==================== block 1
$ cat src/rtl/fifo_arb_pkg.sv
// Shared sizing helpers and types for the FIFO push arbiter.
//   credit_w(depth) : bits needed to hold 0..depth free slots
//   idx_w(nreq)     : bits needed to name one of nreq requesters
//   credit_t / req_idx_t : types at the default DEPTH=8 / NREQ=4 sizing
package fifo_arb_pkg;

  function automatic int credit_w(input int depth);
    return $clog2(depth + 1);
  endfunction

  function automatic int idx_w(input int nreq);
    return (nreq > 1) ? $clog2(nreq) : 1;
  endfunction

  localparam int DEF_NREQ  = 4;
  localparam int DEF_DEPTH = 8;

  typedef logic [credit_w(DEF_DEPTH)-1:0] credit_t;
  typedef logic [idx_w(DEF_NREQ)-1:0]     req_idx_t;

endpackage

$ cat src/rtl/fifo_push_arbiter_rr_pick.sv
// Combinational round-robin picker.
//   elig_i   : eligible requesters
//   ptr_i    : requester with highest priority this cycle
//   valid_o  : at least one requester eligible
//   winner_o : first eligible index at or above ptr_i, wrapping to 0
module rr_pick
  import fifo_arb_pkg::*;
#(
  parameter  int NREQ = 4,
  localparam int IW   = idx_w(NREQ)
) (
  input  logic [NREQ-1:0] elig_i,
  input  logic [IW-1:0]   ptr_i,
  output logic            valid_o,
  output logic [IW-1:0]   winner_o
);

  // Lower copy keeps only bits at/above the pointer; upper copy is the
  // unmasked vector, so a plain LSB-first search covers the wrap.
  logic [2*NREQ-1:0] dbl;
  logic              found;

  always_comb begin
    dbl = '0;
    for (int i = 0; i < NREQ; i++) begin
      dbl[i]        = elig_i[i] & (IW'(i) >= ptr_i);
      dbl[i + NREQ] = elig_i[i];
    end
  end

  always_comb begin
    valid_o  = |elig_i;
    winner_o = '0;
    found    = 1'b0;
    for (int i = 0; i < 2*NREQ; i++) begin
      if (dbl[i] && !found) begin
        found    = 1'b1;
        winner_o = IW'((i >= NREQ) ? (i - NREQ) : i);
      end
    end
  end

endmodule

$ cat src/rtl/fifo_push_arbiter.sv
// Round-robin arbiter sharing one FIFO push port among NREQ producers.
//   clk, rst        : clock, async active-high reset (reset the FIFO with it)
//   req, req_data   : per-requester request (held until ack) and word
//   ack             : one-hot pulse, that requester's word is being pushed
//   fifo_push/write : registered push strobe and data to the FIFO
//   fifo_pop/empty  : consumer pop and FIFO empty, observed for credits
//   grant_id        : index of current/last winner
//   credits         : free FIFO slots as tracked here
module fifo_push_arbiter
  import fifo_arb_pkg::*;
#(
  parameter  int NREQ  = 4,
  parameter  int WIDTH = 8,
  parameter  int DEPTH = 8,
  localparam int IW    = idx_w(NREQ),
  localparam int CW    = credit_w(DEPTH)
) (
  input  logic                  clk,
  input  logic                  rst,
  input  logic [NREQ-1:0]       req,
  input  logic [NREQ*WIDTH-1:0] req_data,
  output logic [NREQ-1:0]       ack,
  output logic                  fifo_push,
  output logic [WIDTH-1:0]      fifo_write,
  input  logic                  fifo_pop,
  input  logic                  fifo_empty,
  output logic [IW-1:0]         grant_id,
  output logic [CW-1:0]         credits
);

  logic [NREQ-1:0]  ack_q, ack_d;
  logic             push_q, push_d;
  logic [WIDTH-1:0] write_q, write_d;
  logic [IW-1:0]    gid_q, gid_d;
  logic [IW-1:0]    ptr_q, ptr_d;
  logic [CW-1:0]    cred_q, cred_d;

  logic [NREQ-1:0]  elig;
  logic             pick_vld, grant, inc;
  logic [IW-1:0]    winner;

  // A requester being acked still shows req this cycle; mask it so the
  // same word is not granted twice.
  assign elig = req & ~ack_q;

  rr_pick #(.NREQ(NREQ)) u_pick (
    .elig_i  (elig),
    .ptr_i   (ptr_q),
    .valid_o (pick_vld),
    .winner_o(winner)
  );

  assign grant = pick_vld & (cred_q != '0);
  assign inc   = fifo_pop & ~fifo_empty;

  always_comb begin
    ack_d   = '0;
    push_d  = grant;
    write_d = write_q;
    gid_d   = gid_q;
    ptr_d   = ptr_q;
    cred_d  = cred_q;
    if (grant) begin
      ack_d[winner] = 1'b1;
      write_d       = req_data[winner*WIDTH +: WIDTH];
      gid_d         = winner;
      ptr_d         = (winner == IW'(NREQ - 1)) ? '0 : winner + 1'b1;
    end
    if (grant && !inc)      cred_d = cred_q - 1'b1;
    else if (!grant && inc) cred_d = cred_q + 1'b1;
  end

  always_ff @(posedge clk or posedge rst) begin
    if (rst) begin
      ack_q   <= '0;
      push_q  <= 1'b0;
      write_q <= '0;
      gid_q   <= '0;
      ptr_q   <= '0;
      cred_q  <= CW'(DEPTH);
    end else begin
      ack_q   <= ack_d;
      push_q  <= push_d;
      write_q <= write_d;
      gid_q   <= gid_d;
      ptr_q   <= ptr_d;
      cred_q  <= cred_d;
    end
  end

  // A pop that would free more slots than the FIFO has means the FIFO and
  // this counter have drifted apart.
  always_ff @(posedge clk) begin
    if (!rst && inc && !grant) assert (cred_q != CW'(DEPTH));
  end

  assign ack        = ack_q;
  assign fifo_push  = push_q;
  assign fifo_write = write_q;
  assign grant_id   = gid_q;
  assign credits    = cred_q;

endmodule

$ cat config.mk
export PLATFORM = sky130hd
export DESIGN_NAME = fifo_push_arbiter
export DESIGN_NICKNAME = d
export VERILOG_FILES = /design/src/rtl/fifo_arb_pkg.sv /design/src/rtl/fifo_push_arbiter_rr_pick.sv /design/src/rtl/fifo_push_arbiter.sv
export SDC_FILE = /design/constraint.sdc
export NUM_CORES = 1
export LEC_CHECK = 0
export CAP_MARGIN = 20
export CORE_MARGIN = 2
export CORE_UTILIZATION = 41
export DETAILED_ROUTE_END_ITERATION = 7
export GPL_TIMING_DRIVEN = 0
export PLACE_DENSITY_LB_ADDON = 0.08
export SETUP_SLACK_MARGIN = 0.3
export SLEW_MARGIN = 20
export SYNTH_ARGS = -nofsm -noshare
export SYNTH_HDL_FRONTEND = slang
export SYNTH_HIERARCHICAL = 1
export SYNTH_SLANG_ARGS = --single-unit
$ cat constraint.sdc
create_clock -name clk -period 3.65 [get_ports clk]
set_clock_uncertainty 0.2 [all_clocks]
set_input_delay 0.73 -clock clk [delete_from_list [all_inputs] [get_ports clk]]
set_output_delay 0.73 -clock clk [all_outputs]
set_load 0.005 [all_outputs]
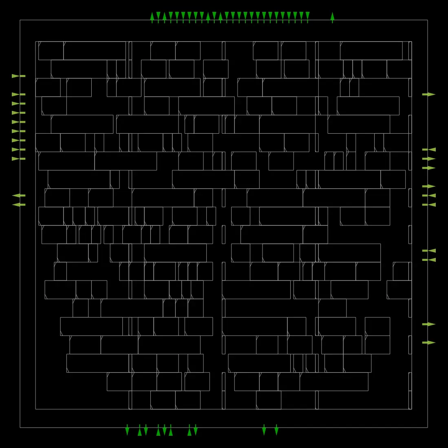
block_1/placement.png
Flops: 21
n_taps: 44
fill count: 260

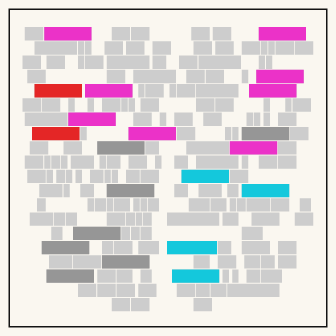
block_1/flops_by_reg.png
Other sequential cells in the stronger gray, the rest of the logic in the fainter gray.
Key: cyan = `credits` [placed flops 4]; magenta = `fifo_write` [placed flops 8]; red = `grant_id` [placed flops 2]
Sequential Area: 527 sq um
Seq group: 0.000462 W

==> summary.txt <==
run results: Synth Warn # 6, crit path kind in -> reg, biggest area cells dfrtp_1, mux4_2, nand2_1, ha_1, nor2b_1, Die Span Y 60.3 um, largest net degree at the start of global routing 22, Peak Freq 0.302 GHz, Hold WC Path Type reg -> reg, Mapped Avg Cell Area 10.9 sq um, status complete, no violations, clock slew at reported path FFs 130 ps, first-pass GRT wire length roughly 4.9 mm, leak pwr 0.862 nW, sequential share of the synthesized area 0.405, Critical Path End credits[3], yosys xor share 0.0202, logic share of the area 0.359, DRT iter0 DRCs around 47, Pwr Total between 0.0015 and 0.002 W
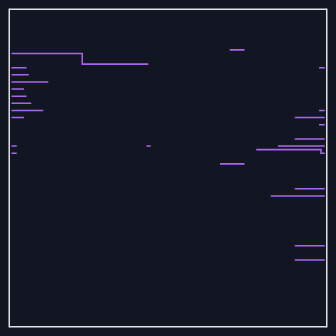
block_1/layer_met3.png
23 nets have wire on it. The longest straight run is 13.3 um. The wires run mostly horizontal.
via count: 1,144
WL final: 3.21 mm

## report_power, final
| part | internal (W) | leakage [nW] | total (W) | switching (W) |
|---|---|---|---|---|
| registers | 0.000357 | 0.251 | 0.000462 | 0.000106 |
| logic | 0.000548 | 0.596 | 0.000948 | 0.000400 |
| clock network | 0.0000426 | 0.0150 | 0.000117 | 0.0000745 |
## flip-flops by register name (all words and copies together), names as in the netlist
register and flops:
fifo_write 8, fifo_push 1, ptr_q 2, grant_id 2, ack 4, credits 4

==================== block 2
block_2/io_fan.png
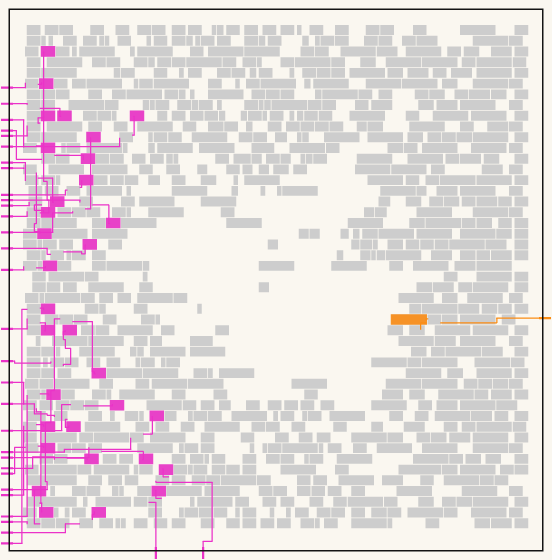
block_2/layer_met3.png
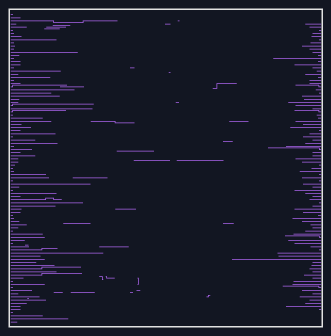
block_2/placement.png
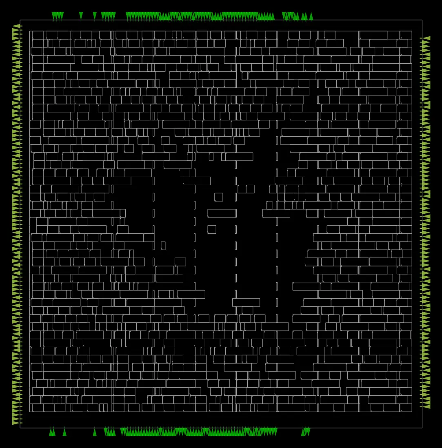
### config.mk
export PLATFORM = sky130hd
export DESIGN_NAME = alu_share_arb
export DESIGN_NICKNAME = d
export VERILOG_FILES = /design/src/rtl/alu_share_arb.sv
export SDC_FILE = /design/constraint.sdc
export NUM_CORES = 1
export LEC_CHECK = 0
export CORE_AREA = 3 3 132 134
export DETAILED_ROUTE_END_ITERATION = 12
export DIE_AREA = 0 0 135 137
export PLACE_DENSITY = 0.81
export SYNTH_ARGS = -nofsm -noshare
export SYNTH_HDL_FRONTEND = slang
export SYNTH_SLANG_ARGS = --single-unit
### constraint.sdc
create_clock -name clk -period 6.4 [get_ports clk]
set_input_delay 1.92 -clock clk [delete_from_list [all_inputs] [get_ports clk]]
set_output_delay 1.92 -clock clk [all_outputs]
set_load 0.01 [all_outputs]
### src/rtl/alu_share_arb.sv
// alu_share_arb: two-requester round-robin arbiter and sequencer for a shared
// 32-bit ALU. Each request is accepted in IDLE and drives the ALU from
// registered operands for one EXEC cycle. The result is then held in RESP
// until the owning requester takes it.
// Optional feature: define ALU_ARB_ILLEGAL_EN to trap the reserved op codes
// 01010, 01011 and 10110..11111. A trapped op runs addu on the ALU, ignores
// the ALU output and returns result=0, zero=1, err=1.
module alu_share_arb #(
    parameter int RR_INIT = 0
) (
    input  logic        clk,
    input  logic        rst,

    input  logic        req0_valid,
    output logic        req0_ready,
    input  logic [4:0]  req0_ctr,
    input  logic [31:0] req0_a,
    input  logic [31:0] req0_b,
    input  logic [4:0]  req0_shamt,
    output logic        rsp0_valid,
    input  logic        rsp0_ready,
    output logic [31:0] rsp0_result,
    output logic        rsp0_zero,
    output logic        rsp0_err,

    input  logic        req1_valid,
    output logic        req1_ready,
    input  logic [4:0]  req1_ctr,
    input  logic [31:0] req1_a,
    input  logic [31:0] req1_b,
    input  logic [4:0]  req1_shamt,
    output logic        rsp1_valid,
    input  logic        rsp1_ready,
    output logic [31:0] rsp1_result,
    output logic        rsp1_zero,
    output logic        rsp1_err,

    output logic [4:0]  alu_ctr,
    output logic [31:0] alu_a,
    output logic [31:0] alu_b,
    output logic [4:0]  alu_shamt,
    input  logic [31:0] alu_result,
    input  logic        alu_zero
);

    typedef enum logic [1:0] {
        IDLE = 2'd0,
        EXEC = 2'd1,
        RESP = 2'd2
    } state_t;

    state_t      state;
    logic        ptr;        // requester that wins a tie
    logic        owner;      // requester of the operation in flight
    logic        ill_q;      // operation in flight carries an illegal code

    logic        grant_any;
    logic        grant;
    logic        accept;
    logic [4:0]  sel_ctr;
    logic [31:0] sel_a;
    logic [31:0] sel_b;
    logic [4:0]  sel_shamt;
    logic        sel_ill;
    logic        owner_ready;

    // Grant selection: a lone valid wins, a tie goes to the priority pointer
    always_comb begin
        grant_any = req0_valid | req1_valid;
        grant     = 1'b0;
        if (req0_valid && req1_valid) begin
            grant = ptr;
        end else if (req1_valid) begin
            grant = 1'b1;
        end
    end

    assign req0_ready = !rst && (state == IDLE) && grant_any && !grant;
    assign req1_ready = !rst && (state == IDLE) && grant_any &&  grant;
    assign accept     = (req0_valid && req0_ready) || (req1_valid && req1_ready);

    // Operand mux towards the capture registers, driven by the current grant
    always_comb begin
        sel_ctr   = req0_ctr;
        sel_a     = req0_a;
        sel_b     = req0_b;
        sel_shamt = req0_shamt;
        if (grant) begin
            sel_ctr   = req1_ctr;
            sel_a     = req1_a;
            sel_b     = req1_b;
            sel_shamt = req1_shamt;
        end
    end

`ifdef ALU_ARB_ILLEGAL_EN
    assign sel_ill = (sel_ctr == 5'b01010) || (sel_ctr == 5'b01011) ||
                     (sel_ctr >= 5'b10110);
`else
    assign sel_ill = 1'b0;
`endif

    // Handshake of the owning requester on the response channel
    always_comb begin
        owner_ready = owner ? rsp1_ready : rsp0_ready;
    end

    // Sequencer: capture on accept, run the ALU for one cycle, hold the response
    always_ff @(posedge clk or posedge rst) begin
        if (rst) begin
            state       <= IDLE;
            ptr         <= (RR_INIT != 0);
            owner       <= 1'b0;
            ill_q       <= 1'b0;
            alu_ctr     <= '0;
            alu_a       <= '0;
            alu_b       <= '0;
            alu_shamt   <= '0;
            rsp0_valid  <= 1'b0;
            rsp0_result <= '0;
            rsp0_zero   <= 1'b0;
            rsp0_err    <= 1'b0;
            rsp1_valid  <= 1'b0;
            rsp1_result <= '0;
            rsp1_zero   <= 1'b0;
            rsp1_err    <= 1'b0;
        end else begin
            case (state)
                IDLE: begin
                    if (accept) begin
                        owner     <= grant;
                        ptr       <= ~grant;
                        ill_q     <= sel_ill;
                        // an illegal code runs a harmless addu on the ALU
                        alu_ctr   <= sel_ill ? 5'b00000 : sel_ctr;
                        alu_a     <= sel_a;
                        alu_b     <= sel_b;
                        alu_shamt <= sel_shamt;
                        state     <= EXEC;
                    end
                end

                EXEC: begin
                    if (!owner) begin
                        rsp0_valid  <= 1'b1;
                        rsp0_result <= ill_q ? '0 : alu_result;
                        rsp0_zero   <= ill_q ? 1'b1 : alu_zero;
                        rsp0_err    <= ill_q;
                    end else begin
                        rsp1_valid  <= 1'b1;
                        rsp1_result <= ill_q ? '0 : alu_result;
                        rsp1_zero   <= ill_q ? 1'b1 : alu_zero;
                        rsp1_err    <= ill_q;
                    end
                    state <= RESP;
                end

                RESP: begin
                    if (owner_ready) begin
                        rsp0_valid <= 1'b0;
                        rsp1_valid <= 1'b0;
                        state      <= IDLE;
                    end
                end

                default: begin
                    state <= IDLE;
                end
            endcase
        end
    end

endmodule

==> summary.txt <==
run results: final tally of setup violations 0, DRC viols 0, combinational group share of total power 0.458, Log Warnings 26, CP peak stage delay ~630 ps, r2r startpoint state[0], list of most frequent post-synthesis cells dfrtp_1, nand2_1, a221o_1, nor3_2, mux2_2, n_diodes 1, sw power 0.00158 W, status complete, no violations, sequential share of the synthesized area 0.548, post-cts resize count 0, Mapped Avg Cell Area 13.1 sq um, DRT iter0 DRCs 208, Top cells excl fill/tap clkdlybuf4s50_1, dfrtp_1, nand2_1, a221o_1, nor3_2, met2 routed WL 10.3 mm, fin util 0.644, vias per std cell 5.21, Main power group combinational cells, hold slack between 500 and 600 ps, final cell area excluding filler cells 10,600 sq um, row cnt 47, Levels on crit path 4, Pwr Total just under 0.005 W, placed inst area 9970 sq um, Flops approximately 150, clock tree cell share of total cell area 0.0558, Setup crit end kind primary output, crit path kind in -> out, CTS Hold Bufs 0, antenna-violating nets left 0, Worst slew margin 0.218, CP required between 4000 and 5000 ps, met3 routed WL between 1.5 and 2 mm
Notes on block_2/io_fan.png above:
Key: magenta = `req0_a` [direction input, edge 30 left, 2 bottom, end cells 32, buffers 32, wire 821 um]; orange = `rsp0_zero` [direction output, edge right, end cells 1, buffers 1, wire 30.6 um]
IO Pins: 333
Port-buffer cells: 330

Notes on block_2/layer_met3.png above:
The longest straight run is 39.8 um. The layer carries 1,920 um of wire. The layer holds 9.3% of the routed length. The wires run mostly horizontal.
WL final: 20.6 mm
via count: 5,478
grt met3 use: 0.0805

Notes on block_2/placement.png above:
Layout Cells excl Fill: 1,051
fill count: 1,295

[sequential cells by signal, summed over array words and instances (netlist names)]
register	flops
rsp1_valid	1
rsp0_result	32
alu_a	32
rsp1_result	32
rsp1_zero	1
state	2
owner	1
alu_b	32
alu_ctr	5
ptr	1
rsp0_valid	1
alu_shamt	5
rsp0_zero	1
[cells by family after synthesis]
family / count (synthesis) / synth area share
AND-OR/OR-AND: 82 / 0.120
buffers and inverters: 55 / 0.0550
flip-flops: 146 / 0.548
multiplexers: 67 / 0.130
other: 1 / 0.000563
AND/OR/NAND/NOR: 159 / 0.146

==================== block 3
$ cat config.mk
export PLATFORM = sky130hd
export DESIGN_NAME = waterfall_ctrl
export DESIGN_NICKNAME = d
export VERILOG_FILES = /design/src/rtl/waterfall_pkg.sv /design/src/rtl/waterfall_tick_gen.sv /design/src/rtl/waterfall_ctrl.sv
export SDC_FILE = /design/constraint.sdc
export NUM_CORES = 1
export LEC_CHECK = 0
export ABC_AREA = 1
export CORE_MARGIN = 3
export CORE_UTILIZATION = 59
export DETAILED_ROUTE_END_ITERATION = 10
export PLACE_DENSITY_LB_ADDON = 0.15
export RECOVER_POWER = 100
export SLEW_MARGIN = 20
export SYNTH_ARGS = -nofsm -noshare
export SYNTH_HDL_FRONTEND = slang
export SYNTH_SLANG_ARGS = --single-unit
$ cat constraint.sdc
create_clock -name clk -period 2.1 [get_ports clk]
set_input_delay 0.42 -clock clk [delete_from_list [all_inputs] [get_ports clk]]
set_output_delay 0.42 -clock clk [all_outputs]
set_load 0.02 [all_outputs]
$ cat src/rtl/waterfall_pkg.sv
// Shared types and constants for the 16-LED waterfall sequencer.
package waterfall_pkg;

  typedef enum logic [1:0] {
    IDLE  = 2'd0,
    RUN   = 2'd1,
    PAUSE = 2'd2
  } state_t;

  localparam logic [3:0] IDX_MAX = 4'd15;
  localparam logic [3:0] IDX_MIN = 4'd0;

  localparam int DIV_W_DEF    = 27;
  localparam int DIV_SLOW_DEF = 50_000_000;
  localparam int DIV_FAST_DEF = 12_500_000;

endpackage

$ cat src/rtl/waterfall_tick_gen.sv
// Prescaler: counts 0..limit-1 while enabled and emits tick on the terminal count.
// The >= compare lets a shortened limit take effect on the very next edge.
module waterfall_tick_gen #(
  parameter int DIV_W = 27
) (
  input  logic             clk,
  input  logic             rst_n,
  input  logic             en,
  input  logic             clr,
  input  logic [DIV_W-1:0] limit,
  output logic             tick
);

  logic [DIV_W-1:0] count_reg;

  assign tick = en && !clr && (count_reg >= limit - DIV_W'(1));

  always_ff @(posedge clk or negedge rst_n) begin
    if (!rst_n) begin
      count_reg <= '0;
    end else if (clr) begin
      count_reg <= '0;
    end else if (tick) begin
      count_reg <= '0;
    end else if (en) begin
      count_reg <= count_reg + DIV_W'(1);
    end
  end

endmodule

$ cat src/rtl/waterfall_ctrl.sv
// Waterfall LED index sequencer: start/stop/pause FSM stepping a 4-bit index.
// Optional ping-pong mode is compiled in with WF_BOUNCE_EN.
module waterfall_ctrl
  import waterfall_pkg::*;
#(
  parameter int DIV_W    = DIV_W_DEF,
  parameter int DIV_SLOW = DIV_SLOW_DEF,
  parameter int DIV_FAST = DIV_FAST_DEF
) (
  input  logic       clk,
  input  logic       rst_n,
  input  logic       start,
  input  logic       stop,
  input  logic       dir,
  input  logic       speed,
  input  logic       bounce,
  output logic [3:0] led_idx,
  output logic       led_en,
  output logic       busy,
  output logic       wrap
);

  state_t     state_reg, state_next;
  logic [3:0] idx_reg, idx_next;
  logic       en_reg, en_next;
  logic       busy_reg, busy_next;
  logic       wrap_reg, wrap_next;
  logic       dir_reg, dir_next;
  logic       step_dir;
  logic       tick;
  logic [DIV_W-1:0] limit;

  assign limit = speed ? DIV_W'(DIV_FAST) : DIV_W'(DIV_SLOW);

  // Prescaler runs only in RUN and freezes in the stop cycle so PAUSE resumes mid-count.
  waterfall_tick_gen #(.DIV_W(DIV_W)) u_tick_gen (
    .clk   (clk),
    .rst_n (rst_n),
    .en    ((state_reg == RUN) && !stop),
    .clr   (state_reg == IDLE),
    .limit (limit),
    .tick  (tick)
  );

`ifdef WF_BOUNCE_EN
  // In ping-pong mode the running direction is owned by the reversal logic.
  assign step_dir = bounce ? dir_reg : dir;
`else
  logic unused_bounce;
  assign unused_bounce = bounce;
  assign step_dir      = dir;
`endif

  always_comb begin
    state_next = state_reg;
    idx_next   = idx_reg;
    en_next    = en_reg;
    busy_next  = busy_reg;
    wrap_next  = 1'b0;
    dir_next   = dir_reg;
    case (state_reg)
      IDLE: begin
        if (start && !stop) begin
          state_next = RUN;
          idx_next   = dir ? IDX_MAX : IDX_MIN;
          en_next    = 1'b1;
          busy_next  = 1'b1;
          dir_next   = dir;
        end
      end
      RUN: begin
        if (stop) begin
          state_next = PAUSE;
        end else if (tick) begin
          dir_next  = step_dir;
          idx_next  = step_dir ? idx_reg - 4'd1 : idx_reg + 4'd1;
          wrap_next = step_dir ? (idx_reg == IDX_MIN) : (idx_reg == IDX_MAX);
`ifdef WF_BOUNCE_EN
          if (bounce && !step_dir && idx_reg == IDX_MAX) begin
            idx_next = IDX_MAX - 4'd1;
            dir_next = 1'b1;
          end else if (bounce && step_dir && idx_reg == IDX_MIN) begin
            idx_next = IDX_MIN + 4'd1;
            dir_next = 1'b0;
          end
`endif
        end
      end
      PAUSE: begin
        if (stop) begin
          state_next = IDLE;
          idx_next   = IDX_MIN;
          en_next    = 1'b0;
          busy_next  = 1'b0;
        end else if (start) begin
          state_next = RUN;
        end
      end
      default: begin
        state_next = IDLE;
        idx_next   = IDX_MIN;
        en_next    = 1'b0;
        busy_next  = 1'b0;
      end
    endcase
  end

  always_ff @(posedge clk or negedge rst_n) begin
    if (!rst_n) begin
      state_reg <= IDLE;
      idx_reg   <= IDX_MIN;
      en_reg    <= 1'b0;
      busy_reg  <= 1'b0;
      wrap_reg  <= 1'b0;
      dir_reg   <= 1'b0;
    end else begin
      state_reg <= state_next;
      idx_reg   <= idx_next;
      en_reg    <= en_next;
      busy_reg  <= busy_next;
      wrap_reg  <= wrap_next;
      dir_reg   <= dir_next;
    end
  end

  assign led_idx = idx_reg;
  assign led_en  = en_reg;
  assign busy    = busy_reg;
  assign wrap    = wrap_reg;

endmodule

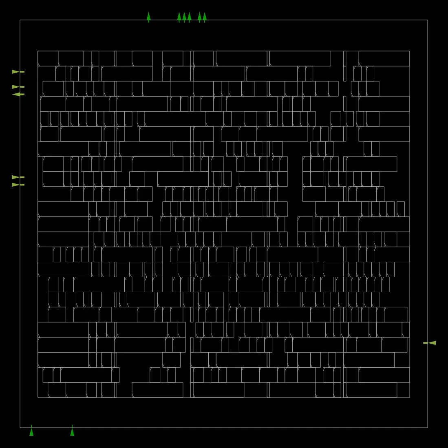
block_3/placement.png
Layout Cells excl Fill: 462
Core Footprint: 4200 sq um
fill count: 351
row cnt: 23
fin util: 0.741

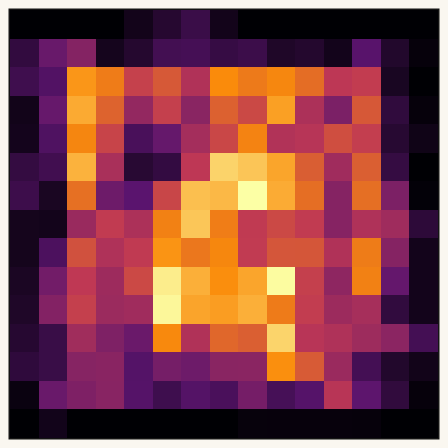
block_3/metal_density.png
The die is cut into 15 by 15 equal tiles; black is low, pale yellow is high, scaled to the fullest tile. Values are wire area over tile area, all layers added.
The fullest tile reaches 0.53. 33% of the tiles are over half the peak. 14% of the tiles are nearly empty. The mean over all tiles is 0.19.
WL final: 6.50 mm
DR WL/cell: 14.1 um
Total GRT Usage: 0.261
via count: 2,522

==> summary.txt <==
run results: post-cts resize count 2, CP max-delay cell dfrtp_2, DRC viols 0, worst ir drop on vdd 0.513 mV, Die Span Y 73.6 um, top layer in use met4, status complete, no violations, n_diodes 0, Post-Syn Area 2700 sq um, floorplan core density 0.642, Port-buffer cells 12, clock tree cell share of total cell area 0.0438, Power Internal 0.00138 W, Die Footprint between 5000 and 6000 sq um, Max-Cap Viols 0, worst-path fanout max 8, Flop pwr share 0.394, sequential share of the synthesized area 0.325, routed metal-1 wirelength between 3 and 4 mm, CTS tree done
## critical path, delay by kind of cell (launching register included)
kind	cells	cell delay (ps)
AND/OR/NAND/NOR	10	1100
flip-flops	1	440
adder cells (fa/ha/maj)	1	230
## cells by family (layout without fill, tap and decap cells)
family                   after synthesis  after routing
XOR/XNOR                              13             13
buffers and inverters                 61             84
AND-OR/OR-AND                         37             37
AND/OR/NAND/NOR                      231            231
flip-flops                            35             35
adder cells (fa/ha/maj)               12             12

==================== block 4
block_4/placement.png
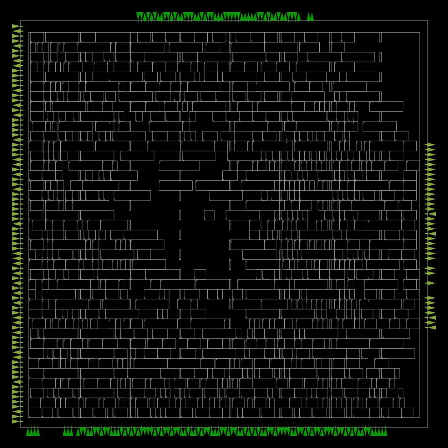
block_4/metal_density.png
The die is cut into 22 by 22 equal tiles; black is low, pale yellow is high, scaled to the fullest tile. Values are wire area over tile area, all layers added.
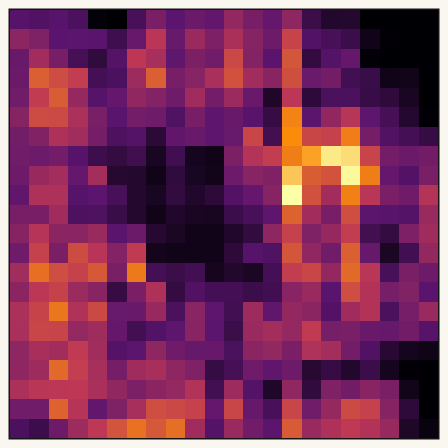
block_4/layer_met3.png
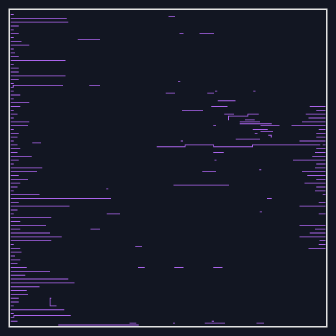
File: config.mk
export PLATFORM = sky130hd
export DESIGN_NAME = pc_fetch_ctrl_flat
export DESIGN_NICKNAME = d
export VERILOG_FILES = /design/src/rtl/pc_fetch_ctrl_if.sv /design/src/rtl/pc_fetch_ctrl.sv /design/src/flat_wrapper.sv
export SDC_FILE = /design/constraint.sdc
export NUM_CORES = 1
export LEC_CHECK = 0
export ABC_AREA = 1
export CORE_MARGIN = 2
export CORE_UTILIZATION = 43
export DETAILED_ROUTE_END_ITERATION = 16
export HOLD_SLACK_MARGIN = 0.15
export PLACE_DENSITY = 0.87
export SLEW_MARGIN = 5
export SYNTH_ARGS = -nofsm -noshare
export SYNTH_HDL_FRONTEND = slang
export SYNTH_SLANG_ARGS = --single-unit
File: constraint.sdc
create_clock -name CLK -period 2.9 [get_ports CLK]
set_clock_uncertainty 0.05 [all_clocks]
set_input_delay 0.87 -clock CLK [delete_from_list [all_inputs] [get_ports CLK]]
set_output_delay 0.87 -clock CLK [all_outputs]
set_load 0.01 [all_outputs]
File: src/rtl/pc_fetch_ctrl_if.sv
// Purpose: groups the fetch controller's bus-side signals. These cover the
//   program counter (PC/npc in, PCEN/new_pc out), the instruction read port
//   (imemREN/imemaddr out, ihit/imemload in), and the datapath issue port
//   (instr/instr_valid out, dp_ready/redir_*/halt in).
// Modports:
//   master - the fetch controller (pc_fetch_ctrl)
//   slave  - everything around it (PC register, imem, datapath, testbench)
interface pc_fetch_ctrl_if #(
    parameter int WORD_W = 32,
    parameter int CNT_W  = 32
);
    logic [WORD_W-1:0] PC;
    logic [WORD_W-1:0] npc;
    logic              ihit;
    logic [WORD_W-1:0] imemload;
    logic              dp_ready;
    logic              redir_valid;
    logic [WORD_W-1:0] redir_target;
    logic              halt;
    logic              imemREN;
    logic [WORD_W-1:0] imemaddr;
    logic [WORD_W-1:0] instr;
    logic              instr_valid;
    logic              PCEN;
    logic [WORD_W-1:0] new_pc;
    logic              halted;
    logic [CNT_W-1:0]  retired;

    modport master (
        input  PC, npc, ihit, imemload, dp_ready, redir_valid, redir_target, halt,
        output imemREN, imemaddr, instr, instr_valid, PCEN, new_pc, halted, retired
    );

    modport slave (
        output PC, npc, ihit, imemload, dp_ready, redir_valid, redir_target, halt,
        input  imemREN, imemaddr, instr, instr_valid, PCEN, new_pc, halted, retired
    );
endinterface

File: src/rtl/pc_fetch_ctrl.sv
// Purpose: instruction fetch sequencer. It reads imem at PC, holds the fetched
//   word until the datapath takes it, and then pulses PCEN with the next PC.
//   The next PC is either the sequential npc or a redirect target. Fetching
//   stops for good on HALT.
// Ports:
//   CLK  - system clock, rising edge
//   nRST - asynchronous active-low reset
//   bus  - pc_fetch_ctrl_if.master (PC/imem/datapath signals)
//
// state  | meaning
// BOOT   | just out of reset, outputs idle
// FETCH  | imem read at PC in flight, waiting for ihit
// ISSUE  | instr held valid, waiting for dp_ready
// HALTED | HALT accepted, fetch stopped until reset
module pc_fetch_ctrl #(
    parameter int WORD_W = 32,
    parameter int CNT_W  = 32
) (
    input  logic           CLK,
    input  logic           nRST,
    pc_fetch_ctrl_if.master bus
);
    localparam logic [1:0] BOOT   = 2'd0;
    localparam logic [1:0] FETCH  = 2'd1;
    localparam logic [1:0] ISSUE  = 2'd2;
    localparam logic [1:0] HALTED = 2'd3;

    logic [1:0]        state, state_d;
    logic [WORD_W-1:0] instr_q;
    logic              instr_valid_q;
    logic              halted_q;
    logic [CNT_W-1:0]  retired_q;
    logic [WORD_W-1:0] new_pc_q;

    logic              accept;
    logic              fire;
    logic              stop;
    logic [WORD_W-1:0] next_pc;

    // A PC load happens only when the datapath accepts a non-HALT instruction.
    // The redirect and halt inputs are therefore looked at in that cycle only.
    assign accept  = (state == ISSUE) && bus.dp_ready;
    assign fire    = accept && !bus.halt;
    assign stop    = accept && bus.halt;
    assign next_pc = (bus.redir_valid ? bus.redir_target : bus.npc)
                     & ~WORD_W'(3);

    always_comb begin
        state_d = state;
        case (state)
            BOOT:    state_d = FETCH;
            FETCH:   if (bus.ihit) state_d = ISSUE;
            ISSUE: begin
                if (fire)      state_d = FETCH;
                else if (stop) state_d = HALTED;
            end
            default: state_d = HALTED;
        endcase
    end

    always_ff @(posedge CLK or negedge nRST) begin
        if (!nRST) begin
            state         <= BOOT;
            instr_q       <= '0;
            instr_valid_q <= 1'b0;
            halted_q      <= 1'b0;
            retired_q     <= '0;
            new_pc_q      <= '0;
        end else begin
            state <= state_d;
            // ihit is only honoured in FETCH, so a stray hit can't clobber instr.
            if (state == FETCH && bus.ihit) begin
                instr_q       <= bus.imemload;
                instr_valid_q <= 1'b1;
            end
            if (accept) begin
                instr_valid_q <= 1'b0;
            end
            if (fire) begin
                retired_q <= retired_q + 1'b1;
                new_pc_q  <= next_pc;
            end
            if (stop) begin
                halted_q <= 1'b1;
            end
        end
    end

    assign bus.imemREN     = (state == FETCH);
    assign bus.imemaddr    = (state == FETCH) ? bus.PC : '0;
    assign bus.instr       = instr_q;
    assign bus.instr_valid = instr_valid_q;
    assign bus.PCEN        = fire;
    // new_pc shows the live value during the PCEN cycle. At all other times it
    // shows the last loaded value, so it is never X.
    assign bus.new_pc      = fire ? next_pc : new_pc_q;
    assign bus.halted      = halted_q;
    assign bus.retired     = retired_q;
endmodule
File: src/flat_wrapper.sv
// flat-port wrapper written by rule: the top's interface ports become plain ports
module pc_fetch_ctrl_flat 
#(
    parameter int WORD_W = 32,
    parameter int CNT_W  = 32
)
  (CLK, nRST, bus_PC, bus_npc, bus_ihit, bus_imemload, bus_dp_ready, bus_redir_valid, bus_redir_target, bus_halt, bus_imemREN, bus_imemaddr, bus_instr, bus_instr_valid, bus_PCEN, bus_new_pc, bus_halted, bus_retired);
  pc_fetch_ctrl_if #(.WORD_W(WORD_W), .CNT_W(CNT_W)) bus_i ();
  input  logic CLK;
  input  logic nRST;
  input wire logic [$bits(bus_i.PC)-1:0] bus_PC;
  input wire logic [$bits(bus_i.npc)-1:0] bus_npc;
  input wire logic [$bits(bus_i.ihit)-1:0] bus_ihit;
  input wire logic [$bits(bus_i.imemload)-1:0] bus_imemload;
  input wire logic [$bits(bus_i.dp_ready)-1:0] bus_dp_ready;
  input wire logic [$bits(bus_i.redir_valid)-1:0] bus_redir_valid;
  input wire logic [$bits(bus_i.redir_target)-1:0] bus_redir_target;
  input wire logic [$bits(bus_i.halt)-1:0] bus_halt;
  output wire logic [$bits(bus_i.imemREN)-1:0] bus_imemREN;
  output wire logic [$bits(bus_i.imemaddr)-1:0] bus_imemaddr;
  output wire logic [$bits(bus_i.instr)-1:0] bus_instr;
  output wire logic [$bits(bus_i.instr_valid)-1:0] bus_instr_valid;
  output wire logic [$bits(bus_i.PCEN)-1:0] bus_PCEN;
  output wire logic [$bits(bus_i.new_pc)-1:0] bus_new_pc;
  output wire logic [$bits(bus_i.halted)-1:0] bus_halted;
  output wire logic [$bits(bus_i.retired)-1:0] bus_retired;
  assign bus_i.PC = bus_PC;
  assign bus_i.npc = bus_npc;
  assign bus_i.ihit = bus_ihit;
  assign bus_i.imemload = bus_imemload;
  assign bus_i.dp_ready = bus_dp_ready;
  assign bus_i.redir_valid = bus_redir_valid;
  assign bus_i.redir_target = bus_redir_target;
  assign bus_i.halt = bus_halt;
  assign bus_imemREN = bus_i.imemREN;
  assign bus_imemaddr = bus_i.imemaddr;
  assign bus_instr = bus_i.instr;
  assign bus_instr_valid = bus_i.instr_valid;
  assign bus_PCEN = bus_i.PCEN;
  assign bus_new_pc = bus_i.new_pc;
  assign bus_halted = bus_i.halted;
  assign bus_retired = bus_i.retired;
  pc_fetch_ctrl #(.WORD_W(WORD_W), .CNT_W(CNT_W)) u_core (.CLK(CLK), .nRST(nRST), .bus(bus_i));
endmodule
==> summary.txt <==
run results: RSZ-0062 raised after global routing no, Synth Flop Type dfrtp_1, largest net degree at the start of global routing 38, leak pwr 4.11 nW, crit path launch type input pin, Pre-antenna DRT Iters 5, status complete, no violations, Slew @ Worst Pin 515 ps, CP cell instances clkdlybuf4s50_1 -> inv_1 -> nand2_1 -> o21ai_0 -> o21ai_2 -> clkdlybuf4s15_2, clock slew at reported path FFs 60 ps, Critical Path AT 1930 ps, worst ir drop on vdd approximately 0.32 mV, Slew Limit Fails 0, CP required 1980 ps, Hold WC Path Type in -> async, Peak Freq around 0.35 GHz, Top cells excl fill/tap clkdlybuf4s50_1, nand2_1, inv_1, dfrtp_1, nor2_1, clock network power share 0.265, Levels on crit path 6, n_diodes 0, Worst Setup SP bus_redir_target[28], Signal buf overhead 0.340, worst-path fanout max 2, biggest area cells dfrtp_1, nand2_1, inv_1, mux2_2, nor2_1, global-route track usage on met2 0.433, CTS Sinks 100, met3 routed WL 940 um, Mapped Cells 597, Post-Syn Area 5020 sq um, yosys stat area 5020 sq um, antenna-violating nets left 0, postcts setup bufs 2, Die Span Y 112 um, yosys cell count 597, inverter count 105, Layout area overhead 63.0%, Layout Nets 1,010, Mapped Avg Cell Area approximately 8.4 sq um, logic share of the area 0.250
## Picture notes: block_4/placement.png
fill count: 902
fin util: 0.717

## Picture notes: block_4/metal_density.png
The mean over all tiles is 0.19. 4.1% of the tiles are nearly empty. 16% of the tiles are over half the peak.
via count: 4,857
DR WL/cell: 14.6 um

## Picture notes: block_4/layer_met3.png
The longest straight run is 35.2 um. 145 nets have wire on it. The layer holds 6.3% of the routed length. The wires run mostly horizontal.
grt met3 use: 0.0626
WL final: 14.9 mm

metrics by stage:
| step | setup WS, ps | total power [W] | TNS, ps | instances | util |
|---|---|---|---|---|---|
| after floorplan | 205 | 0.00235 | 0 | 597 | - |
| after detailed placement | -735 | 0.00333 | -21730 | 1000 | 0.691 |
| after global placement | -675 | 0.00328 | -20200 | 1000 | 0.691 |
| after global routing | 7.29 | 0.00461 | 0 | 1021 | 0.717 |
| final | 50.3 | 0.00438 | 0 | 1021 | 0.717 |
| after CTS | 0.340 | 0.00441 | 0 | 1020 | 0.717 |

==================== block 5
## config.mk

```make
export PLATFORM = sky130hd
export DESIGN_NAME = fir_byte_bridge
export DESIGN_NICKNAME = d
export VERILOG_FILES = /design/src/rtl/fir_bridge_pkg.sv /design/src/rtl/fir_bridge_fifo.sv /design/src/rtl/fir_byte_bridge.sv
export SDC_FILE = /design/constraint.sdc
export NUM_CORES = 1
export LEC_CHECK = 0
export ABC_AREA = 0
export CORE_MARGIN = 5
export CORE_UTILIZATION = 49
export DETAILED_ROUTE_END_ITERATION = 10
export GPL_TIMING_DRIVEN = 1
export PLACE_DENSITY = 0.76
export SLEW_MARGIN = 20
export SYNTH_ARGS = -nofsm -noshare
export SYNTH_HDL_FRONTEND = slang
export SYNTH_SLANG_ARGS = --single-unit
```

## constraint.sdc

```tcl
create_clock -name clk -period 3.47 [get_ports clk]
set_input_delay 0.694 -clock clk [delete_from_list [all_inputs] [get_ports clk]]
set_output_delay 0.694 -clock clk [all_outputs]
set_load 0.05 [all_outputs]
```

## src/rtl/fir_bridge_pkg.sv

```systemverilog
// Shared widths and state encodings for the FIR byte bridge.
package fir_bridge_pkg;

    localparam int unsigned BYTES_PER_WORD = 4;
    localparam int unsigned WORD_W         = 32;
    localparam int unsigned BYTE_W         = 8;
    localparam int unsigned IDX_W          = 2;
    localparam int unsigned ASM_W          = WORD_W - BYTE_W;

    typedef enum logic {
        RX_COLLECT = 1'b0,
        RX_WAIT    = 1'b1
    } rx_state_e;

    typedef enum logic {
        TX_IDLE = 1'b0,
        TX_SEND = 1'b1
    } tx_state_e;

endpackage : fir_bridge_pkg

```

## src/rtl/fir_bridge_fifo.sv

```systemverilog
// Small circular word FIFO with occupancy counter; push while full is
// accepted only when a pop happens on the same edge.
module fir_bridge_fifo #(
    parameter int unsigned WORD_W = 32,
    parameter int unsigned DEPTH  = 2
) (
    input  logic              clk,
    input  logic              rst,
    input  logic              push_i,
    input  logic [WORD_W-1:0] data_i,
    input  logic              pop_i,
    output logic [WORD_W-1:0] head_c,
    output logic              full_c,
    output logic              empty_c
);

    localparam int unsigned PTR_W = (DEPTH > 1) ? $clog2(DEPTH) : 1;
    localparam int unsigned CNT_W = $clog2(DEPTH + 1);

    logic [WORD_W-1:0] mem_q [DEPTH];
    logic [PTR_W-1:0]  wr_ptr_q;
    logic [PTR_W-1:0]  rd_ptr_q;
    logic [CNT_W-1:0]  count_q;
    logic              do_push;
    logic              do_pop;

    assign full_c  = (count_q == CNT_W'(DEPTH));
    assign empty_c = (count_q == '0);
    assign head_c  = mem_q[rd_ptr_q];
    assign do_pop  = pop_i && !empty_c;
    assign do_push = push_i && (!full_c || do_pop);

    // Pointer and occupancy bookkeeping.
    always_ff @(posedge clk) begin
        if (rst) begin
            wr_ptr_q <= '0;
            rd_ptr_q <= '0;
            count_q  <= '0;
        end else begin
            if (do_push) begin
                wr_ptr_q <= (wr_ptr_q == PTR_W'(DEPTH - 1)) ? '0 : wr_ptr_q + PTR_W'(1);
            end
            if (do_pop) begin
                rd_ptr_q <= (rd_ptr_q == PTR_W'(DEPTH - 1)) ? '0 : rd_ptr_q + PTR_W'(1);
            end
            case ({do_push, do_pop})
                2'b10:   count_q <= count_q + CNT_W'(1);
                2'b01:   count_q <= count_q - CNT_W'(1);
                default: count_q <= count_q;
            endcase
        end
    end

    // Storage write; contents are don't-care while empty so no reset.
    always_ff @(posedge clk) begin
        if (do_push) begin
            mem_q[wr_ptr_q] <= data_i;
        end
    end

endmodule : fir_bridge_fifo

```

## src/rtl/fir_byte_bridge.sv

```systemverilog
// Byte-stream bridge around a 32-bit FIR core: RX packs host bytes into
// sample words, TX queues result words and serialises them LSB byte first.
module fir_byte_bridge
    import fir_bridge_pkg::*;
#(
    parameter int unsigned FIFO_DEPTH = 2
) (
    input  logic        clk,
    input  logic        rst,
    input  logic [7:0]  in_data,
    input  logic        in_valid,
    output logic        in_ready,
    output logic [7:0]  out_data,
    output logic        out_valid,
    input  logic        out_ready,
    output logic [31:0] x_dat,
    input  logic        x_lz,
    input  logic [31:0] y_dat,
    input  logic        y_lz,
    output logic        overrun
);

    rx_state_e          rx_state_q;
    logic [IDX_W-1:0]   rx_idx_q;
    logic [ASM_W-1:0]   asm_q;
    logic [WORD_W-1:0]  x_dat_q;

    tx_state_e          tx_state_q;
    logic [IDX_W-1:0]   tx_idx_q;
    logic [WORD_W-1:0]  shift_q;
    logic               overrun_q;

    logic [WORD_W-1:0]  fifo_head;
    logic               fifo_full;
    logic               fifo_empty;
    logic               fifo_pop;

    // Handshake outputs are forced low while reset is asserted.
    assign in_ready  = (rx_state_q == RX_COLLECT) && !rst;
    assign out_valid = (tx_state_q == TX_SEND) && !rst;
    assign out_data  = shift_q[BYTE_W-1:0];
    assign x_dat     = x_dat_q;
    assign overrun   = overrun_q;
    assign fifo_pop  = (tx_state_q == TX_IDLE) && !fifo_empty;

    // RX: assemble four bytes little-endian, then hold until the core consumes.
    always_ff @(posedge clk) begin
        if (rst) begin
            rx_state_q <= RX_COLLECT;
            rx_idx_q   <= '0;
            asm_q      <= '0;
            x_dat_q    <= '0;
        end else begin
            case (rx_state_q)
                RX_COLLECT: begin
                    if (in_valid) begin
                        if (rx_idx_q == IDX_W'(BYTES_PER_WORD - 1)) begin
                            x_dat_q    <= {in_data, asm_q};
                            rx_idx_q   <= '0;
                            rx_state_q <= RX_WAIT;
                        end else begin
                            case (rx_idx_q)
                                2'd0:    asm_q[7:0]   <= in_data;
                                2'd1:    asm_q[15:8]  <= in_data;
                                default: asm_q[23:16] <= in_data;
                            endcase
                            rx_idx_q <= rx_idx_q + IDX_W'(1);
                        end
                    end
                end
                RX_WAIT: begin
                    if (x_lz) begin
                        rx_state_q <= RX_COLLECT;
                    end
                end
                default: rx_state_q <= RX_COLLECT;
            endcase
        end
    end

    // Result words queue here between the core and the TX serialiser.
    fir_bridge_fifo #(
        .WORD_W (WORD_W),
        .DEPTH  (FIFO_DEPTH)
    ) u_fifo (
        .clk     (clk),
        .rst     (rst),
        .push_i  (y_lz),
        .data_i  (y_dat),
        .pop_i   (fifo_pop),
        .head_c  (fifo_head),
        .full_c  (fifo_full),
        .empty_c (fifo_empty)
    );

    // Sticky flag for a result word that found the FIFO full with no pop.
    always_ff @(posedge clk) begin
        if (rst) begin
            overrun_q <= 1'b0;
        end else if (y_lz && fifo_full && !fifo_pop) begin
            overrun_q <= 1'b1;
        end
    end

    // TX: load head word on pop, then shift out one byte per accepted beat.
    always_ff @(posedge clk) begin
        if (rst) begin
            tx_state_q <= TX_IDLE;
            tx_idx_q   <= '0;
            shift_q    <= '0;
        end else begin
            case (tx_state_q)
                TX_IDLE: begin
                    if (!fifo_empty) begin
                        shift_q    <= fifo_head;
                        tx_idx_q   <= '0;
                        tx_state_q <= TX_SEND;
                    end
                end
                TX_SEND: begin
                    if (out_ready) begin
                        if (tx_idx_q == IDX_W'(BYTES_PER_WORD - 1)) begin
                            tx_state_q <= TX_IDLE;
                        end else begin
                            shift_q  <= shift_q >> BYTE_W;
                            tx_idx_q <= tx_idx_q + IDX_W'(1);
                        end
                    end
                end
                default: tx_state_q <= TX_IDLE;
            endcase
        end
    end

endmodule : fir_byte_bridge

```

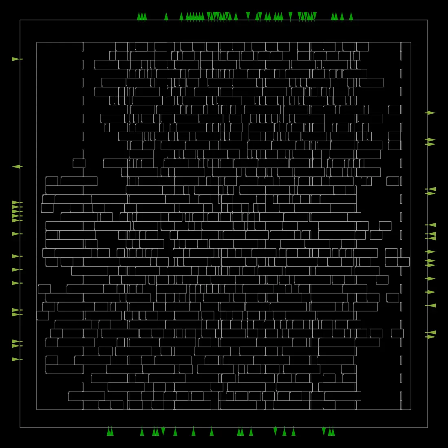
block_5/placement.png
Flops: 164
Seq area share: 0.499
row cnt: 41

==> summary.txt <==
run results: status complete, no violations, sequential share of the synthesized area 0.619, biggest area cells dfxtp_1, edfxtp_1, mux2i_1, mux2_2, nand2_1, first-pass GRT wire length 21.1 mm, combinational group share of total power 0.106, CP max-delay cell clkdlybuf4s50_1, Layout Cells excl Fill 794, Synth top cell by count dfxtp_1, Setup crit end kind primary output, Final GP Congestion 0.772, comb pwr approximately 0.00048 W, Total GRT Usage 0.180, Largest delay share family, worst path buffers and inverters, Synth flops 164, fin util 0.621
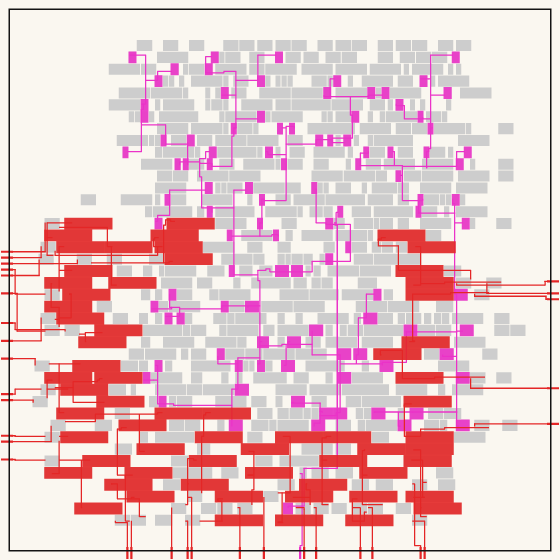
block_5/io_fan.png
Key: red = `y_dat` [direction input, edge 14 left, 13 bottom, 5 right, end cells 64, buffers 32, wire 1,030 um]; magenta = `rst` [direction input, edge bottom, end cells 103, buffers 2, wire 879 um]
Port-buffer cells: 88
IO Pins: 89

## worst paths after layout
| kind | from | endpoint | slack, ps | depth (start not counted) |
|---|---|---|---|---|
| hold / removal | x_dat[1] | x_dat[1] | 450 | 2 |
| hold reg to reg | x_dat[1] | x_dat[1] | 450 | 2 |
| setup / recovery | rx_state_q | in_ready | 990 | 2 |
| setup reg to reg | tx_state_q | shift_q[19] | 1100 | 4 |
## state kept, by name (all words and copies together) (netlist names), 2 cells and up, named ones only
register,cells
u_fifo.count_q,2
u_fifo.mem_q,64
x_dat,32
shift_q,32
rx_idx_q,2
asm_q,24
tx_idx_q,2

==================== block 6
--- src/rtl/perceptron_trainer.sv ---
// Two-input perceptron training engine: predicts from its own sign-magnitude Q15.16
// weights and applies w += LR*(label-pred)*x, tracking epochs and convergence.
module perceptron_trainer #(
    parameter int                          sign       = 1,
    parameter int                          q_m        = 15,
    parameter int                          q_n        = 16,
    parameter logic [sign+q_m+q_n-1:0]     LR         = 32'h0000_4000,
    parameter logic [sign+q_m+q_n-1:0]     INIT_W1    = 32'h0,
    parameter logic [sign+q_m+q_n-1:0]     INIT_W2    = 32'h0,
    parameter logic [sign+q_m+q_n-1:0]     INIT_WB    = 32'h0,
    parameter int                          MAX_EPOCHS = 64,
    parameter int                          EPOCH_W    = 8
) (
    input  logic                           clk,
    input  logic                           rst_n,
    input  logic                           start_in,
    input  logic                           sample_valid_in,
    output logic                           sample_ready_out,
    input  logic                           x1_in,
    input  logic                           x2_in,
    input  logic                           label_in,
    input  logic                           last_in,
    output logic                           result_valid_out,
    output logic                           pred_out,
    output logic                           error_out,
    output logic [sign+q_m+q_n-1:0]        w1_out,
    output logic [sign+q_m+q_n-1:0]        w2_out,
    output logic [sign+q_m+q_n-1:0]        wb_out,
    output logic [EPOCH_W-1:0]             epoch_count_out,
    output logic                           converged_out,
    output logic                           done_out
);

    localparam int W = sign + q_m + q_n;

    // Two guard bits above the 32-bit two's-complement range hold a three-term sum.
    localparam logic signed [W+1:0] POS_MAX = {3'b000, {(W-1){1'b1}}};
    localparam logic signed [W+1:0] NEG_MAX = -POS_MAX;
    localparam logic signed [W+1:0] LR_TC   = {3'b000, LR[W-2:0]};
    localparam logic [EPOCH_W-1:0]  EPOCH_LIMIT = EPOCH_W'(MAX_EPOCHS);

    typedef enum logic [1:0] {
        S_IDLE,
        S_PREDICT,
        S_UPDATE,
        S_DONE
    } state_t;

    state_t state_q, state_d;

    logic                  x1_q, x2_q, label_q, last_q;
    logic                  err_flag_q;
    logic signed [W:0]     sum_q;
    logic signed [W+1:0]   sum_raw, sum_sat;
    logic                  accept;
    logic                  pred_now, err_now, conv_now;
    logic [EPOCH_W-1:0]    epoch_next;

    function automatic logic signed [W+1:0] to_tc(input logic [W-1:0] w);
        logic signed [W+1:0] mag;
        mag = {3'b000, w[W-2:0]};
        return w[W-1] ? -mag : mag;
    endfunction

    function automatic logic signed [W+1:0] sat(input logic signed [W+1:0] v);
        if (v > POS_MAX) return POS_MAX;
        if (v < NEG_MAX) return NEG_MAX;
        return v;
    endfunction

    // Sign-magnitude weight step of +/-LR; a zero result comes out as +0.
    function automatic logic [W-1:0] sm_step(input logic [W-1:0] w, input logic up);
        logic signed [W+1:0] r;
        logic [W-2:0]        mag;
        r   = sat(up ? to_tc(w) + LR_TC : to_tc(w) - LR_TC);
        mag = r[W+1] ? (W-1)'(-r) : (W-1)'(r);
        return {r[W+1], mag};
    endfunction

    always_comb begin
        sum_raw = to_tc(wb_out);
        if (x1_q) sum_raw = sum_raw + to_tc(w1_out);
        if (x2_q) sum_raw = sum_raw + to_tc(w2_out);
        sum_sat = sat(sum_raw);
    end

    assign pred_now   = (sum_q >= 0);
    assign err_now    = (pred_now != label_q);
    assign conv_now   = !(err_flag_q || err_now);
    assign epoch_next = (&epoch_count_out) ? epoch_count_out : epoch_count_out + 1'b1;

    // NOTE: every signal written here gets a default first so no latch is inferred.
    always_comb begin
        state_d          = state_q;
        accept           = 1'b0;
        sample_ready_out = (state_q == S_IDLE);
        if (start_in) begin
            state_d = S_IDLE;
        end else begin
            case (state_q)
                S_IDLE: begin
                    if (sample_valid_in) begin
                        accept  = 1'b1;
                        state_d = S_PREDICT;
                    end
                end
                S_PREDICT: state_d = S_UPDATE;
                S_UPDATE: begin
                    if (last_q && (conv_now || epoch_next == EPOCH_LIMIT))
                        state_d = S_DONE;
                    else
                        state_d = S_IDLE;
                end
                S_DONE:   state_d = S_DONE;
                default:  state_d = S_IDLE;
            endcase
        end
    end

    // NOTE: sequential state uses non-blocking assignments so all registers update together.
    always_ff @(posedge clk or negedge rst_n) begin
        if (!rst_n) state_q <= S_IDLE;
        else        state_q <= state_d;
    end

    always_ff @(posedge clk or negedge rst_n) begin
        if (!rst_n) begin
            x1_q             <= 1'b0;
            x2_q             <= 1'b0;
            label_q          <= 1'b0;
            last_q           <= 1'b0;
            sum_q            <= '0;
            err_flag_q       <= 1'b0;
            result_valid_out <= 1'b0;
            pred_out         <= 1'b0;
            error_out        <= 1'b0;
            w1_out           <= INIT_W1;
            w2_out           <= INIT_W2;
            wb_out           <= INIT_WB;
            epoch_count_out  <= '0;
            converged_out    <= 1'b0;
            done_out         <= 1'b0;
        end else if (start_in) begin
            // Restart wins over everything, dropping any sample in flight.
            err_flag_q       <= 1'b0;
            result_valid_out <= 1'b0;
            pred_out         <= 1'b0;
            error_out        <= 1'b0;
            w1_out           <= INIT_W1;
            w2_out           <= INIT_W2;
            wb_out           <= INIT_WB;
            epoch_count_out  <= '0;
            converged_out    <= 1'b0;
            done_out         <= 1'b0;
        end else begin
            result_valid_out <= 1'b0;
            done_out         <= (state_d == S_DONE);

            if (accept) begin
                x1_q    <= x1_in;
                x2_q    <= x2_in;
                label_q <= label_in;
                last_q  <= last_in;
            end

            if (state_q == S_PREDICT)
                sum_q <= (W+1)'(sum_sat);

            if (state_q == S_UPDATE) begin
                result_valid_out <= 1'b1;
                pred_out         <= pred_now;
                error_out        <= err_now;
                if (err_now) begin
                    wb_out <= sm_step(wb_out, label_q);
                    if (x1_q) w1_out <= sm_step(w1_out, label_q);
                    if (x2_q) w2_out <= sm_step(w2_out, label_q);
                end
                if (last_q) begin
                    epoch_count_out <= epoch_next;
                    converged_out   <= conv_now;
                    err_flag_q      <= 1'b0;
                end else if (err_now) begin
                    err_flag_q <= 1'b1;
                end
            end
        end
    end

endmodule
--- config.mk ---
export PLATFORM = sky130hd
export DESIGN_NAME = perceptron_trainer
export DESIGN_NICKNAME = d
export VERILOG_FILES = /design/src/rtl/perceptron_trainer.sv
export SDC_FILE = /design/constraint.sdc
export NUM_CORES = 1
export LEC_CHECK = 0
export ABC_CLOCK_PERIOD_IN_PS = 13550
export CAP_MARGIN = 20
export CORE_MARGIN = 8
export CORE_UTILIZATION = 40
export CTS_CLUSTER_SIZE = 20
export DETAILED_ROUTE_END_ITERATION = 7
export GPL_TIMING_DRIVEN = 0
export PLACE_DENSITY_LB_ADDON = 0.1
export SLEW_MARGIN = 0
export SYNTH_ARGS = -nofsm -noshare
export SYNTH_HDL_FRONTEND = slang
export SYNTH_SLANG_ARGS = --single-unit
--- constraint.sdc ---
create_clock -name clk -period 13.55 [get_ports clk]
set_clock_uncertainty 0.15 [all_clocks]
set_input_delay 1.355 -clock clk [delete_from_list [all_inputs] [get_ports clk]]
set_output_delay 1.355 -clock clk [all_outputs]
set_load 0.005 [all_outputs]
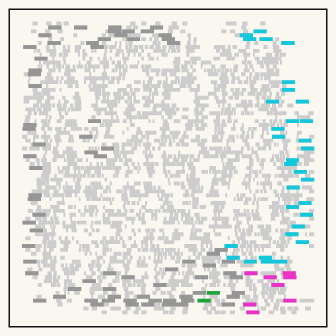
block_6/flops_by_reg.png
Other sequential cells in the stronger gray, the rest of the logic in the fainter gray.
Key: cyan = `w2_out` [placed flops 32, where a column on the right]; magenta = `epoch_count_out` [placed flops 8, where lower right]; green = `state_q` [placed flops 2]
Another 75 sequential cells are not colored.
Seq group: 0.000370 W
Seq area share: 0.153
fin util: 0.461
Sequential Area: 2930 sq um

==> summary.txt <==
run results: layout cells sized above 1 0.0489, hold_sp error_out, logic share of the area 0.675, DRT iter0 DRCs about 1,200, row cnt 75, clock tree cell share of total cell area 0.0302, Synth top cell by count nand2_1, comb area leader AND-OR/OR-AND gates, status complete, no violations, n_diodes 0, Critical Path AT slightly above 10,000 ps, Post-Syn Area around 17,000 sq um, Sw Share 0.483, WL final around 64 mm, first-pass GRT wire length 99.1 mm, Max-Cap Viols 0, Flop pwr share 0.192, Worst Setup SP w1_out[31], RSZ-0062 raised after global routing no, Reg-to-Reg End w1_out[24], Final Hold Fails 0, clock slew at reported path FFs 70 ps
==> routing by layer <==
| metal | up-vias | routed length, um |
|---|---|---|
| li1 | 8612 | - |
| met1 | 8650 | 28300 |
| met2 | 535 | 30200 |
| met3 | 114 | 2950 |
| met4 | 0 | 2190 |
| met5 | - | 0 |
==> state kept, by name, summed over array words and instances, names as in the netlist, 2 cells and up <==
name	flops
w1_out	32
w2_out	32
wb_out	32
epoch_count_out	8
state_q	2

==================== block 7
block_7/placement.png
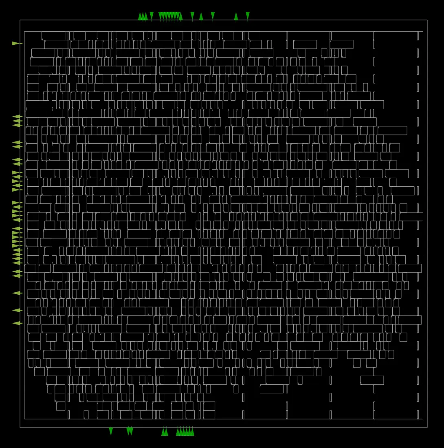
File: src/rtl/exposure_sequencer.sv
// Timed exposure controller: opens/closes the shutter around a tick-counted
// exposure, then fires a two-cycle readout toggle and tracks readout busy.
// SETTLE_TICKS must be at least 1 and fit in EXP_WIDTH bits.
module exposure_sequencer #(
  parameter int TICK_DIV     = 100000,
  parameter int SETTLE_TICKS = 200,
  parameter int EXP_WIDTH    = 24,
  parameter int BUSY_TIMEOUT = 16
) (
  input  logic                 clk,
  input  logic                 rst_n,
  input  logic                 start,
  input  logic                 abort,
  input  logic                 dark,
  input  logic [EXP_WIDTH-1:0] exp_ticks,
  input  logic                 readout_busy,
  output logic                 shutter_open,
  output logic                 readout_toggle,
  output logic                 busy,
  output logic                 done,
  output logic                 aborted,
  output logic                 timeout,
  output logic [EXP_WIDTH-1:0] remaining
);

  localparam int PRESC_W = (TICK_DIV > 1) ? $clog2(TICK_DIV) : 1;
  localparam int CNT_W   = $clog2(BUSY_TIMEOUT + 1);
  localparam logic [PRESC_W-1:0]   PRESC_LAST   = PRESC_W'(TICK_DIV - 1);
  localparam logic [EXP_WIDTH-1:0] SETTLE_LAST  = EXP_WIDTH'(SETTLE_TICKS - 1);
  localparam logic [CNT_W-1:0]     TIMEOUT_LAST = CNT_W'(BUSY_TIMEOUT - 1);

  typedef enum logic [2:0] {
    IDLE         = 3'd0,
    OPEN_SETTLE  = 3'd1,
    EXPOSE       = 3'd2,
    CLOSE_SETTLE = 3'd3,
    TRIGGER      = 3'd4,
    WAIT_START   = 3'd5,
    WAIT_READOUT = 3'd6
  } state_t;

  state_t                 state_r, state_nxt_s;
  logic                   start_q_r;
  logic [EXP_WIDTH-1:0]   exp_lat_r, exp_nxt_s;
  logic                   dark_lat_r, dark_nxt_s;
  logic                   abort_close_r, abort_close_nxt_s;
  logic [PRESC_W-1:0]     presc_r, presc_nxt_s;
  logic [EXP_WIDTH-1:0]   tick_r, tick_nxt_s;
  logic [CNT_W-1:0]       cnt_r, cnt_nxt_s;
  logic                   aborted_nxt_s, timeout_nxt_s, done_nxt_s;
  logic [EXP_WIDTH-1:0]   remaining_nxt_s;
  logic                   start_edge_s, wrap_s, timed_s;

  assign start_edge_s = start & ~start_q_r;
  assign wrap_s       = (presc_r == PRESC_LAST);
  assign timed_s      = (state_r == OPEN_SETTLE) || (state_r == EXPOSE) ||
                        (state_r == CLOSE_SETTLE);

  // Next-state, latched-parameter, flag and counter logic.
  always_comb begin
    state_nxt_s       = state_r;
    exp_nxt_s         = exp_lat_r;
    dark_nxt_s        = dark_lat_r;
    abort_close_nxt_s = abort_close_r;
    aborted_nxt_s     = aborted;
    timeout_nxt_s     = timeout;
    done_nxt_s        = 1'b0;
    presc_nxt_s       = presc_r;
    tick_nxt_s        = tick_r;
    cnt_nxt_s         = cnt_r;
    remaining_nxt_s   = {EXP_WIDTH{1'b0}};

    case (state_r)
      IDLE: begin
        if (start_edge_s) begin
          exp_nxt_s         = exp_ticks;
          dark_nxt_s        = dark;
          abort_close_nxt_s = 1'b0;
          aborted_nxt_s     = 1'b0;
          timeout_nxt_s     = 1'b0;
          if (!dark) begin
            state_nxt_s = OPEN_SETTLE;
          end else if (exp_ticks == {EXP_WIDTH{1'b0}}) begin
            state_nxt_s = TRIGGER;
          end else begin
            state_nxt_s = EXPOSE;
          end
        end else begin
          state_nxt_s = IDLE;
        end
      end
      OPEN_SETTLE: begin
        if (abort) begin
          aborted_nxt_s     = 1'b1;
          abort_close_nxt_s = 1'b1;
          state_nxt_s       = CLOSE_SETTLE;
        end else if (wrap_s && (tick_r == SETTLE_LAST)) begin
          // A zero-length exposure skips straight to closing.
          state_nxt_s = (exp_lat_r == {EXP_WIDTH{1'b0}}) ? CLOSE_SETTLE : EXPOSE;
        end else begin
          state_nxt_s = OPEN_SETTLE;
        end
      end
      EXPOSE: begin
        if (abort) begin
          aborted_nxt_s = 1'b1;
          if (!dark_lat_r) begin
            abort_close_nxt_s = 1'b1;
            state_nxt_s       = CLOSE_SETTLE;
          end else begin
            state_nxt_s = IDLE;
          end
        end else if (wrap_s && (tick_r == exp_lat_r - {{(EXP_WIDTH-1){1'b0}}, 1'b1})) begin
          state_nxt_s = dark_lat_r ? TRIGGER : CLOSE_SETTLE;
        end else begin
          state_nxt_s = EXPOSE;
        end
      end
      CLOSE_SETTLE: begin
        if (wrap_s && (tick_r == SETTLE_LAST)) begin
          state_nxt_s = abort_close_r ? IDLE : TRIGGER;
        end else begin
          state_nxt_s = CLOSE_SETTLE;
        end
      end
      TRIGGER: begin
        if (cnt_r == {{(CNT_W-1){1'b0}}, 1'b1}) begin
          state_nxt_s = WAIT_START;
        end else begin
          state_nxt_s = TRIGGER;
        end
      end
      WAIT_START: begin
        if (readout_busy) begin
          state_nxt_s = WAIT_READOUT;
        end else if (cnt_r == TIMEOUT_LAST) begin
          timeout_nxt_s = 1'b1;
          state_nxt_s   = IDLE;
        end else begin
          state_nxt_s = WAIT_START;
        end
      end
      WAIT_READOUT: begin
        if (!readout_busy) begin
          done_nxt_s  = 1'b1;
          state_nxt_s = IDLE;
        end else begin
          state_nxt_s = WAIT_READOUT;
        end
      end
      default: begin
        state_nxt_s = IDLE;
      end
    endcase

    // Every state change restarts the prescaler, tick and cycle counters.
    if (state_nxt_s != state_r) begin
      presc_nxt_s = {PRESC_W{1'b0}};
      tick_nxt_s  = {EXP_WIDTH{1'b0}};
      cnt_nxt_s   = {CNT_W{1'b0}};
    end else if (timed_s) begin
      if (wrap_s) begin
        presc_nxt_s = {PRESC_W{1'b0}};
        tick_nxt_s  = tick_r + {{(EXP_WIDTH-1){1'b0}}, 1'b1};
      end else begin
        presc_nxt_s = presc_r + {{(PRESC_W-1){1'b0}}, 1'b1};
      end
    end else if ((state_r == TRIGGER) || (state_r == WAIT_START)) begin
      cnt_nxt_s = cnt_r + {{(CNT_W-1){1'b0}}, 1'b1};
    end else begin
      cnt_nxt_s = cnt_r;
    end

    // Remaining ticks only track EXPOSE; it reads 0 everywhere else.
    if (state_nxt_s == EXPOSE) begin
      if (state_r != EXPOSE) begin
        remaining_nxt_s = exp_nxt_s;
      end else if (wrap_s && (remaining != {EXP_WIDTH{1'b0}})) begin
        remaining_nxt_s = remaining - {{(EXP_WIDTH-1){1'b0}}, 1'b1};
      end else begin
        remaining_nxt_s = remaining;
      end
    end else begin
      remaining_nxt_s = {EXP_WIDTH{1'b0}};
    end
  end

  // State, counters and registered outputs (derived from the next state).
  always_ff @(posedge clk) begin
    if (!rst_n) begin
      state_r        <= IDLE;
      start_q_r      <= 1'b0;
      exp_lat_r      <= {EXP_WIDTH{1'b0}};
      dark_lat_r     <= 1'b0;
      abort_close_r  <= 1'b0;
      presc_r        <= {PRESC_W{1'b0}};
      tick_r         <= {EXP_WIDTH{1'b0}};
      cnt_r          <= {CNT_W{1'b0}};
      shutter_open   <= 1'b0;
      readout_toggle <= 1'b0;
      busy           <= 1'b0;
      done           <= 1'b0;
      aborted        <= 1'b0;
      timeout        <= 1'b0;
      remaining      <= {EXP_WIDTH{1'b0}};
    end else begin
      state_r        <= state_nxt_s;
      start_q_r      <= start;
      exp_lat_r      <= exp_nxt_s;
      dark_lat_r     <= dark_nxt_s;
      abort_close_r  <= abort_close_nxt_s;
      presc_r        <= presc_nxt_s;
      tick_r         <= tick_nxt_s;
      cnt_r          <= cnt_nxt_s;
      shutter_open   <= (state_nxt_s == OPEN_SETTLE) ||
                        ((state_nxt_s == EXPOSE) && !dark_nxt_s);
      readout_toggle <= (state_nxt_s == TRIGGER);
      busy           <= (state_nxt_s != IDLE);
      done           <= done_nxt_s;
      aborted        <= aborted_nxt_s;
      timeout        <= timeout_nxt_s;
      remaining      <= remaining_nxt_s;
    end
  end

endmodule

File: config.mk
export PLATFORM = sky130hd
export DESIGN_NAME = exposure_sequencer
export DESIGN_NICKNAME = d
export VERILOG_FILES = /design/src/rtl/exposure_sequencer.sv
export SDC_FILE = /design/constraint.sdc
export NUM_CORES = 1
export LEC_CHECK = 0
export ABC_AREA = 1
export CAP_MARGIN = 25
export CELL_PAD_IN_SITES_DETAIL_PLACEMENT = 1
export CELL_PAD_IN_SITES_GLOBAL_PLACEMENT = 1
export CORE_UTILIZATION = 42
export DETAILED_ROUTE_END_ITERATION = 16
export PLACE_DENSITY = 0.91
export SYNTH_ARGS = -nofsm -noshare
export SYNTH_HDL_FRONTEND = slang
export SYNTH_SLANG_ARGS = --single-unit
File: constraint.sdc
create_clock -name clk -period 3.2 [get_ports clk]
set_clock_uncertainty 0.05 [all_clocks]
set_input_delay 0.64 -clock clk [delete_from_list [all_inputs] [get_ports clk]]
set_output_delay 0.64 -clock clk [all_outputs]
set_load 0.005 [all_outputs]
==> summary.txt <==
run results: Final HPWL DP 16.4 mm, r2r startpoint exp_lat_r[0], sequential share of the synthesized area 0.314, Hold WC Path Type reg -> reg, crit share post-route 0.899, hold slack 430 ps, M1 GR Usage 0.322, Max-Cap Viols 0, status complete, no violations, Levels on crit path 19, Die Footprint about 17,000 sq um, global-route track usage on met2 0.483, grt ovf 0, Final Hold Fails 0, n_taps 211, Worst Setup SP exp_lat_r[0], Synth Flop Type dfxtp_1, number of enable flip-flop cells 0, Setup crit end kind flip-flop, Power Internal around 0.0028 W, n_diodes 0, MUX area fraction 0.0148, floorplan core density 0.438, worst ir drop on vdd between 0.4 and 0.5 mV, logic share of the area 0.496, CTS Sinks 106, CP max-delay cell dfxtp_1, combinational group share of total power 0.441, CTS Hold Bufs 0, Placed Cells incl. Taps 1,299, Non-CTS buffers 75, Pwr Total around 0.0049 W, Largest regs exp_lat_r x24, remaining x24, tick_r x24, Seq group ~0.0016 W, Synth top cell by count nand2_1, CP peak stage delay around 340 ps, Post-Syn Area 6750 sq um, DRC viols 0, post-synthesis adder-cell area fraction 0.0130, antenna-violating nets left 0, CP required between 3000 and 4000 ps, Final GP Congestion 0.891, routed metal-1 wirelength 9.26 mm, sw power ~0.0020 W, post-route setup TNS 0 ps
## Picture notes: block_7/placement.png
fill count: 2,095
Core Footprint: 15,400 sq um
fin util: 0.515

==> placed cells by master, fill, tap and decap left out, drive strengths merged <==
cell and instances:
nor2 236, buf 16, or2 5, clkbuf 9, a2111oi 2, o21bai 2, a221oi 4, clkinv 4
nor4 11, dfxtp 106, nand4 26, o21ai 35, mux2i 10, and2 1, clkdlybuf4s50 59, a211oi 1
bufinv 1, xor2 47, nor3 31, a31oi 1, nand3 58, o2bb2ai 1, o22ai 6, and3 1
a21boi 1, o211ai 2, o221ai 1, inv 151, ha 7, a21oi 37, nand3b 4, xnor2 16
nand2 211, a21o 1

==================== block 8
[src/rtl/byp_seq_ctrl.sv]
// Bypass contactor sequencer: arbitrates master close command vs. fiber-fault auto-bypass,
// drives the coil and supervises the debounced aux contact. Auto-bypass path enabled by BYP_AUTO_EN.
module byp_seq_ctrl #(
  parameter int FB_DEB   = 200,
  parameter int FB_TMO   = 50000,
  parameter int HOLD_MIN = 10000
) (
  input  logic        clk,
  input  logic        rst,
  input  logic        time_1us,
  input  logic        reset_unit,
  input  logic        byp_req,
  input  logic        fiber_delay_err,
  input  logic        fiber_verify_err,
  input  logic [13:0] delay_tims,
  input  logic        byp_fb,
  output logic        byp_con,
  output logic        byp_closed,
  output logic        byp_fail,
  output logic [2:0]  byp_state
);

  typedef enum logic [2:0] {
    IDLE    = 3'd0,
    DELAY   = 3'd1,
    CLOSING = 3'd2,
    CLOSED  = 3'd3,
    OPENING = 3'd4,
    FAIL    = 3'd5
  } state_t;

  localparam logic [15:0] DEB_LAST = 16'(FB_DEB - 1);
  localparam logic [15:0] TMO_C    = 16'(FB_TMO);
  localparam logic [15:0] HOLD_C   = 16'(HOLD_MIN);

  logic [1:0]  t_sync;
  logic [1:0]  fb_sync;
  logic        tick;
  logic        fb_stable;
  logic [15:0] deb_cnt;
  logic [15:0] cnt;
  state_t      state;
  state_t      nxt;
  logic        auto_src;
  logic        auto_nxt;
  logic        err;
  logic [13:0] dly;

`ifdef BYP_AUTO_EN
  assign err = fiber_delay_err | fiber_verify_err;
  assign dly = delay_tims;
`else
  // Master-only build: fiber error inputs are deliberately left dangling.
  logic unused_auto;
  assign unused_auto = ^{fiber_delay_err, fiber_verify_err, delay_tims};
  assign err = 1'b0;
  assign dly = '0;
`endif

  // t_sync[1] is the older sample, so 2'b01 marks a rising timebase edge.
  assign tick      = (t_sync == 2'b01);
  assign byp_state = state;

  always_ff @(posedge clk or posedge rst) begin
    if (rst) begin
      t_sync    <= '0;
      fb_sync   <= '0;
      fb_stable <= 1'b0;
      deb_cnt   <= '0;
    end else begin
      t_sync  <= {t_sync[0], time_1us};
      fb_sync <= {fb_sync[0], byp_fb};
      if (tick) begin
        if (fb_sync[1] != fb_stable) begin
          if (deb_cnt == DEB_LAST) begin
            fb_stable <= fb_sync[1];
            deb_cnt   <= '0;
          end else begin
            deb_cnt <= deb_cnt + 16'd1;
          end
        end else begin
          deb_cnt <= '0;
        end
      end
    end
  end

  always_comb begin
    nxt      = state;
    auto_nxt = auto_src;
    if (reset_unit) begin
      nxt      = IDLE;
      auto_nxt = 1'b0;
    end else begin
      case (state)
        IDLE: begin
          if (byp_req) begin
            nxt      = CLOSING;
            auto_nxt = 1'b0;
          end else if (err) begin
            nxt = DELAY;
          end
        end
        DELAY: begin
          if (byp_req) begin
            nxt      = CLOSING;
            auto_nxt = 1'b0;
          end else if (!err) begin
            nxt = IDLE;
          end else if (cnt >= {2'b00, dly}) begin
            nxt      = CLOSING;
            auto_nxt = 1'b1;
          end
        end
        CLOSING: begin
          if (fb_stable)            nxt = CLOSED;
          else if (cnt >= TMO_C)    nxt = FAIL;
        end
        CLOSED: begin
          // An auto-bypass closure latches until the master resets the unit.
          if (!fb_stable)                                     nxt = FAIL;
          else if (!auto_src && !byp_req && cnt >= HOLD_C)    nxt = OPENING;
        end
        OPENING: begin
          if (!fb_stable)           nxt = IDLE;
          else if (cnt >= TMO_C)    nxt = FAIL;
        end
        FAIL: nxt = FAIL;
        default: begin
          nxt      = IDLE;
          auto_nxt = 1'b0;
        end
      endcase
    end
  end

  always_ff @(posedge clk or posedge rst) begin
    if (rst) begin
      state      <= IDLE;
      auto_src   <= 1'b0;
      cnt        <= '0;
      byp_con    <= 1'b0;
      byp_closed <= 1'b0;
      byp_fail   <= 1'b0;
    end else begin
      state    <= nxt;
      auto_src <= auto_nxt;
      if (reset_unit || (nxt != state)) cnt <= '0;
      else if (tick && (cnt != 16'hFFFF)) cnt <= cnt + 16'd1;
      byp_con    <= (nxt == CLOSING) || (nxt == CLOSED);
      byp_closed <= (nxt == CLOSED);
      byp_fail   <= (nxt == FAIL);
    end
  end

endmodule

[config.mk]
export PLATFORM = sky130hd
export DESIGN_NAME = byp_seq_ctrl
export DESIGN_NICKNAME = d
export VERILOG_FILES = /design/src/rtl/byp_seq_ctrl.sv
export SDC_FILE = /design/constraint.sdc
export NUM_CORES = 1
export LEC_CHECK = 0
export CAP_MARGIN = 25
export CORE_UTILIZATION = 30
export CTS_BUF_LIST = sky130_fd_sc_hd__clkbuf_4 sky130_fd_sc_hd__clkbuf_8
export CTS_CLUSTER_SIZE = 40
export DETAILED_ROUTE_END_ITERATION = 8
export PLACE_DENSITY = 0.48
export SYNTH_ARGS = -nofsm -noshare
export SYNTH_HDL_FRONTEND = slang
export SYNTH_SLANG_ARGS = --single-unit
[constraint.sdc]
create_clock -name clk -period 1.8 [get_ports clk]
set_input_delay 0.36 -clock clk [delete_from_list [all_inputs] [get_ports clk]]
set_output_delay 0.36 -clock clk [all_outputs]
set_load 0.1 [all_outputs]
==> summary.txt <==
run results: status complete, no violations, Slew Limit Fails 0, CTS Hold Bufs 0, logic share of the area 0.402, PD cells slightly below 600 nW/um^2, Min Clock Period, post-route 1800 ps, MUX area fraction 0, number of enable flip-flop cells 0, hold slack 298 ps, Signal buf overhead 0.172, Mapped Cells about 260, Synth flops 43, largest net degree at the start of global routing 34, sequential share of the synthesized area 0.455, dominant logic cell type in the layout buf_4, comb. cell area 1280 sq um, CP cell instances ha_2 -> nand4_1 -> and4b_1 -> or3_4 -> or3_1 -> o21ai_1, Peak Freq approximately 0.56 GHz, initial antenna violation count 0, top layer in use met4, postcts setup bufs 0, clock slew at reported path FFs 90 ps, Slew @ Worst Pin 357 ps, Synth Flop Type dfrtp_1, Dominant cell area share 0.455, CP required roughly 2000 ps, vias per std cell 4.95, syn_nets 282, Netlist cell types about 46, clock tree cell share of total cell area 0.0278, Synth Warn # 0, Total GRT Usage 0.144, IO Pins 28, worst-path fanout max 8, floorplan core density 0.308
-- final timing paths --
path	start	endpoint	slack [ps]	cells after the start
hold reg to reg	fb_sync[0]	fb_sync[1]	400	0
setup reg to reg	deb_cnt[1]	deb_cnt[5]	2	6
setup / recovery	deb_cnt[1]	deb_cnt[5]	2	6
max in group asynchronous	rst	byp_state[0]	1020	3
hold / removal	rst	cnt[2]	300	2
min in group clk	fb_sync[0]	fb_sync[1]	400	0
-- sequential cells by signal (all words and copies together) (netlist names) --
signal and count:
byp_con 1, byp_closed 1, deb_cnt 16, cnt 16
byp_state 3, fb_sync 2, fb_stable 1, t_sync 2
byp_fail 1
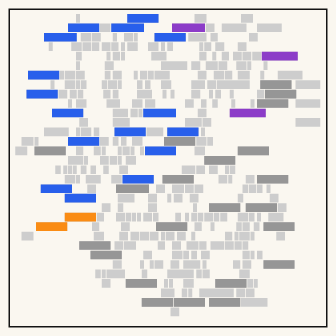
block_8/flops_by_reg.png
Other sequential cells in the stronger gray, the rest of the logic in the fainter gray.
Key: blue = `cnt` [placed flops 16]; purple = `byp_state` [placed flops 3]; orange = `t_sync` [placed flops 2]
Seq group: 0.00100 W
fin util: 0.415
Sequential Area: 1090 sq um

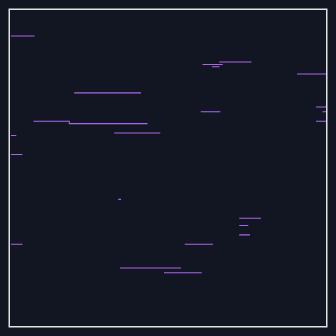
block_8/layer_met3.png
The wires run mostly horizontal. The longest straight run is 22.3 um. The layer carries 161 um of wire.
WL final: 5.64 mm
via count: 2,058


==================== block 9
block_9/placement.png
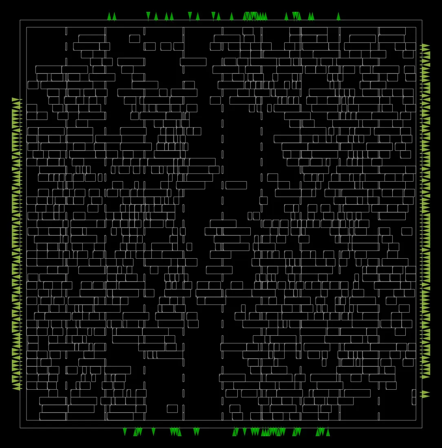
block_9/io_fan.png
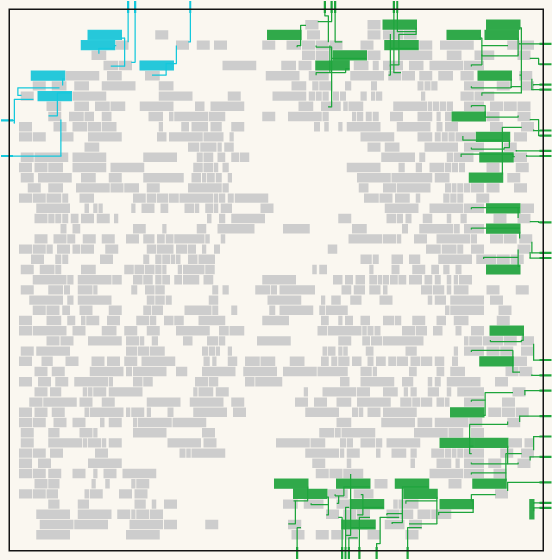
$ cat src/rtl/lsu.sv
// Load/store unit: accepts one execute-stage operation at a time, passes
// non-memory results straight to writeback, and runs a single data memory access.
module lsu (
    input  logic        clk,
    input  logic        rst_n,
    input  logic        ex_valid,
    output logic        ex_ready,
    input  logic [7:0]  ex_op,
    input  logic [31:0] ex_result,
    input  logic [31:0] ex_store_data,
    input  logic [4:0]  ex_rd,
    output logic        dmem_req,
    input  logic        dmem_gnt,
    output logic        dmem_we,
    output logic [31:0] dmem_addr,
    output logic [3:0]  dmem_be,
    output logic [31:0] dmem_wdata,
    input  logic        dmem_rvalid,
    input  logic [31:0] dmem_rdata,
    output logic        wb_valid,
    output logic        wb_we,
    output logic [4:0]  wb_rd,
    output logic [31:0] wb_data,
    output logic        misaligned
);

    localparam logic [7:0] ALU_OPERATIONS_NOP  = 8'h00;
    localparam logic [7:0] ALU_OPERATIONS_ADD  = 8'h01;
    localparam logic [7:0] ALU_OPERATIONS_SUB  = 8'h02;
    localparam logic [7:0] ALU_OPERATIONS_AND  = 8'h03;
    localparam logic [7:0] ALU_OPERATIONS_OR   = 8'h04;
    localparam logic [7:0] ALU_OPERATIONS_XOR  = 8'h05;
    localparam logic [7:0] ALU_OPERATIONS_SLL  = 8'h06;
    localparam logic [7:0] ALU_OPERATIONS_SRL  = 8'h07;
    localparam logic [7:0] ALU_OPERATIONS_SRA  = 8'h08;
    localparam logic [7:0] ALU_OPERATIONS_SLT  = 8'h09;
    localparam logic [7:0] ALU_OPERATIONS_SLTU = 8'h0A;
    localparam logic [7:0] ALU_OPERATIONS_LB   = 8'h10;
    localparam logic [7:0] ALU_OPERATIONS_LH   = 8'h11;
    localparam logic [7:0] ALU_OPERATIONS_LW   = 8'h12;
    localparam logic [7:0] ALU_OPERATIONS_LBU  = 8'h13;
    localparam logic [7:0] ALU_OPERATIONS_LHU  = 8'h14;
    localparam logic [7:0] ALU_OPERATIONS_SB   = 8'h18;
    localparam logic [7:0] ALU_OPERATIONS_SH   = 8'h19;
    localparam logic [7:0] ALU_OPERATIONS_SW   = 8'h1A;

    typedef enum logic [1:0] {
        S_IDLE,
        S_REQ,
        S_WAIT
    } state_e;

    typedef enum logic [1:0] {
        SZ_B,
        SZ_H,
        SZ_W
    } size_e;

    state_e      state;
    size_e       size_q;
    logic        uns_q;
    logic [1:0]  off_q;
    logic [4:0]  rd_q;

    logic        dec_load;
    logic        dec_store;
    logic        dec_uns;
    size_e       dec_size;
    logic        dec_aligned;
    logic [3:0]  req_be;
    logic [31:0] req_wdata;
    logic [7:0]  ld_byte;
    logic [15:0] ld_half;
    logic [31:0] ld_data;

    assign ex_ready = (state == S_IDLE);

    always_comb begin
        dec_load  = 1'b0;
        dec_store = 1'b0;
        dec_uns   = 1'b0;
        dec_size  = SZ_W;
        case (ex_op)
            ALU_OPERATIONS_LB:  begin dec_load  = 1'b1; dec_size = SZ_B; end
            ALU_OPERATIONS_LBU: begin dec_load  = 1'b1; dec_size = SZ_B; dec_uns = 1'b1; end
            ALU_OPERATIONS_LH:  begin dec_load  = 1'b1; dec_size = SZ_H; end
            ALU_OPERATIONS_LHU: begin dec_load  = 1'b1; dec_size = SZ_H; dec_uns = 1'b1; end
            ALU_OPERATIONS_LW:  begin dec_load  = 1'b1; dec_size = SZ_W; end
            ALU_OPERATIONS_SB:  begin dec_store = 1'b1; dec_size = SZ_B; end
            ALU_OPERATIONS_SH:  begin dec_store = 1'b1; dec_size = SZ_H; end
            ALU_OPERATIONS_SW:  begin dec_store = 1'b1; dec_size = SZ_W; end
            default: ;
        endcase
    end

    always_comb begin
        dec_aligned = 1'b1;
        req_be      = 4'b1111;
        req_wdata   = ex_store_data;
        case (dec_size)
            SZ_B: begin
                req_be    = 4'b0001 << ex_result[1:0];
                req_wdata = {4{ex_store_data[7:0]}};
            end
            SZ_H: begin
                dec_aligned = ~ex_result[0];
                req_be      = ex_result[1] ? 4'b1100 : 4'b0011;
                req_wdata   = {2{ex_store_data[15:0]}};
            end
            default: dec_aligned = (ex_result[1:0] == 2'b00);
        endcase
    end

    // Lane selection uses the offset captured at accept time, not the live bus.
    always_comb begin
        case (off_q)
            2'd0:    ld_byte = dmem_rdata[7:0];
            2'd1:    ld_byte = dmem_rdata[15:8];
            2'd2:    ld_byte = dmem_rdata[23:16];
            default: ld_byte = dmem_rdata[31:24];
        endcase
        ld_half = off_q[1] ? dmem_rdata[31:16] : dmem_rdata[15:0];
        case (size_q)
            SZ_B:    ld_data = uns_q ? {24'h000000, ld_byte} : {{24{ld_byte[7]}}, ld_byte};
            SZ_H:    ld_data = uns_q ? {16'h0000, ld_half} : {{16{ld_half[15]}}, ld_half};
            default: ld_data = dmem_rdata;
        endcase
    end

    always_ff @(posedge clk or negedge rst_n) begin
        if (!rst_n) begin
            state      <= S_IDLE;
            size_q     <= SZ_W;
            uns_q      <= 1'b0;
            off_q      <= '0;
            rd_q       <= '0;
            dmem_req   <= 1'b0;
            dmem_we    <= 1'b0;
            dmem_addr  <= '0;
            dmem_be    <= '0;
            dmem_wdata <= '0;
            wb_valid   <= 1'b0;
            wb_we      <= 1'b0;
            wb_rd      <= '0;
            wb_data    <= '0;
            misaligned <= 1'b0;
        end else begin
            wb_valid   <= 1'b0;
            wb_we      <= 1'b0;
            misaligned <= 1'b0;
            case (state)
                S_IDLE: begin
                    if (ex_valid) begin
                        if (!(dec_load || dec_store)) begin
                            wb_valid <= 1'b1;
                            wb_we    <= (ex_rd != '0) && (ex_op != ALU_OPERATIONS_NOP);
                            wb_rd    <= ex_rd;
                            wb_data  <= ex_result;
                        end else if (!dec_aligned) begin
                            wb_valid   <= 1'b1;
                            misaligned <= 1'b1;
                            wb_rd      <= ex_rd;
                            wb_data    <= ex_result;
                        end else begin
                            state      <= S_REQ;
                            dmem_req   <= 1'b1;
                            dmem_we    <= dec_store;
                            dmem_addr  <= {ex_result[31:2], 2'b00};
                            dmem_be    <= req_be;
                            dmem_wdata <= dec_store ? req_wdata : '0;
                            size_q     <= dec_size;
                            uns_q      <= dec_uns;
                            off_q      <= ex_result[1:0];
                            rd_q       <= ex_rd;
                        end
                    end
                end
                S_REQ: begin
                    if (dmem_gnt) begin
                        dmem_req <= 1'b0;
                        if (dmem_we) begin
                            state    <= S_IDLE;
                            wb_valid <= 1'b1;
                            wb_rd    <= rd_q;
                        end else begin
                            state <= S_WAIT;
                        end
                    end
                end
                S_WAIT: begin
                    if (dmem_rvalid) begin
                        state    <= S_IDLE;
                        wb_valid <= 1'b1;
                        wb_we    <= (rd_q != '0);
                        wb_rd    <= rd_q;
                        wb_data  <= ld_data;
                    end
                end
                default: state <= S_IDLE;
            endcase
        end
    end

endmodule

$ cat config.mk
export PLATFORM = sky130hd
export DESIGN_NAME = lsu
export DESIGN_NICKNAME = d
export VERILOG_FILES = /design/src/rtl/lsu.sv
export SDC_FILE = /design/constraint.sdc
export NUM_CORES = 1
export LEC_CHECK = 0
export CAP_MARGIN = 25
export CORE_AREA = 2 2 140 142
export CTS_CLUSTER_SIZE = 14
export DETAILED_ROUTE_END_ITERATION = 8
export DIE_AREA = 0 0 142 144
export HOLD_SLACK_MARGIN = 0.1
export SLEW_MARGIN = 20
export SYNTH_ARGS = -nofsm -noshare
export SYNTH_HDL_FRONTEND = slang
export SYNTH_SLANG_ARGS = --single-unit
$ cat constraint.sdc
create_clock -name clk -period 3.05 [get_ports clk]
set_input_delay 0.61 -clock clk [delete_from_list [all_inputs] [get_ports clk]]
set_output_delay 0.61 -clock clk [all_outputs]
set_load 0.01 [all_outputs]
==> summary.txt <==
run results: leak pwr 4.26 nW, Log Warnings 29, Clock group 0.00203 W, DRT iter0 DRCs around 340, Mapped Avg Cell Area 11.0 sq um, async set-reset flop share out of synthesis 1.00, Peak Freq 0.389 GHz, Min Clock Period, post-route ~2600 ps, Layout area overhead 48.4%, clk latency of the worst-skew pair 410 ps, Levels on crit path 7, dominant logic cell type in the layout clkdlybuf4s50_1, vias in the first global route 5,980, via count 5,755, Critical Path AT about 2900 ps, list of most frequent post-synthesis cells dfrtp_1, mux2_2, a21oi_1, nor2_1, nand2_1, grt ovf 0, Synth top cell by count dfrtp_1, CTS Hold Bufs 0, clock slew at reported path FFs 60 ps, post-synthesis adder-cell area fraction 0.00762, r2r setup slk 710 ps, Critical Path End dmem_wdata[8], status complete, no violations, area leader, netlist dfrtp_1, met2 routed WL approximately 10 mm, simple share 0.0970, Synth Warn # 0, grt met3 use 0.0593, layout cells sized above 1 0.200, n_diodes 0, Die Footprint 20,400 sq um, Top cells excl fill/tap clkdlybuf4s50_1, dfrtp_1, mux2_2, a21oi_1, nor2_1, post-cts resize count 0, RSZ-0062 raised after global routing no, Layout Nets 950, Seq group 0.00224 W, MUX area fraction 0.222, Synth flops 120, clock skew 7.84 ps, sw power 0.00197 W, final tally of setup violations 0, top layer in use met4, Final HPWL DP 16.4 mm, Core Footprint ~19,000 sq um
About block_9/placement.png:
Flops: 120
Seq area share: 0.308
fin util: 0.511

About block_9/io_fan.png:
Key: green = `dmem_addr` [direction output, edge 20 right, 7 bottom, 5 top, end cells 32, buffers 30, wire 755 um]; cyan = `wb_rd` [direction output, edge 3 top, 2 left, end cells 5, buffers 5, wire 129 um]
Port-buffer cells: 222
IO Pins: 225

==> final cells by class <==
class | instances | area (sq um)
Inverter | 25 | 93.8
Timing Repair Buffer | 255 | 2540
Sequential cell | 120 | 3000
Multi-Input combinational cell | 413 | 3220
Fill cell | 1708 | 9340
Clock buffer | 19 | 433
Clock inverter | 12 | 153
Tap cell | 238 | 298
==> through the flow <==
step	instances	worst slack (ps)	area, sq um
2_1_floorplan	598	584	6570
3_3_place_gp	1051	113	9160
3_5_place_dp	1051	73.8	9160
4_1_cts	1082	488	9740
5_1_grt	1082	394	9740
6_report	1082	480	9740

==================== block 10
block_10/placement.png
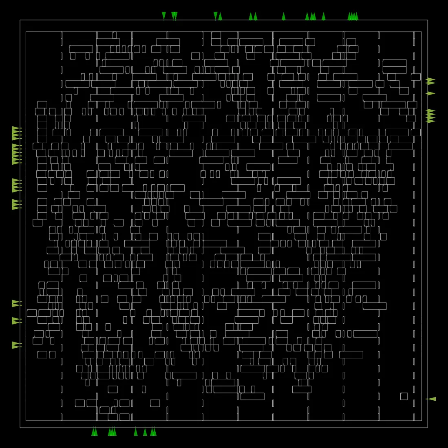
<file path="config.mk">
export PLATFORM = sky130hd
export DESIGN_NAME = bfloat16_add_stage
export DESIGN_NICKNAME = d
export VERILOG_FILES = /design/src/rtl/bf16_pkg.sv /design/src/rtl/bf16_lzc.sv /design/src/rtl/bfloat16_add_stage.sv
export SDC_FILE = /design/constraint.sdc
export NUM_CORES = 1
export LEC_CHECK = 0
export CELL_PAD_IN_SITES_DETAIL_PLACEMENT = 1
export CELL_PAD_IN_SITES_GLOBAL_PLACEMENT = 1
export CORE_MARGIN = 2
export CORE_UTILIZATION = 25
export DETAILED_ROUTE_END_ITERATION = 16
export PLACE_DENSITY_LB_ADDON = 0.1
export SLEW_MARGIN = 20
export SYNTH_ARGS = -nofsm -noshare
export SYNTH_HDL_FRONTEND = slang
export SYNTH_HIERARCHICAL = 1
export SYNTH_SLANG_ARGS = --single-unit
export TNS_END_PERCENT = 20
</file>
<file path="constraint.sdc">
create_clock -name clk -period 6.3 [get_ports clk]
set_input_delay 1.26 -clock clk [delete_from_list [all_inputs] [get_ports clk]]
set_output_delay 1.26 -clock clk [all_outputs]
set_load 0.05 [all_outputs]
</file>
<file path="src/rtl/bf16_pkg.sv">
`default_nettype none
// ============================================================================
// Module      : bf16_pkg
// Description : Shared bfloat16 field widths, constants and unpacked-operand
//               type used across the FMA datapath.
// Revision    : 1.0 - initial release
// ============================================================================
package bf16_pkg;

  localparam int EXP_W    = 8;
  localparam int FRAC_W   = 7;
  localparam int SIG_W    = FRAC_W + 1;
  localparam int ALIGN_W  = SIG_W + 3;
  localparam int EXP_BIAS = 127;
  localparam logic [EXP_W-1:0] EXP_MAX = 8'hFF;

  typedef struct packed {
    logic             sign;
    logic [EXP_W-1:0] exp;
    logic [SIG_W-1:0] sig;
  } bf16_unpk_t;

  // Exponent 0 is zero: no denormals, so the fraction is discarded.
  function automatic bf16_unpk_t bf16_unpack(input logic [15:0] x);
    bf16_unpk_t u;
    u.sign = x[15];
    u.exp  = x[14:7];
    u.sig  = (x[14:7] == '0) ? '0 : {1'b1, x[6:0]};
    return u;
  endfunction

endpackage
`default_nettype wire

</file>
<file path="src/rtl/bf16_lzc.sv">
`default_nettype none
// ============================================================================
// Module      : bf16_lzc
// Description : Leading-zero count of an 11-bit significand; all-zero -> 11.
// Revision    : 1.0 - initial release
// ============================================================================
module bf16_lzc
  import bf16_pkg::*;
(
  input  logic [ALIGN_W-1:0] i_data,
  output logic [3:0]         o_count
);

  logic w_found;

  always_comb begin
    o_count = 4'(ALIGN_W);
    w_found = 1'b0;
    for (int i = ALIGN_W - 1; i >= 0; i--) begin
      if (!w_found && i_data[i]) begin
        o_count = 4'(ALIGN_W - 1 - i);
        w_found = 1'b1;
      end
    end
  end

endmodule
`default_nettype wire

</file>
<file path="src/rtl/bfloat16_add_stage.sv">
`default_nettype none
// ============================================================================
// Module      : bfloat16_add_stage
// Description : 3-stage bfloat16 adder closing A*B+C (align, add, normalize).
//               Define BF16_ROUND_RNE_EN for round-to-nearest-even; default
//               build truncates.
// Revision    : 1.0 - initial release
// ============================================================================
module bfloat16_add_stage
  import bf16_pkg::*;
#(
  parameter int PIPE_DEPTH = 3
) (
  input  logic        clk,
  input  logic        rst_n,
  input  logic        in_valid,
  output logic        in_ready,
  input  logic [15:0] prod,
  input  logic        prod_ov,
  input  logic [15:0] addend,
  output logic        out_valid,
  input  logic        out_ready,
  output logic [15:0] sum,
  output logic        ov
);

`ifdef BF16_ROUND_RNE_EN
  localparam logic c_rne_en = 1'b1;
`else
  localparam logic c_rne_en = 1'b0;
`endif

  logic                  w_advance;
  logic [PIPE_DEPTH-1:0] r_valid;

  // Global stall: every stage moves together or not at all.
  assign w_advance = out_ready | ~out_valid;
  assign in_ready  = w_advance;
  assign out_valid = r_valid[PIPE_DEPTH-1];

  always_ff @(posedge clk or negedge rst_n) begin
    if (!rst_n) begin
      r_valid <= '0;
    end else if (w_advance) begin
      r_valid <= {r_valid[PIPE_DEPTH-2:0], in_valid};
    end
  end

  // ---------------- S1: unpack / align ----------------
  bf16_unpk_t         w_p, w_c, w_big, w_small;
  logic               w_p_big;
  logic               w_in_ovf;
  logic [EXP_W-1:0]   w_diff;
  logic [ALIGN_W-1:0] w_small_ext, w_shifted, w_lost, w_aligned;

  assign w_p         = bf16_unpack(prod);
  assign w_c         = bf16_unpack(addend);
  assign w_p_big     = {w_p.exp, w_p.sig} >= {w_c.exp, w_c.sig};
  assign w_big       = w_p_big ? w_p : w_c;
  assign w_small     = w_p_big ? w_c : w_p;
  assign w_diff      = w_big.exp - w_small.exp;
  assign w_small_ext = {w_small.sig, 3'b000};
  assign w_shifted   = w_small_ext >> w_diff;
  assign w_lost      = w_small_ext & ((ALIGN_W'(1) << w_diff) - ALIGN_W'(1));
  assign w_aligned   = (w_diff >= 8'(ALIGN_W))
                     ? {{(ALIGN_W-1){1'b0}}, |w_small.sig}
                     : {w_shifted[ALIGN_W-1:1], w_shifted[0] | (|w_lost)};
  assign w_in_ovf    = prod_ov | (w_p.exp == EXP_MAX) | (w_c.exp == EXP_MAX);

  logic               r1_ovf, r1_sign, r1_sub;
  logic [EXP_W-1:0]   r1_exp;
  logic [ALIGN_W-1:0] r1_a, r1_b;

  always_ff @(posedge clk or negedge rst_n) begin
    if (!rst_n) begin
      r1_ovf  <= 1'b0;
      r1_sign <= 1'b0;
      r1_sub  <= 1'b0;
      r1_exp  <= '0;
      r1_a    <= '0;
      r1_b    <= '0;
    end else if (w_advance) begin
      r1_ovf  <= w_in_ovf;
      r1_sign <= w_big.sign;
      r1_sub  <= w_big.sign ^ w_small.sign;
      r1_exp  <= w_big.exp;
      r1_a    <= {w_big.sig, 3'b000};
      r1_b    <= w_aligned;
    end
  end

  // ---------------- S2: add / subtract ----------------
  // r1_a is the larger magnitude, so the subtraction never goes negative.
  logic [ALIGN_W:0] w_mag;

  assign w_mag = r1_sub ? ({1'b0, r1_a} - {1'b0, r1_b})
                        : ({1'b0, r1_a} + {1'b0, r1_b});

  logic               r2_ovf, r2_sign;
  logic [EXP_W-1:0]   r2_exp;
  logic [ALIGN_W:0]   r2_mag;

  always_ff @(posedge clk or negedge rst_n) begin
    if (!rst_n) begin
      r2_ovf  <= 1'b0;
      r2_sign <= 1'b0;
      r2_exp  <= '0;
      r2_mag  <= '0;
    end else if (w_advance) begin
      r2_ovf  <= r1_ovf;
      r2_sign <= r1_sign;
      r2_exp  <= r1_exp;
      r2_mag  <= w_mag;
    end
  end

  // ---------------- S3: normalize / round / pack ----------------
  logic [3:0]          w_lz;
  logic [ALIGN_W-1:0]  w_norm;
  logic signed [9:0]   w_exp_n, w_exp_f;
  logic                w_round_up;
  logic [SIG_W:0]      w_sig_r;
  logic [FRAC_W-1:0]   w_frac;
  logic [15:0]         w_sum;
  logic                w_ov;

  bf16_lzc u_lzc (
    .i_data  (r2_mag[ALIGN_W-1:0]),
    .o_count (w_lz)
  );

  always_comb begin
    w_norm  = '0;
    w_exp_n = '0;
    if (r2_mag[ALIGN_W]) begin
      w_norm  = {r2_mag[ALIGN_W:2], r2_mag[1] | r2_mag[0]};
      w_exp_n = $signed({2'b00, r2_exp}) + 10'sd1;
    end else begin
      w_norm  = r2_mag[ALIGN_W-1:0] << w_lz;
      w_exp_n = $signed({2'b00, r2_exp}) - $signed({6'b000000, w_lz});
    end
  end

  // Bits [2:0] of w_norm are guard, round, sticky; bit 3 is the result LSB.
  assign w_round_up = c_rne_en & w_norm[2] & (w_norm[1] | w_norm[0] | w_norm[3]);
  assign w_sig_r    = {1'b0, w_norm[ALIGN_W-1:3]} + 9'(w_round_up);
  assign w_exp_f    = w_exp_n + $signed({9'b0, w_sig_r[SIG_W]});
  assign w_frac     = w_sig_r[SIG_W] ? w_sig_r[SIG_W-1:1] : w_sig_r[FRAC_W-1:0];

  always_comb begin
    w_sum = '0;
    w_ov  = 1'b0;
    if (r2_ovf) begin
      w_ov = 1'b1;
    end else if (r2_mag != '0) begin
      if (w_exp_f <= 10'sd0 || w_exp_f >= 10'sd255) begin
        w_ov = 1'b1;
      end else begin
        w_sum = {r2_sign, w_exp_f[EXP_W-1:0], w_frac};
      end
    end
  end

  logic [15:0] r_sum;
  logic        r_ov;

  always_ff @(posedge clk or negedge rst_n) begin
    if (!rst_n) begin
      r_sum <= '0;
      r_ov  <= 1'b0;
    end else if (w_advance) begin
      r_sum <= w_sum;
      r_ov  <= w_ov;
    end
  end

  assign sum = r_sum;
  assign ov  = r_ov;

endmodule
`default_nettype wire

</file>
==> summary.txt <==
run results: Final Hold Fails 0, IO Pins 56, Worst slew margin 0.357, DRT iter0 DRCs 190, Synth flops 72, layout cells sized above 1 0.114, r2r setup slk ~1300 ps, Worst Setup SP addend[12], WL final 18.7 mm, hold_sp r_valid[1], hold slack 463 ps, Top cells excl fill/tap nand2_1, dfrtp_1, nor2_1, clkdlybuf4s50_1, o21ai_0, post-route setup TNS 0 ps, status complete, no violations, CTS tree done, list of most frequent post-synthesis cells nand2_1, dfrtp_1, nor2_1, o21ai_0, inv_1, CP cell instances clkdlybuf4s50_1 -> nor4_1 -> nand2_1 -> nand2_1 -> ha_1 -> nor2b_1 -> o211a_1 -> o31a_2 -> o311ai_0 -> o21ai_2 -> a221oi_1 -> mux2_2 -> a311oi_2 -> a211oi_4 -> nand2_4 -> o22ai_2, yosys cell count 733, grt met3 use 0.0148, CP max-delay cell a221oi_1, inverter count 50
Notes on block_10/placement.png above:
Layout Cells excl Fill: 1,119
row cnt: 56
Core Footprint: 23,600 sq um
fill count: 2,833
n_taps: 319

[power by group]
part | internal (W) | total, W | switching [W]
Combinational | 0.000600 | 0.00145 | 0.000850
Sequential | 0.000608 | 0.000798 | 0.000190
Clock | 0.000275 | 0.000506 | 0.000231
[registers in the layout (all words and copies together) (netlist names), 3 cells and up]
signal / flops
sum: 16
r2_mag: 12
r1_b: 11
r1_a: 8
r1_exp: 8
r2_exp: 8
r_valid: 3

==================== block 11
[src/rtl/regbank_pkg.sv]
// regbank_pkg: shared widths and the buffered load entry type for the write-back stage
package regbank_pkg;
  localparam int DATA_W = 32;
  localparam int ADDR_W = 5;
  localparam int NREG = 2 ** ADDR_W;
  localparam logic [ADDR_W-1:0] REG_ZERO = '0;
  typedef struct packed {
    logic              valid;
    logic [ADDR_W-1:0] addr;
    logic [DATA_W-1:0] data;
  } wb_entry_t;
endpackage

[src/rtl/regbank_writeback_if.sv]
// regbank_writeback_if: ALU/load result inputs and register bank write port of the write-back stage
interface regbank_writeback_if
  import regbank_pkg::*;
#(
  parameter int FIFO_DEPTH = 2
);
  localparam int CW = $clog2(FIFO_DEPTH) + 1;
  logic              alu_valid;
  logic [ADDR_W-1:0] alu_addr;
  logic [DATA_W-1:0] alu_data;
  logic              ld_valid;
  logic              ld_ready;
  logic [ADDR_W-1:0] ld_addr;
  logic [DATA_W-1:0] ld_data;
  logic [DATA_W-1:0] wrData;
  logic [ADDR_W-1:0] wAddr;
  logic              regWriteFlag;
  logic [NREG-1:0]   pending_mask;
  logic [CW-1:0]     fifo_count;
  modport master (
    output alu_valid, alu_addr, alu_data, ld_valid, ld_addr, ld_data,
    input  ld_ready, wrData, wAddr, regWriteFlag, pending_mask, fifo_count
  );
  modport slave (
    input  alu_valid, alu_addr, alu_data, ld_valid, ld_addr, ld_data,
    output ld_ready, wrData, wAddr, regWriteFlag, pending_mask, fifo_count
  );
endinterface

[src/rtl/wb_load_fifo.sv]
// wb_load_fifo: compacted load-result queue with squash-by-address, count and pending mask
module wb_load_fifo
  import regbank_pkg::*;
#(
  parameter int DEPTH = 2,
  localparam int CW = $clog2(DEPTH) + 1,
  localparam int IW = $clog2(DEPTH)
) (
  input  logic              clk,
  input  logic              rst_n,
  input  logic              push_i,
  input  logic [ADDR_W-1:0] push_addr_i,
  input  logic [DATA_W-1:0] push_data_i,
  input  logic              pop_i,
  input  logic              sq_i,
  input  logic [ADDR_W-1:0] sq_addr_i,
  output wb_entry_t         head_o,
  output logic [CW-1:0]     count_o,
  output logic [NREG-1:0]   pending_o
);
  wb_entry_t e_q [DEPTH];
  wb_entry_t e_d [DEPTH];
  logic [CW-1:0] n;
  // survivors slide toward slot 0 in age order, so slot 0 is always the oldest entry
  always_comb begin
    e_d = '{default: '0};
    n = '0;
    for (int i = 0; i < DEPTH; i++)
      if (e_q[i].valid && !(pop_i && i == 0) && !(sq_i && e_q[i].addr == sq_addr_i)) begin
        e_d[n[IW-1:0]] = e_q[i];
        n = n + CW'(1);
      end
    if (push_i) e_d[n[IW-1:0]] = '{valid: 1'b1, addr: push_addr_i, data: push_data_i};
  end
  // entry storage
  always_ff @(posedge clk or negedge rst_n)
    if (!rst_n) e_q <= '{default: '0};
    else e_q <= e_d;
  // occupancy and per-register pending bits derived from stored entries only
  always_comb begin
    count_o = '0;
    pending_o = '0;
    for (int i = 0; i < DEPTH; i++) begin
      count_o = count_o + CW'(e_q[i].valid);
      if (e_q[i].valid) pending_o[e_q[i].addr] = 1'b1;
    end
  end
  assign head_o = e_q[0];
endmodule

[src/rtl/regbank_writeback.sv]
// regbank_writeback: arbitrates ALU results and buffered/bypassed loads onto the register write port
module regbank_writeback
  import regbank_pkg::*;
#(
  parameter int FIFO_DEPTH = 2
) (
  input  logic clk,
  input  logic rst_n,
  regbank_writeback_if.slave bus
);
  localparam int CW = $clog2(FIFO_DEPTH) + 1;
  localparam logic [CW-1:0] FULL = CW'(FIFO_DEPTH);
  wb_entry_t head;
  logic [CW-1:0] count;
  logic alu_w, ld_acc, pop, byp, push;
  logic wr_en_q, wr_en_d;
  logic [ADDR_W-1:0] wr_addr_q, wr_addr_d;
  logic [DATA_W-1:0] wr_data_q, wr_data_d;
  assign bus.ld_ready = rst_n && (count < FULL);
  // priority: ALU, then FIFO head, then bypass of a fresh load; a load colliding with the ALU target is older and dropped
  always_comb begin
    ld_acc = bus.ld_valid && bus.ld_ready;
    alu_w = bus.alu_valid && bus.alu_addr != REG_ZERO;
    pop = !alu_w && head.valid;
    byp = !alu_w && !head.valid && ld_acc && bus.ld_addr != REG_ZERO;
    push = ld_acc && bus.ld_addr != REG_ZERO && !byp && !(alu_w && bus.ld_addr == bus.alu_addr);
    wr_en_d = alu_w || pop || byp;
    wr_addr_d = alu_w ? bus.alu_addr : pop ? head.addr : byp ? bus.ld_addr : wr_addr_q;
    wr_data_d = alu_w ? bus.alu_data : pop ? head.data : byp ? bus.ld_data : wr_data_q;
  end
  // registered write port
  always_ff @(posedge clk or negedge rst_n)
    if (!rst_n) begin
      wr_en_q <= 1'b0;
      wr_addr_q <= '0;
      wr_data_q <= '0;
    end else begin
      wr_en_q <= wr_en_d;
      wr_addr_q <= wr_addr_d;
      wr_data_q <= wr_data_d;
    end
  wb_load_fifo #(.DEPTH(FIFO_DEPTH)) u_fifo (
    .clk         (clk),
    .rst_n       (rst_n),
    .push_i      (push),
    .push_addr_i (bus.ld_addr),
    .push_data_i (bus.ld_data),
    .pop_i       (pop),
    .sq_i        (alu_w),
    .sq_addr_i   (bus.alu_addr),
    .head_o      (head),
    .count_o     (count),
    .pending_o   (bus.pending_mask)
  );
  assign bus.fifo_count = count;
  assign bus.regWriteFlag = wr_en_q;
  assign bus.wAddr = wr_addr_q;
  assign bus.wrData = wr_data_q;
endmodule

[src/flat_wrapper.sv]
// flat-port wrapper written by rule: the top's interface ports become plain ports
module regbank_writeback_flat import regbank_pkg::*;
#(
  parameter int FIFO_DEPTH = 2
)
  (clk, rst_n, bus_alu_valid, bus_alu_addr, bus_alu_data, bus_ld_valid, bus_ld_addr, bus_ld_data, bus_ld_ready, bus_wrData, bus_wAddr, bus_regWriteFlag, bus_pending_mask, bus_fifo_count);
  regbank_writeback_if #(.FIFO_DEPTH(FIFO_DEPTH)) bus_i ();
  input  logic clk;
  input  logic rst_n;
  input wire logic [$bits(bus_i.alu_valid)-1:0] bus_alu_valid;
  input wire logic [$bits(bus_i.alu_addr)-1:0] bus_alu_addr;
  input wire logic [$bits(bus_i.alu_data)-1:0] bus_alu_data;
  input wire logic [$bits(bus_i.ld_valid)-1:0] bus_ld_valid;
  input wire logic [$bits(bus_i.ld_addr)-1:0] bus_ld_addr;
  input wire logic [$bits(bus_i.ld_data)-1:0] bus_ld_data;
  output wire logic [$bits(bus_i.ld_ready)-1:0] bus_ld_ready;
  output wire logic [$bits(bus_i.wrData)-1:0] bus_wrData;
  output wire logic [$bits(bus_i.wAddr)-1:0] bus_wAddr;
  output wire logic [$bits(bus_i.regWriteFlag)-1:0] bus_regWriteFlag;
  output wire logic [$bits(bus_i.pending_mask)-1:0] bus_pending_mask;
  output wire logic [$bits(bus_i.fifo_count)-1:0] bus_fifo_count;
  assign bus_i.alu_valid = bus_alu_valid;
  assign bus_i.alu_addr = bus_alu_addr;
  assign bus_i.alu_data = bus_alu_data;
  assign bus_i.ld_valid = bus_ld_valid;
  assign bus_i.ld_addr = bus_ld_addr;
  assign bus_i.ld_data = bus_ld_data;
  assign bus_ld_ready = bus_i.ld_ready;
  assign bus_wrData = bus_i.wrData;
  assign bus_wAddr = bus_i.wAddr;
  assign bus_regWriteFlag = bus_i.regWriteFlag;
  assign bus_pending_mask = bus_i.pending_mask;
  assign bus_fifo_count = bus_i.fifo_count;
  regbank_writeback #(.FIFO_DEPTH(FIFO_DEPTH)) u_core (.clk(clk), .rst_n(rst_n), .bus(bus_i));
endmodule
[config.mk]
export PLATFORM = sky130hd
export DESIGN_NAME = regbank_writeback_flat
export DESIGN_NICKNAME = d
export VERILOG_FILES = /design/src/rtl/regbank_pkg.sv /design/src/rtl/regbank_writeback_if.sv /design/src/rtl/wb_load_fifo.sv /design/src/rtl/regbank_writeback.sv /design/src/flat_wrapper.sv
export SDC_FILE = /design/constraint.sdc
export NUM_CORES = 1
export LEC_CHECK = 0
export CORE_ASPECT_RATIO = 0.6
export CORE_MARGIN = 2
export CORE_UTILIZATION = 50
export CTS_BUF_LIST = sky130_fd_sc_hd__clkbuf_4
export DETAILED_ROUTE_END_ITERATION = 8
export PLACE_DENSITY = 0.8
export SLEW_MARGIN = 20
export SYNTH_ARGS = -nofsm -noshare
export SYNTH_HDL_FRONTEND = slang
export SYNTH_SLANG_ARGS = --single-unit
export TNS_END_PERCENT = 50
[constraint.sdc]
create_clock -name clk -period 5.14 [get_ports clk]
set_clock_uncertainty 0.15 [all_clocks]
set_input_delay 0.514 -clock clk [delete_from_list [all_inputs] [get_ports clk]]
set_output_delay 0.514 -clock clk [all_outputs]
set_load 0.01 [all_outputs]
==> summary.txt <==
run results: status complete, no violations, area leader, netlist dfrtp_1, r2r worst-path depth 6, sequential share of the synthesized area 0.453, final cell area excluding filler cells ~8000 sq um, yosys stat area 6300 sq um, Main power group registers, Mapped Avg Cell Area 9.43 sq um, Synth top cell by count dfrtp_1, yosys cell count around 670, CTS Sinks 114, Critical Path End bus_pending_mask[20], Slew Limit Fails 0, Total GRT Usage 0.282, Netlist cell types 44, comb area leader AND-OR/OR-AND gates, Top cells excl fill/tap clkdlybuf4s50_1, dfrtp_1, nand3_1, nand2_1, Placement Setup Slack 1180 ps
[how the worst min path moves through the flow]
stage	end	cells past startpoint
after floorplan	u_core.bus.regWriteFlag	0
after global placement	u_core.bus.wrData[28]	2
after detailed placement	u_core.bus.wAddr[0]	2
after CTS	u_core.bus.wAddr[4]	2
after global routing	u_core.bus.wAddr[4]	2
final	u_core.bus.wAddr[1]	2
[sequential cells by signal, indices dropped and copies added (netlist names)]
name / flops
u_core.bus.regWriteFlag: 1
u_core.bus.wAddr: 5
u_core.bus.wrData: 32
u_core.u_fifo.e_q: 38
u_core.u_fifo.head_o: 38
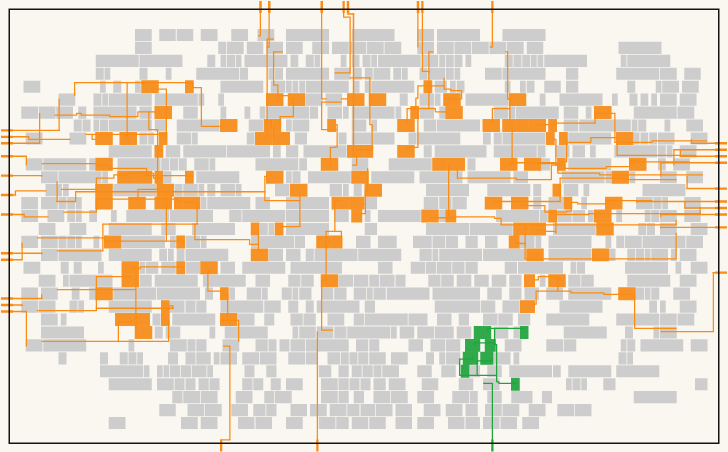
block_11/io_fan.png
Key: orange = `bus_ld_data` [direction input, edge 12 left, 10 right, 8 top, 2 bottom, end cells 101, buffers 32, wire 1,670 um]; green = `bus_alu_valid` [direction input, edge bottom, end cells 8, buffers 1, wire 65.0 um]
Port-buffer cells: 150
IO Pins: 151


==================== block 12
block_12/metal_density.png
The die is cut into 37 by 37 equal tiles; black is low, pale yellow is high, scaled to the fullest tile. Values are wire area over tile area, all layers added.
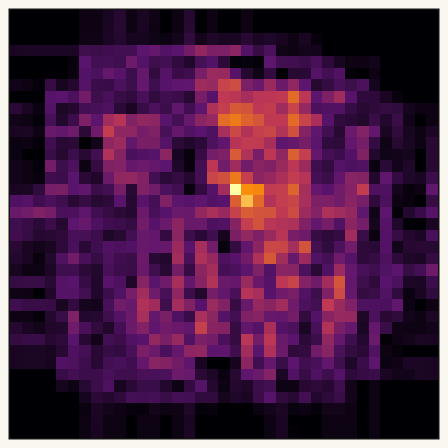
block_12/layer_met3.png
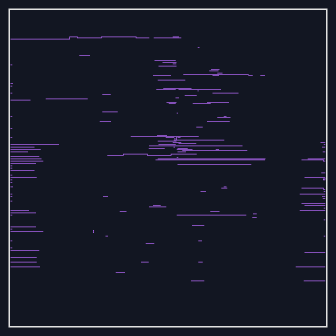
--- src/rtl/fp_int_acc.sv ---
// Exponent-aligning accumulate step: aligns a signed accumulator and an unsigned magnitude to the
// smaller exponent, then adds or subtracts. Define FP_INT_ACC_SAT_EN to saturate instead of wrapping.
module fp_int_acc #(
  parameter int ACC_W = 32,
  parameter int IN_W  = 14,
  parameter int EXP_W = 5
) (
  input  logic             clk,
  input  logic             rst,
  input  logic             start,
  input  logic             sign_in,
  input  logic [EXP_W-1:0] exp_min,
  input  logic [ACC_W-1:0] fixed_point_acc,
  input  logic [EXP_W-1:0] exp_in,
  input  logic [IN_W-1:0]  fixed_point_in,
  output logic [EXP_W-1:0] exp_out,
  output logic [ACC_W-1:0] fixed_point_out
);

  localparam int SUM_W = 64;

  typedef enum logic {IDLE = 1'b0, ADD = 1'b1} state_t;

  state_t state_q, state_d;
  logic   load_op, write_out;

  logic             sign_q;
  logic [EXP_W-1:0] exp_min_q, exp_in_q;
  logic [ACC_W-1:0] acc_q;
  logic [IN_W-1:0]  in_q;

  logic [EXP_W-1:0] e_min, sh_a, sh_b;
  logic [SUM_W-1:0] a_al, b_al, sum;
  logic [ACC_W-1:0] result;

  // Handshake: start is sampled only in IDLE; one operation per two cycles, no backpressure.
  always_comb begin
    state_d   = state_q;
    load_op   = 1'b0;
    write_out = 1'b0;
    case (state_q)
      IDLE: begin
        if (start) begin
          load_op = 1'b1;
          state_d = ADD;
        end
      end
      ADD: begin
        write_out = 1'b1;
        state_d   = IDLE;
      end
      default: state_d = IDLE;
    endcase
  end

  always_ff @(posedge clk) begin
    if (rst) state_q <= IDLE;
    else     state_q <= state_d;
  end

  always_ff @(posedge clk) begin
    if (rst) begin
      sign_q    <= 1'b0;
      exp_min_q <= '0;
      exp_in_q  <= '0;
      acc_q     <= '0;
      in_q      <= '0;
    end else if (load_op) begin
      sign_q    <= sign_in;
      exp_min_q <= exp_min;
      exp_in_q  <= exp_in;
      acc_q     <= fixed_point_acc;
      in_q      <= fixed_point_in;
    end
  end

  // Shifts never exceed 31, so 64 bits hold both aligned operands and their sum exactly.
  assign e_min = (exp_in_q < exp_min_q) ? exp_in_q : exp_min_q;
  assign sh_a  = exp_min_q - e_min;
  assign sh_b  = exp_in_q - e_min;
  assign a_al  = {{(SUM_W-ACC_W){acc_q[ACC_W-1]}}, acc_q} << sh_a;
  assign b_al  = {{(SUM_W-IN_W){1'b0}}, in_q} << sh_b;
  assign sum   = sign_q ? (a_al - b_al) : (a_al + b_al);

`ifdef FP_INT_ACC_SAT_EN
  logic ovf;
  assign ovf = (sum[SUM_W-1:ACC_W-1] != {(SUM_W-ACC_W+1){sum[SUM_W-1]}});
  always_comb begin
    result = sum[ACC_W-1:0];
    if (ovf) result = sum[SUM_W-1] ? {1'b1, {(ACC_W-1){1'b0}}} : {1'b0, {(ACC_W-1){1'b1}}};
  end
`else
  logic unused_sum_hi;
  assign unused_sum_hi = ^sum[SUM_W-1:ACC_W];
  assign result        = sum[ACC_W-1:0];
`endif

  always_ff @(posedge clk) begin
    if (rst) begin
      exp_out         <= '0;
      fixed_point_out <= '0;
    end else if (write_out) begin
      exp_out         <= e_min;
      fixed_point_out <= result;
    end
  end

endmodule

--- config.mk ---
export PLATFORM = sky130hd
export DESIGN_NAME = fp_int_acc
export DESIGN_NICKNAME = d
export VERILOG_FILES = /design/src/rtl/fp_int_acc.sv
export SDC_FILE = /design/constraint.sdc
export NUM_CORES = 1
export LEC_CHECK = 0
export ABC_AREA = 0
export ABC_CLOCK_PERIOD_IN_PS = 10800
export CAP_MARGIN = 40
export CELL_PAD_IN_SITES_DETAIL_PLACEMENT = 0
export CELL_PAD_IN_SITES_GLOBAL_PLACEMENT = 1
export CORE_MARGIN = 10
export CORE_UTILIZATION = 35
export CTS_CLUSTER_SIZE = 25
export DETAILED_ROUTE_END_ITERATION = 10
export HOLD_SLACK_MARGIN = 0.08
export PLACE_DENSITY_LB_ADDON = 0.1
export RECOVER_POWER = 100
export SETUP_SLACK_MARGIN = 0.15
export SYNTH_ARGS = -nofsm -noshare
export SYNTH_HDL_FRONTEND = slang
export SYNTH_SLANG_ARGS = --single-unit
--- constraint.sdc ---
create_clock -name clk -period 10.8 [get_ports clk]
set_clock_uncertainty 0.2 [all_clocks]
set_input_delay 2.16 -clock clk [delete_from_list [all_inputs] [get_ports clk]]
set_output_delay 2.16 -clock clk [all_outputs]
set_load 0.005 [all_outputs]
==> summary.txt <==
run results: status finished, violations left, failing checks max-capacitance violations, max-slew violations, r2r setup slk 1260 ps, Setup crit end kind flip-flop, Max-Cap Viols 2, n_diodes 0, Synth top cell by count nand2_1, leak pwr between 4 and 5 nW, comb area leader AND-OR/OR-AND gates, Slew Limit Fails 107, row cnt between 50 and 60, yosys cell count around 1,300, inverter count 30, RSZ-0062 raised after global routing no, CP max-delay cell fa_1, sequential share of the synthesized area 0.204, Flops roughly 95, Synth flops 95, Largest delay share family, worst path AND-OR/OR-AND gates, crit path kind reg -> reg, clock network power share 0.112, H-tree depth 3, CTS Sinks 95, final tally of setup violations 0, combinational group share of total power 0.754, Worst slew margin -0.653, clk latency of the worst-skew pair roughly 360 ps, vias per std cell between 5 and 6, postcts setup bufs 0, Core Footprint 26,100 sq um, floorplan core density 0.357, Seq group 0.000432 W, Multi-In Gates 1,064, fill count 2,804, Peak Freq 0.105 GHz, CTS Hold Bufs 0, Sequential Area 1900 sq um, PD cells 300 nW/um^2
About block_12/metal_density.png:
4.6% of the tiles are over half the peak. The fullest tile reaches 0.78. 17% of the tiles are nearly empty. The densest ninth of the die: center. The mean over all tiles is 0.14.
via count: 8,990
WL final: 30.6 mm
DR WL/cell: 18.5 um
Total GRT Usage: 0.181

About block_12/layer_met3.png:
121 nets have wire on it. The longest straight run is 63.3 um. The layer carries 1,440 um of wire.
grt met3 use: 0.0302

[path summary, 6_finish.rpt]
kind	start	end	depth (start not counted)
worst max-delay path	exp_min_q[2]	fixed_point_out[31]	30
worst min-delay path	fixed_point_out[30]	fixed_point_out[30]	2
worst max register to register	exp_min_q[2]	fixed_point_out[31]	30
worst min register to register	fixed_point_out[30]	fixed_point_out[30]	2
[per-layer routing]
layer,wire [um],vias up,track usage
met3,1440,23,0.0302
met1,15500,4160,0.256
met5,0,-,0
met4,373,0,0.0410
met2,13300,212,0.279
li1,-,4595,-


==> gallery <==
Register map, names as in the netlist.
Other sequential cells in the stronger gray, the rest of the logic in the fainter gray.
picture 1
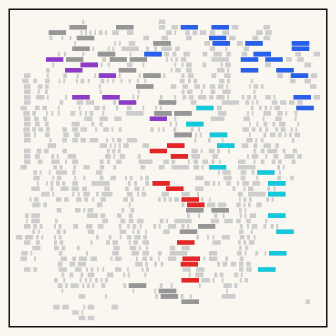
picture 2
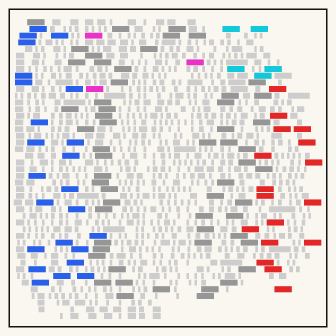
picture 3
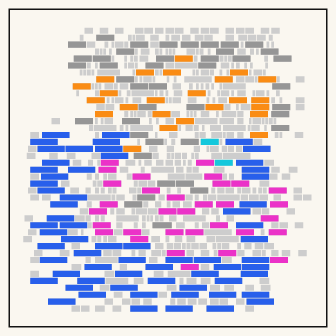
picture 4
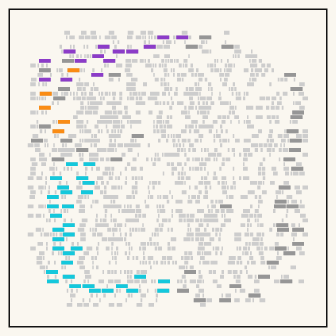
picture 5
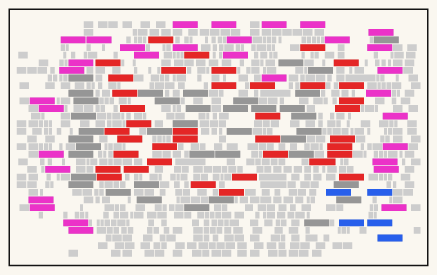
picture 6
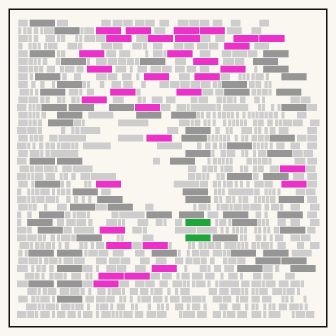
block 7: picture 2
block 11: picture 5
block 12: picture 4
block 4: picture 6
block 5: picture 3
block 10: picture 1


## Gallery

I/O nets highlighted.
image #1
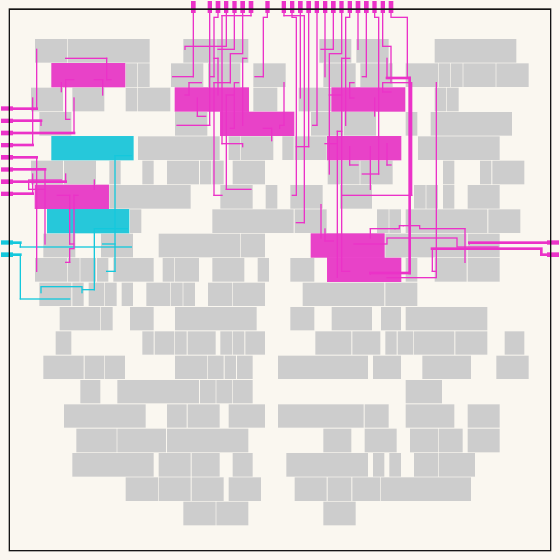
image #2
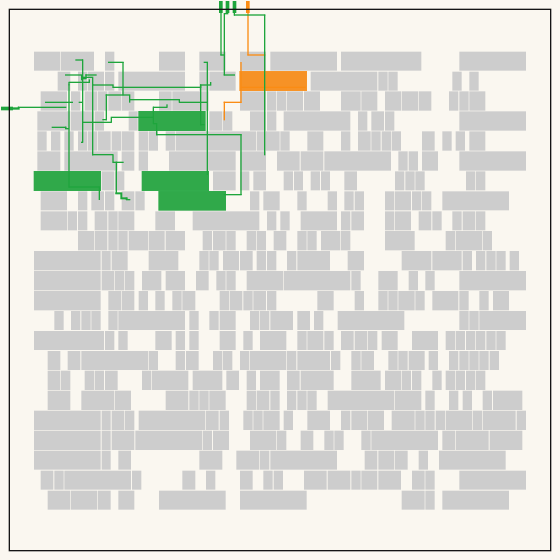
image #3
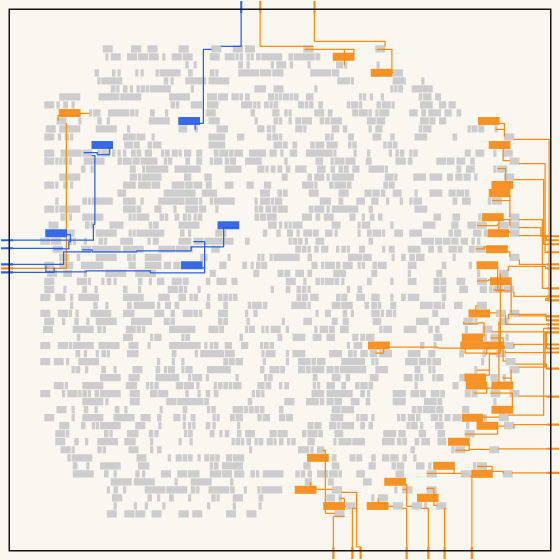
image #4
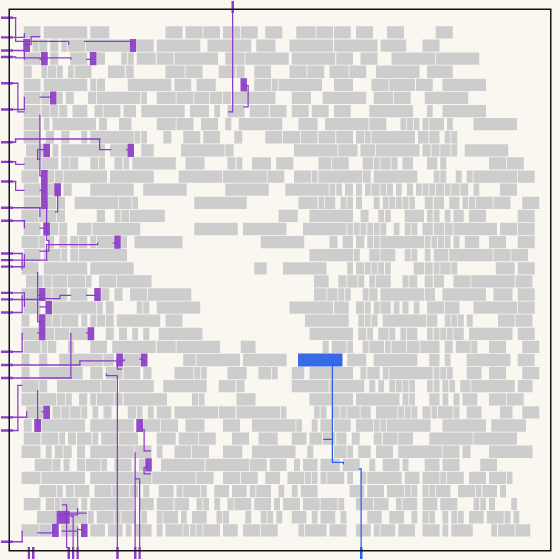
image #5
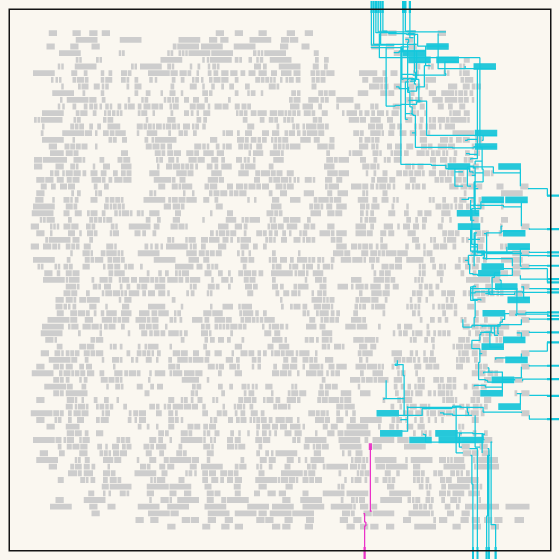
image #6
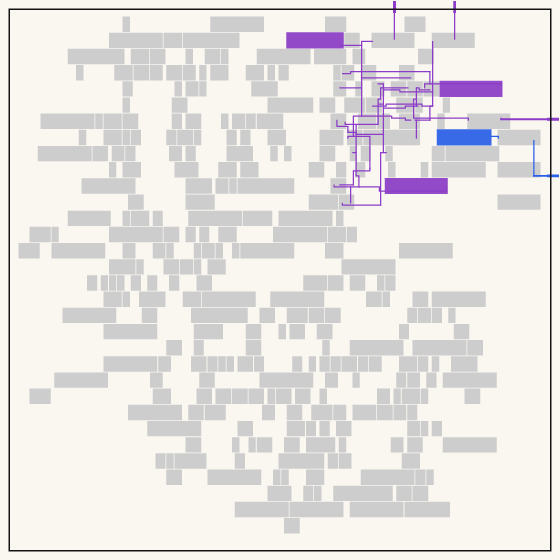
block 4: image #4
block 1: image #1
block 8: image #6
block 6: image #5
block 12: image #3
block 3: image #2
- most cells: image #5
- fewest cells: image #1

Key to image #6:
Key: blue = `byp_closed` [direction output, edge right, end cells 1, buffers 1, wire 10.2 um]; purple = `byp_state` [direction output, edge 2 top, 1 right, end cells 3, buffers 5, wire 265 um]

No activity file was given, so power comes from the tool's default toggle rates.
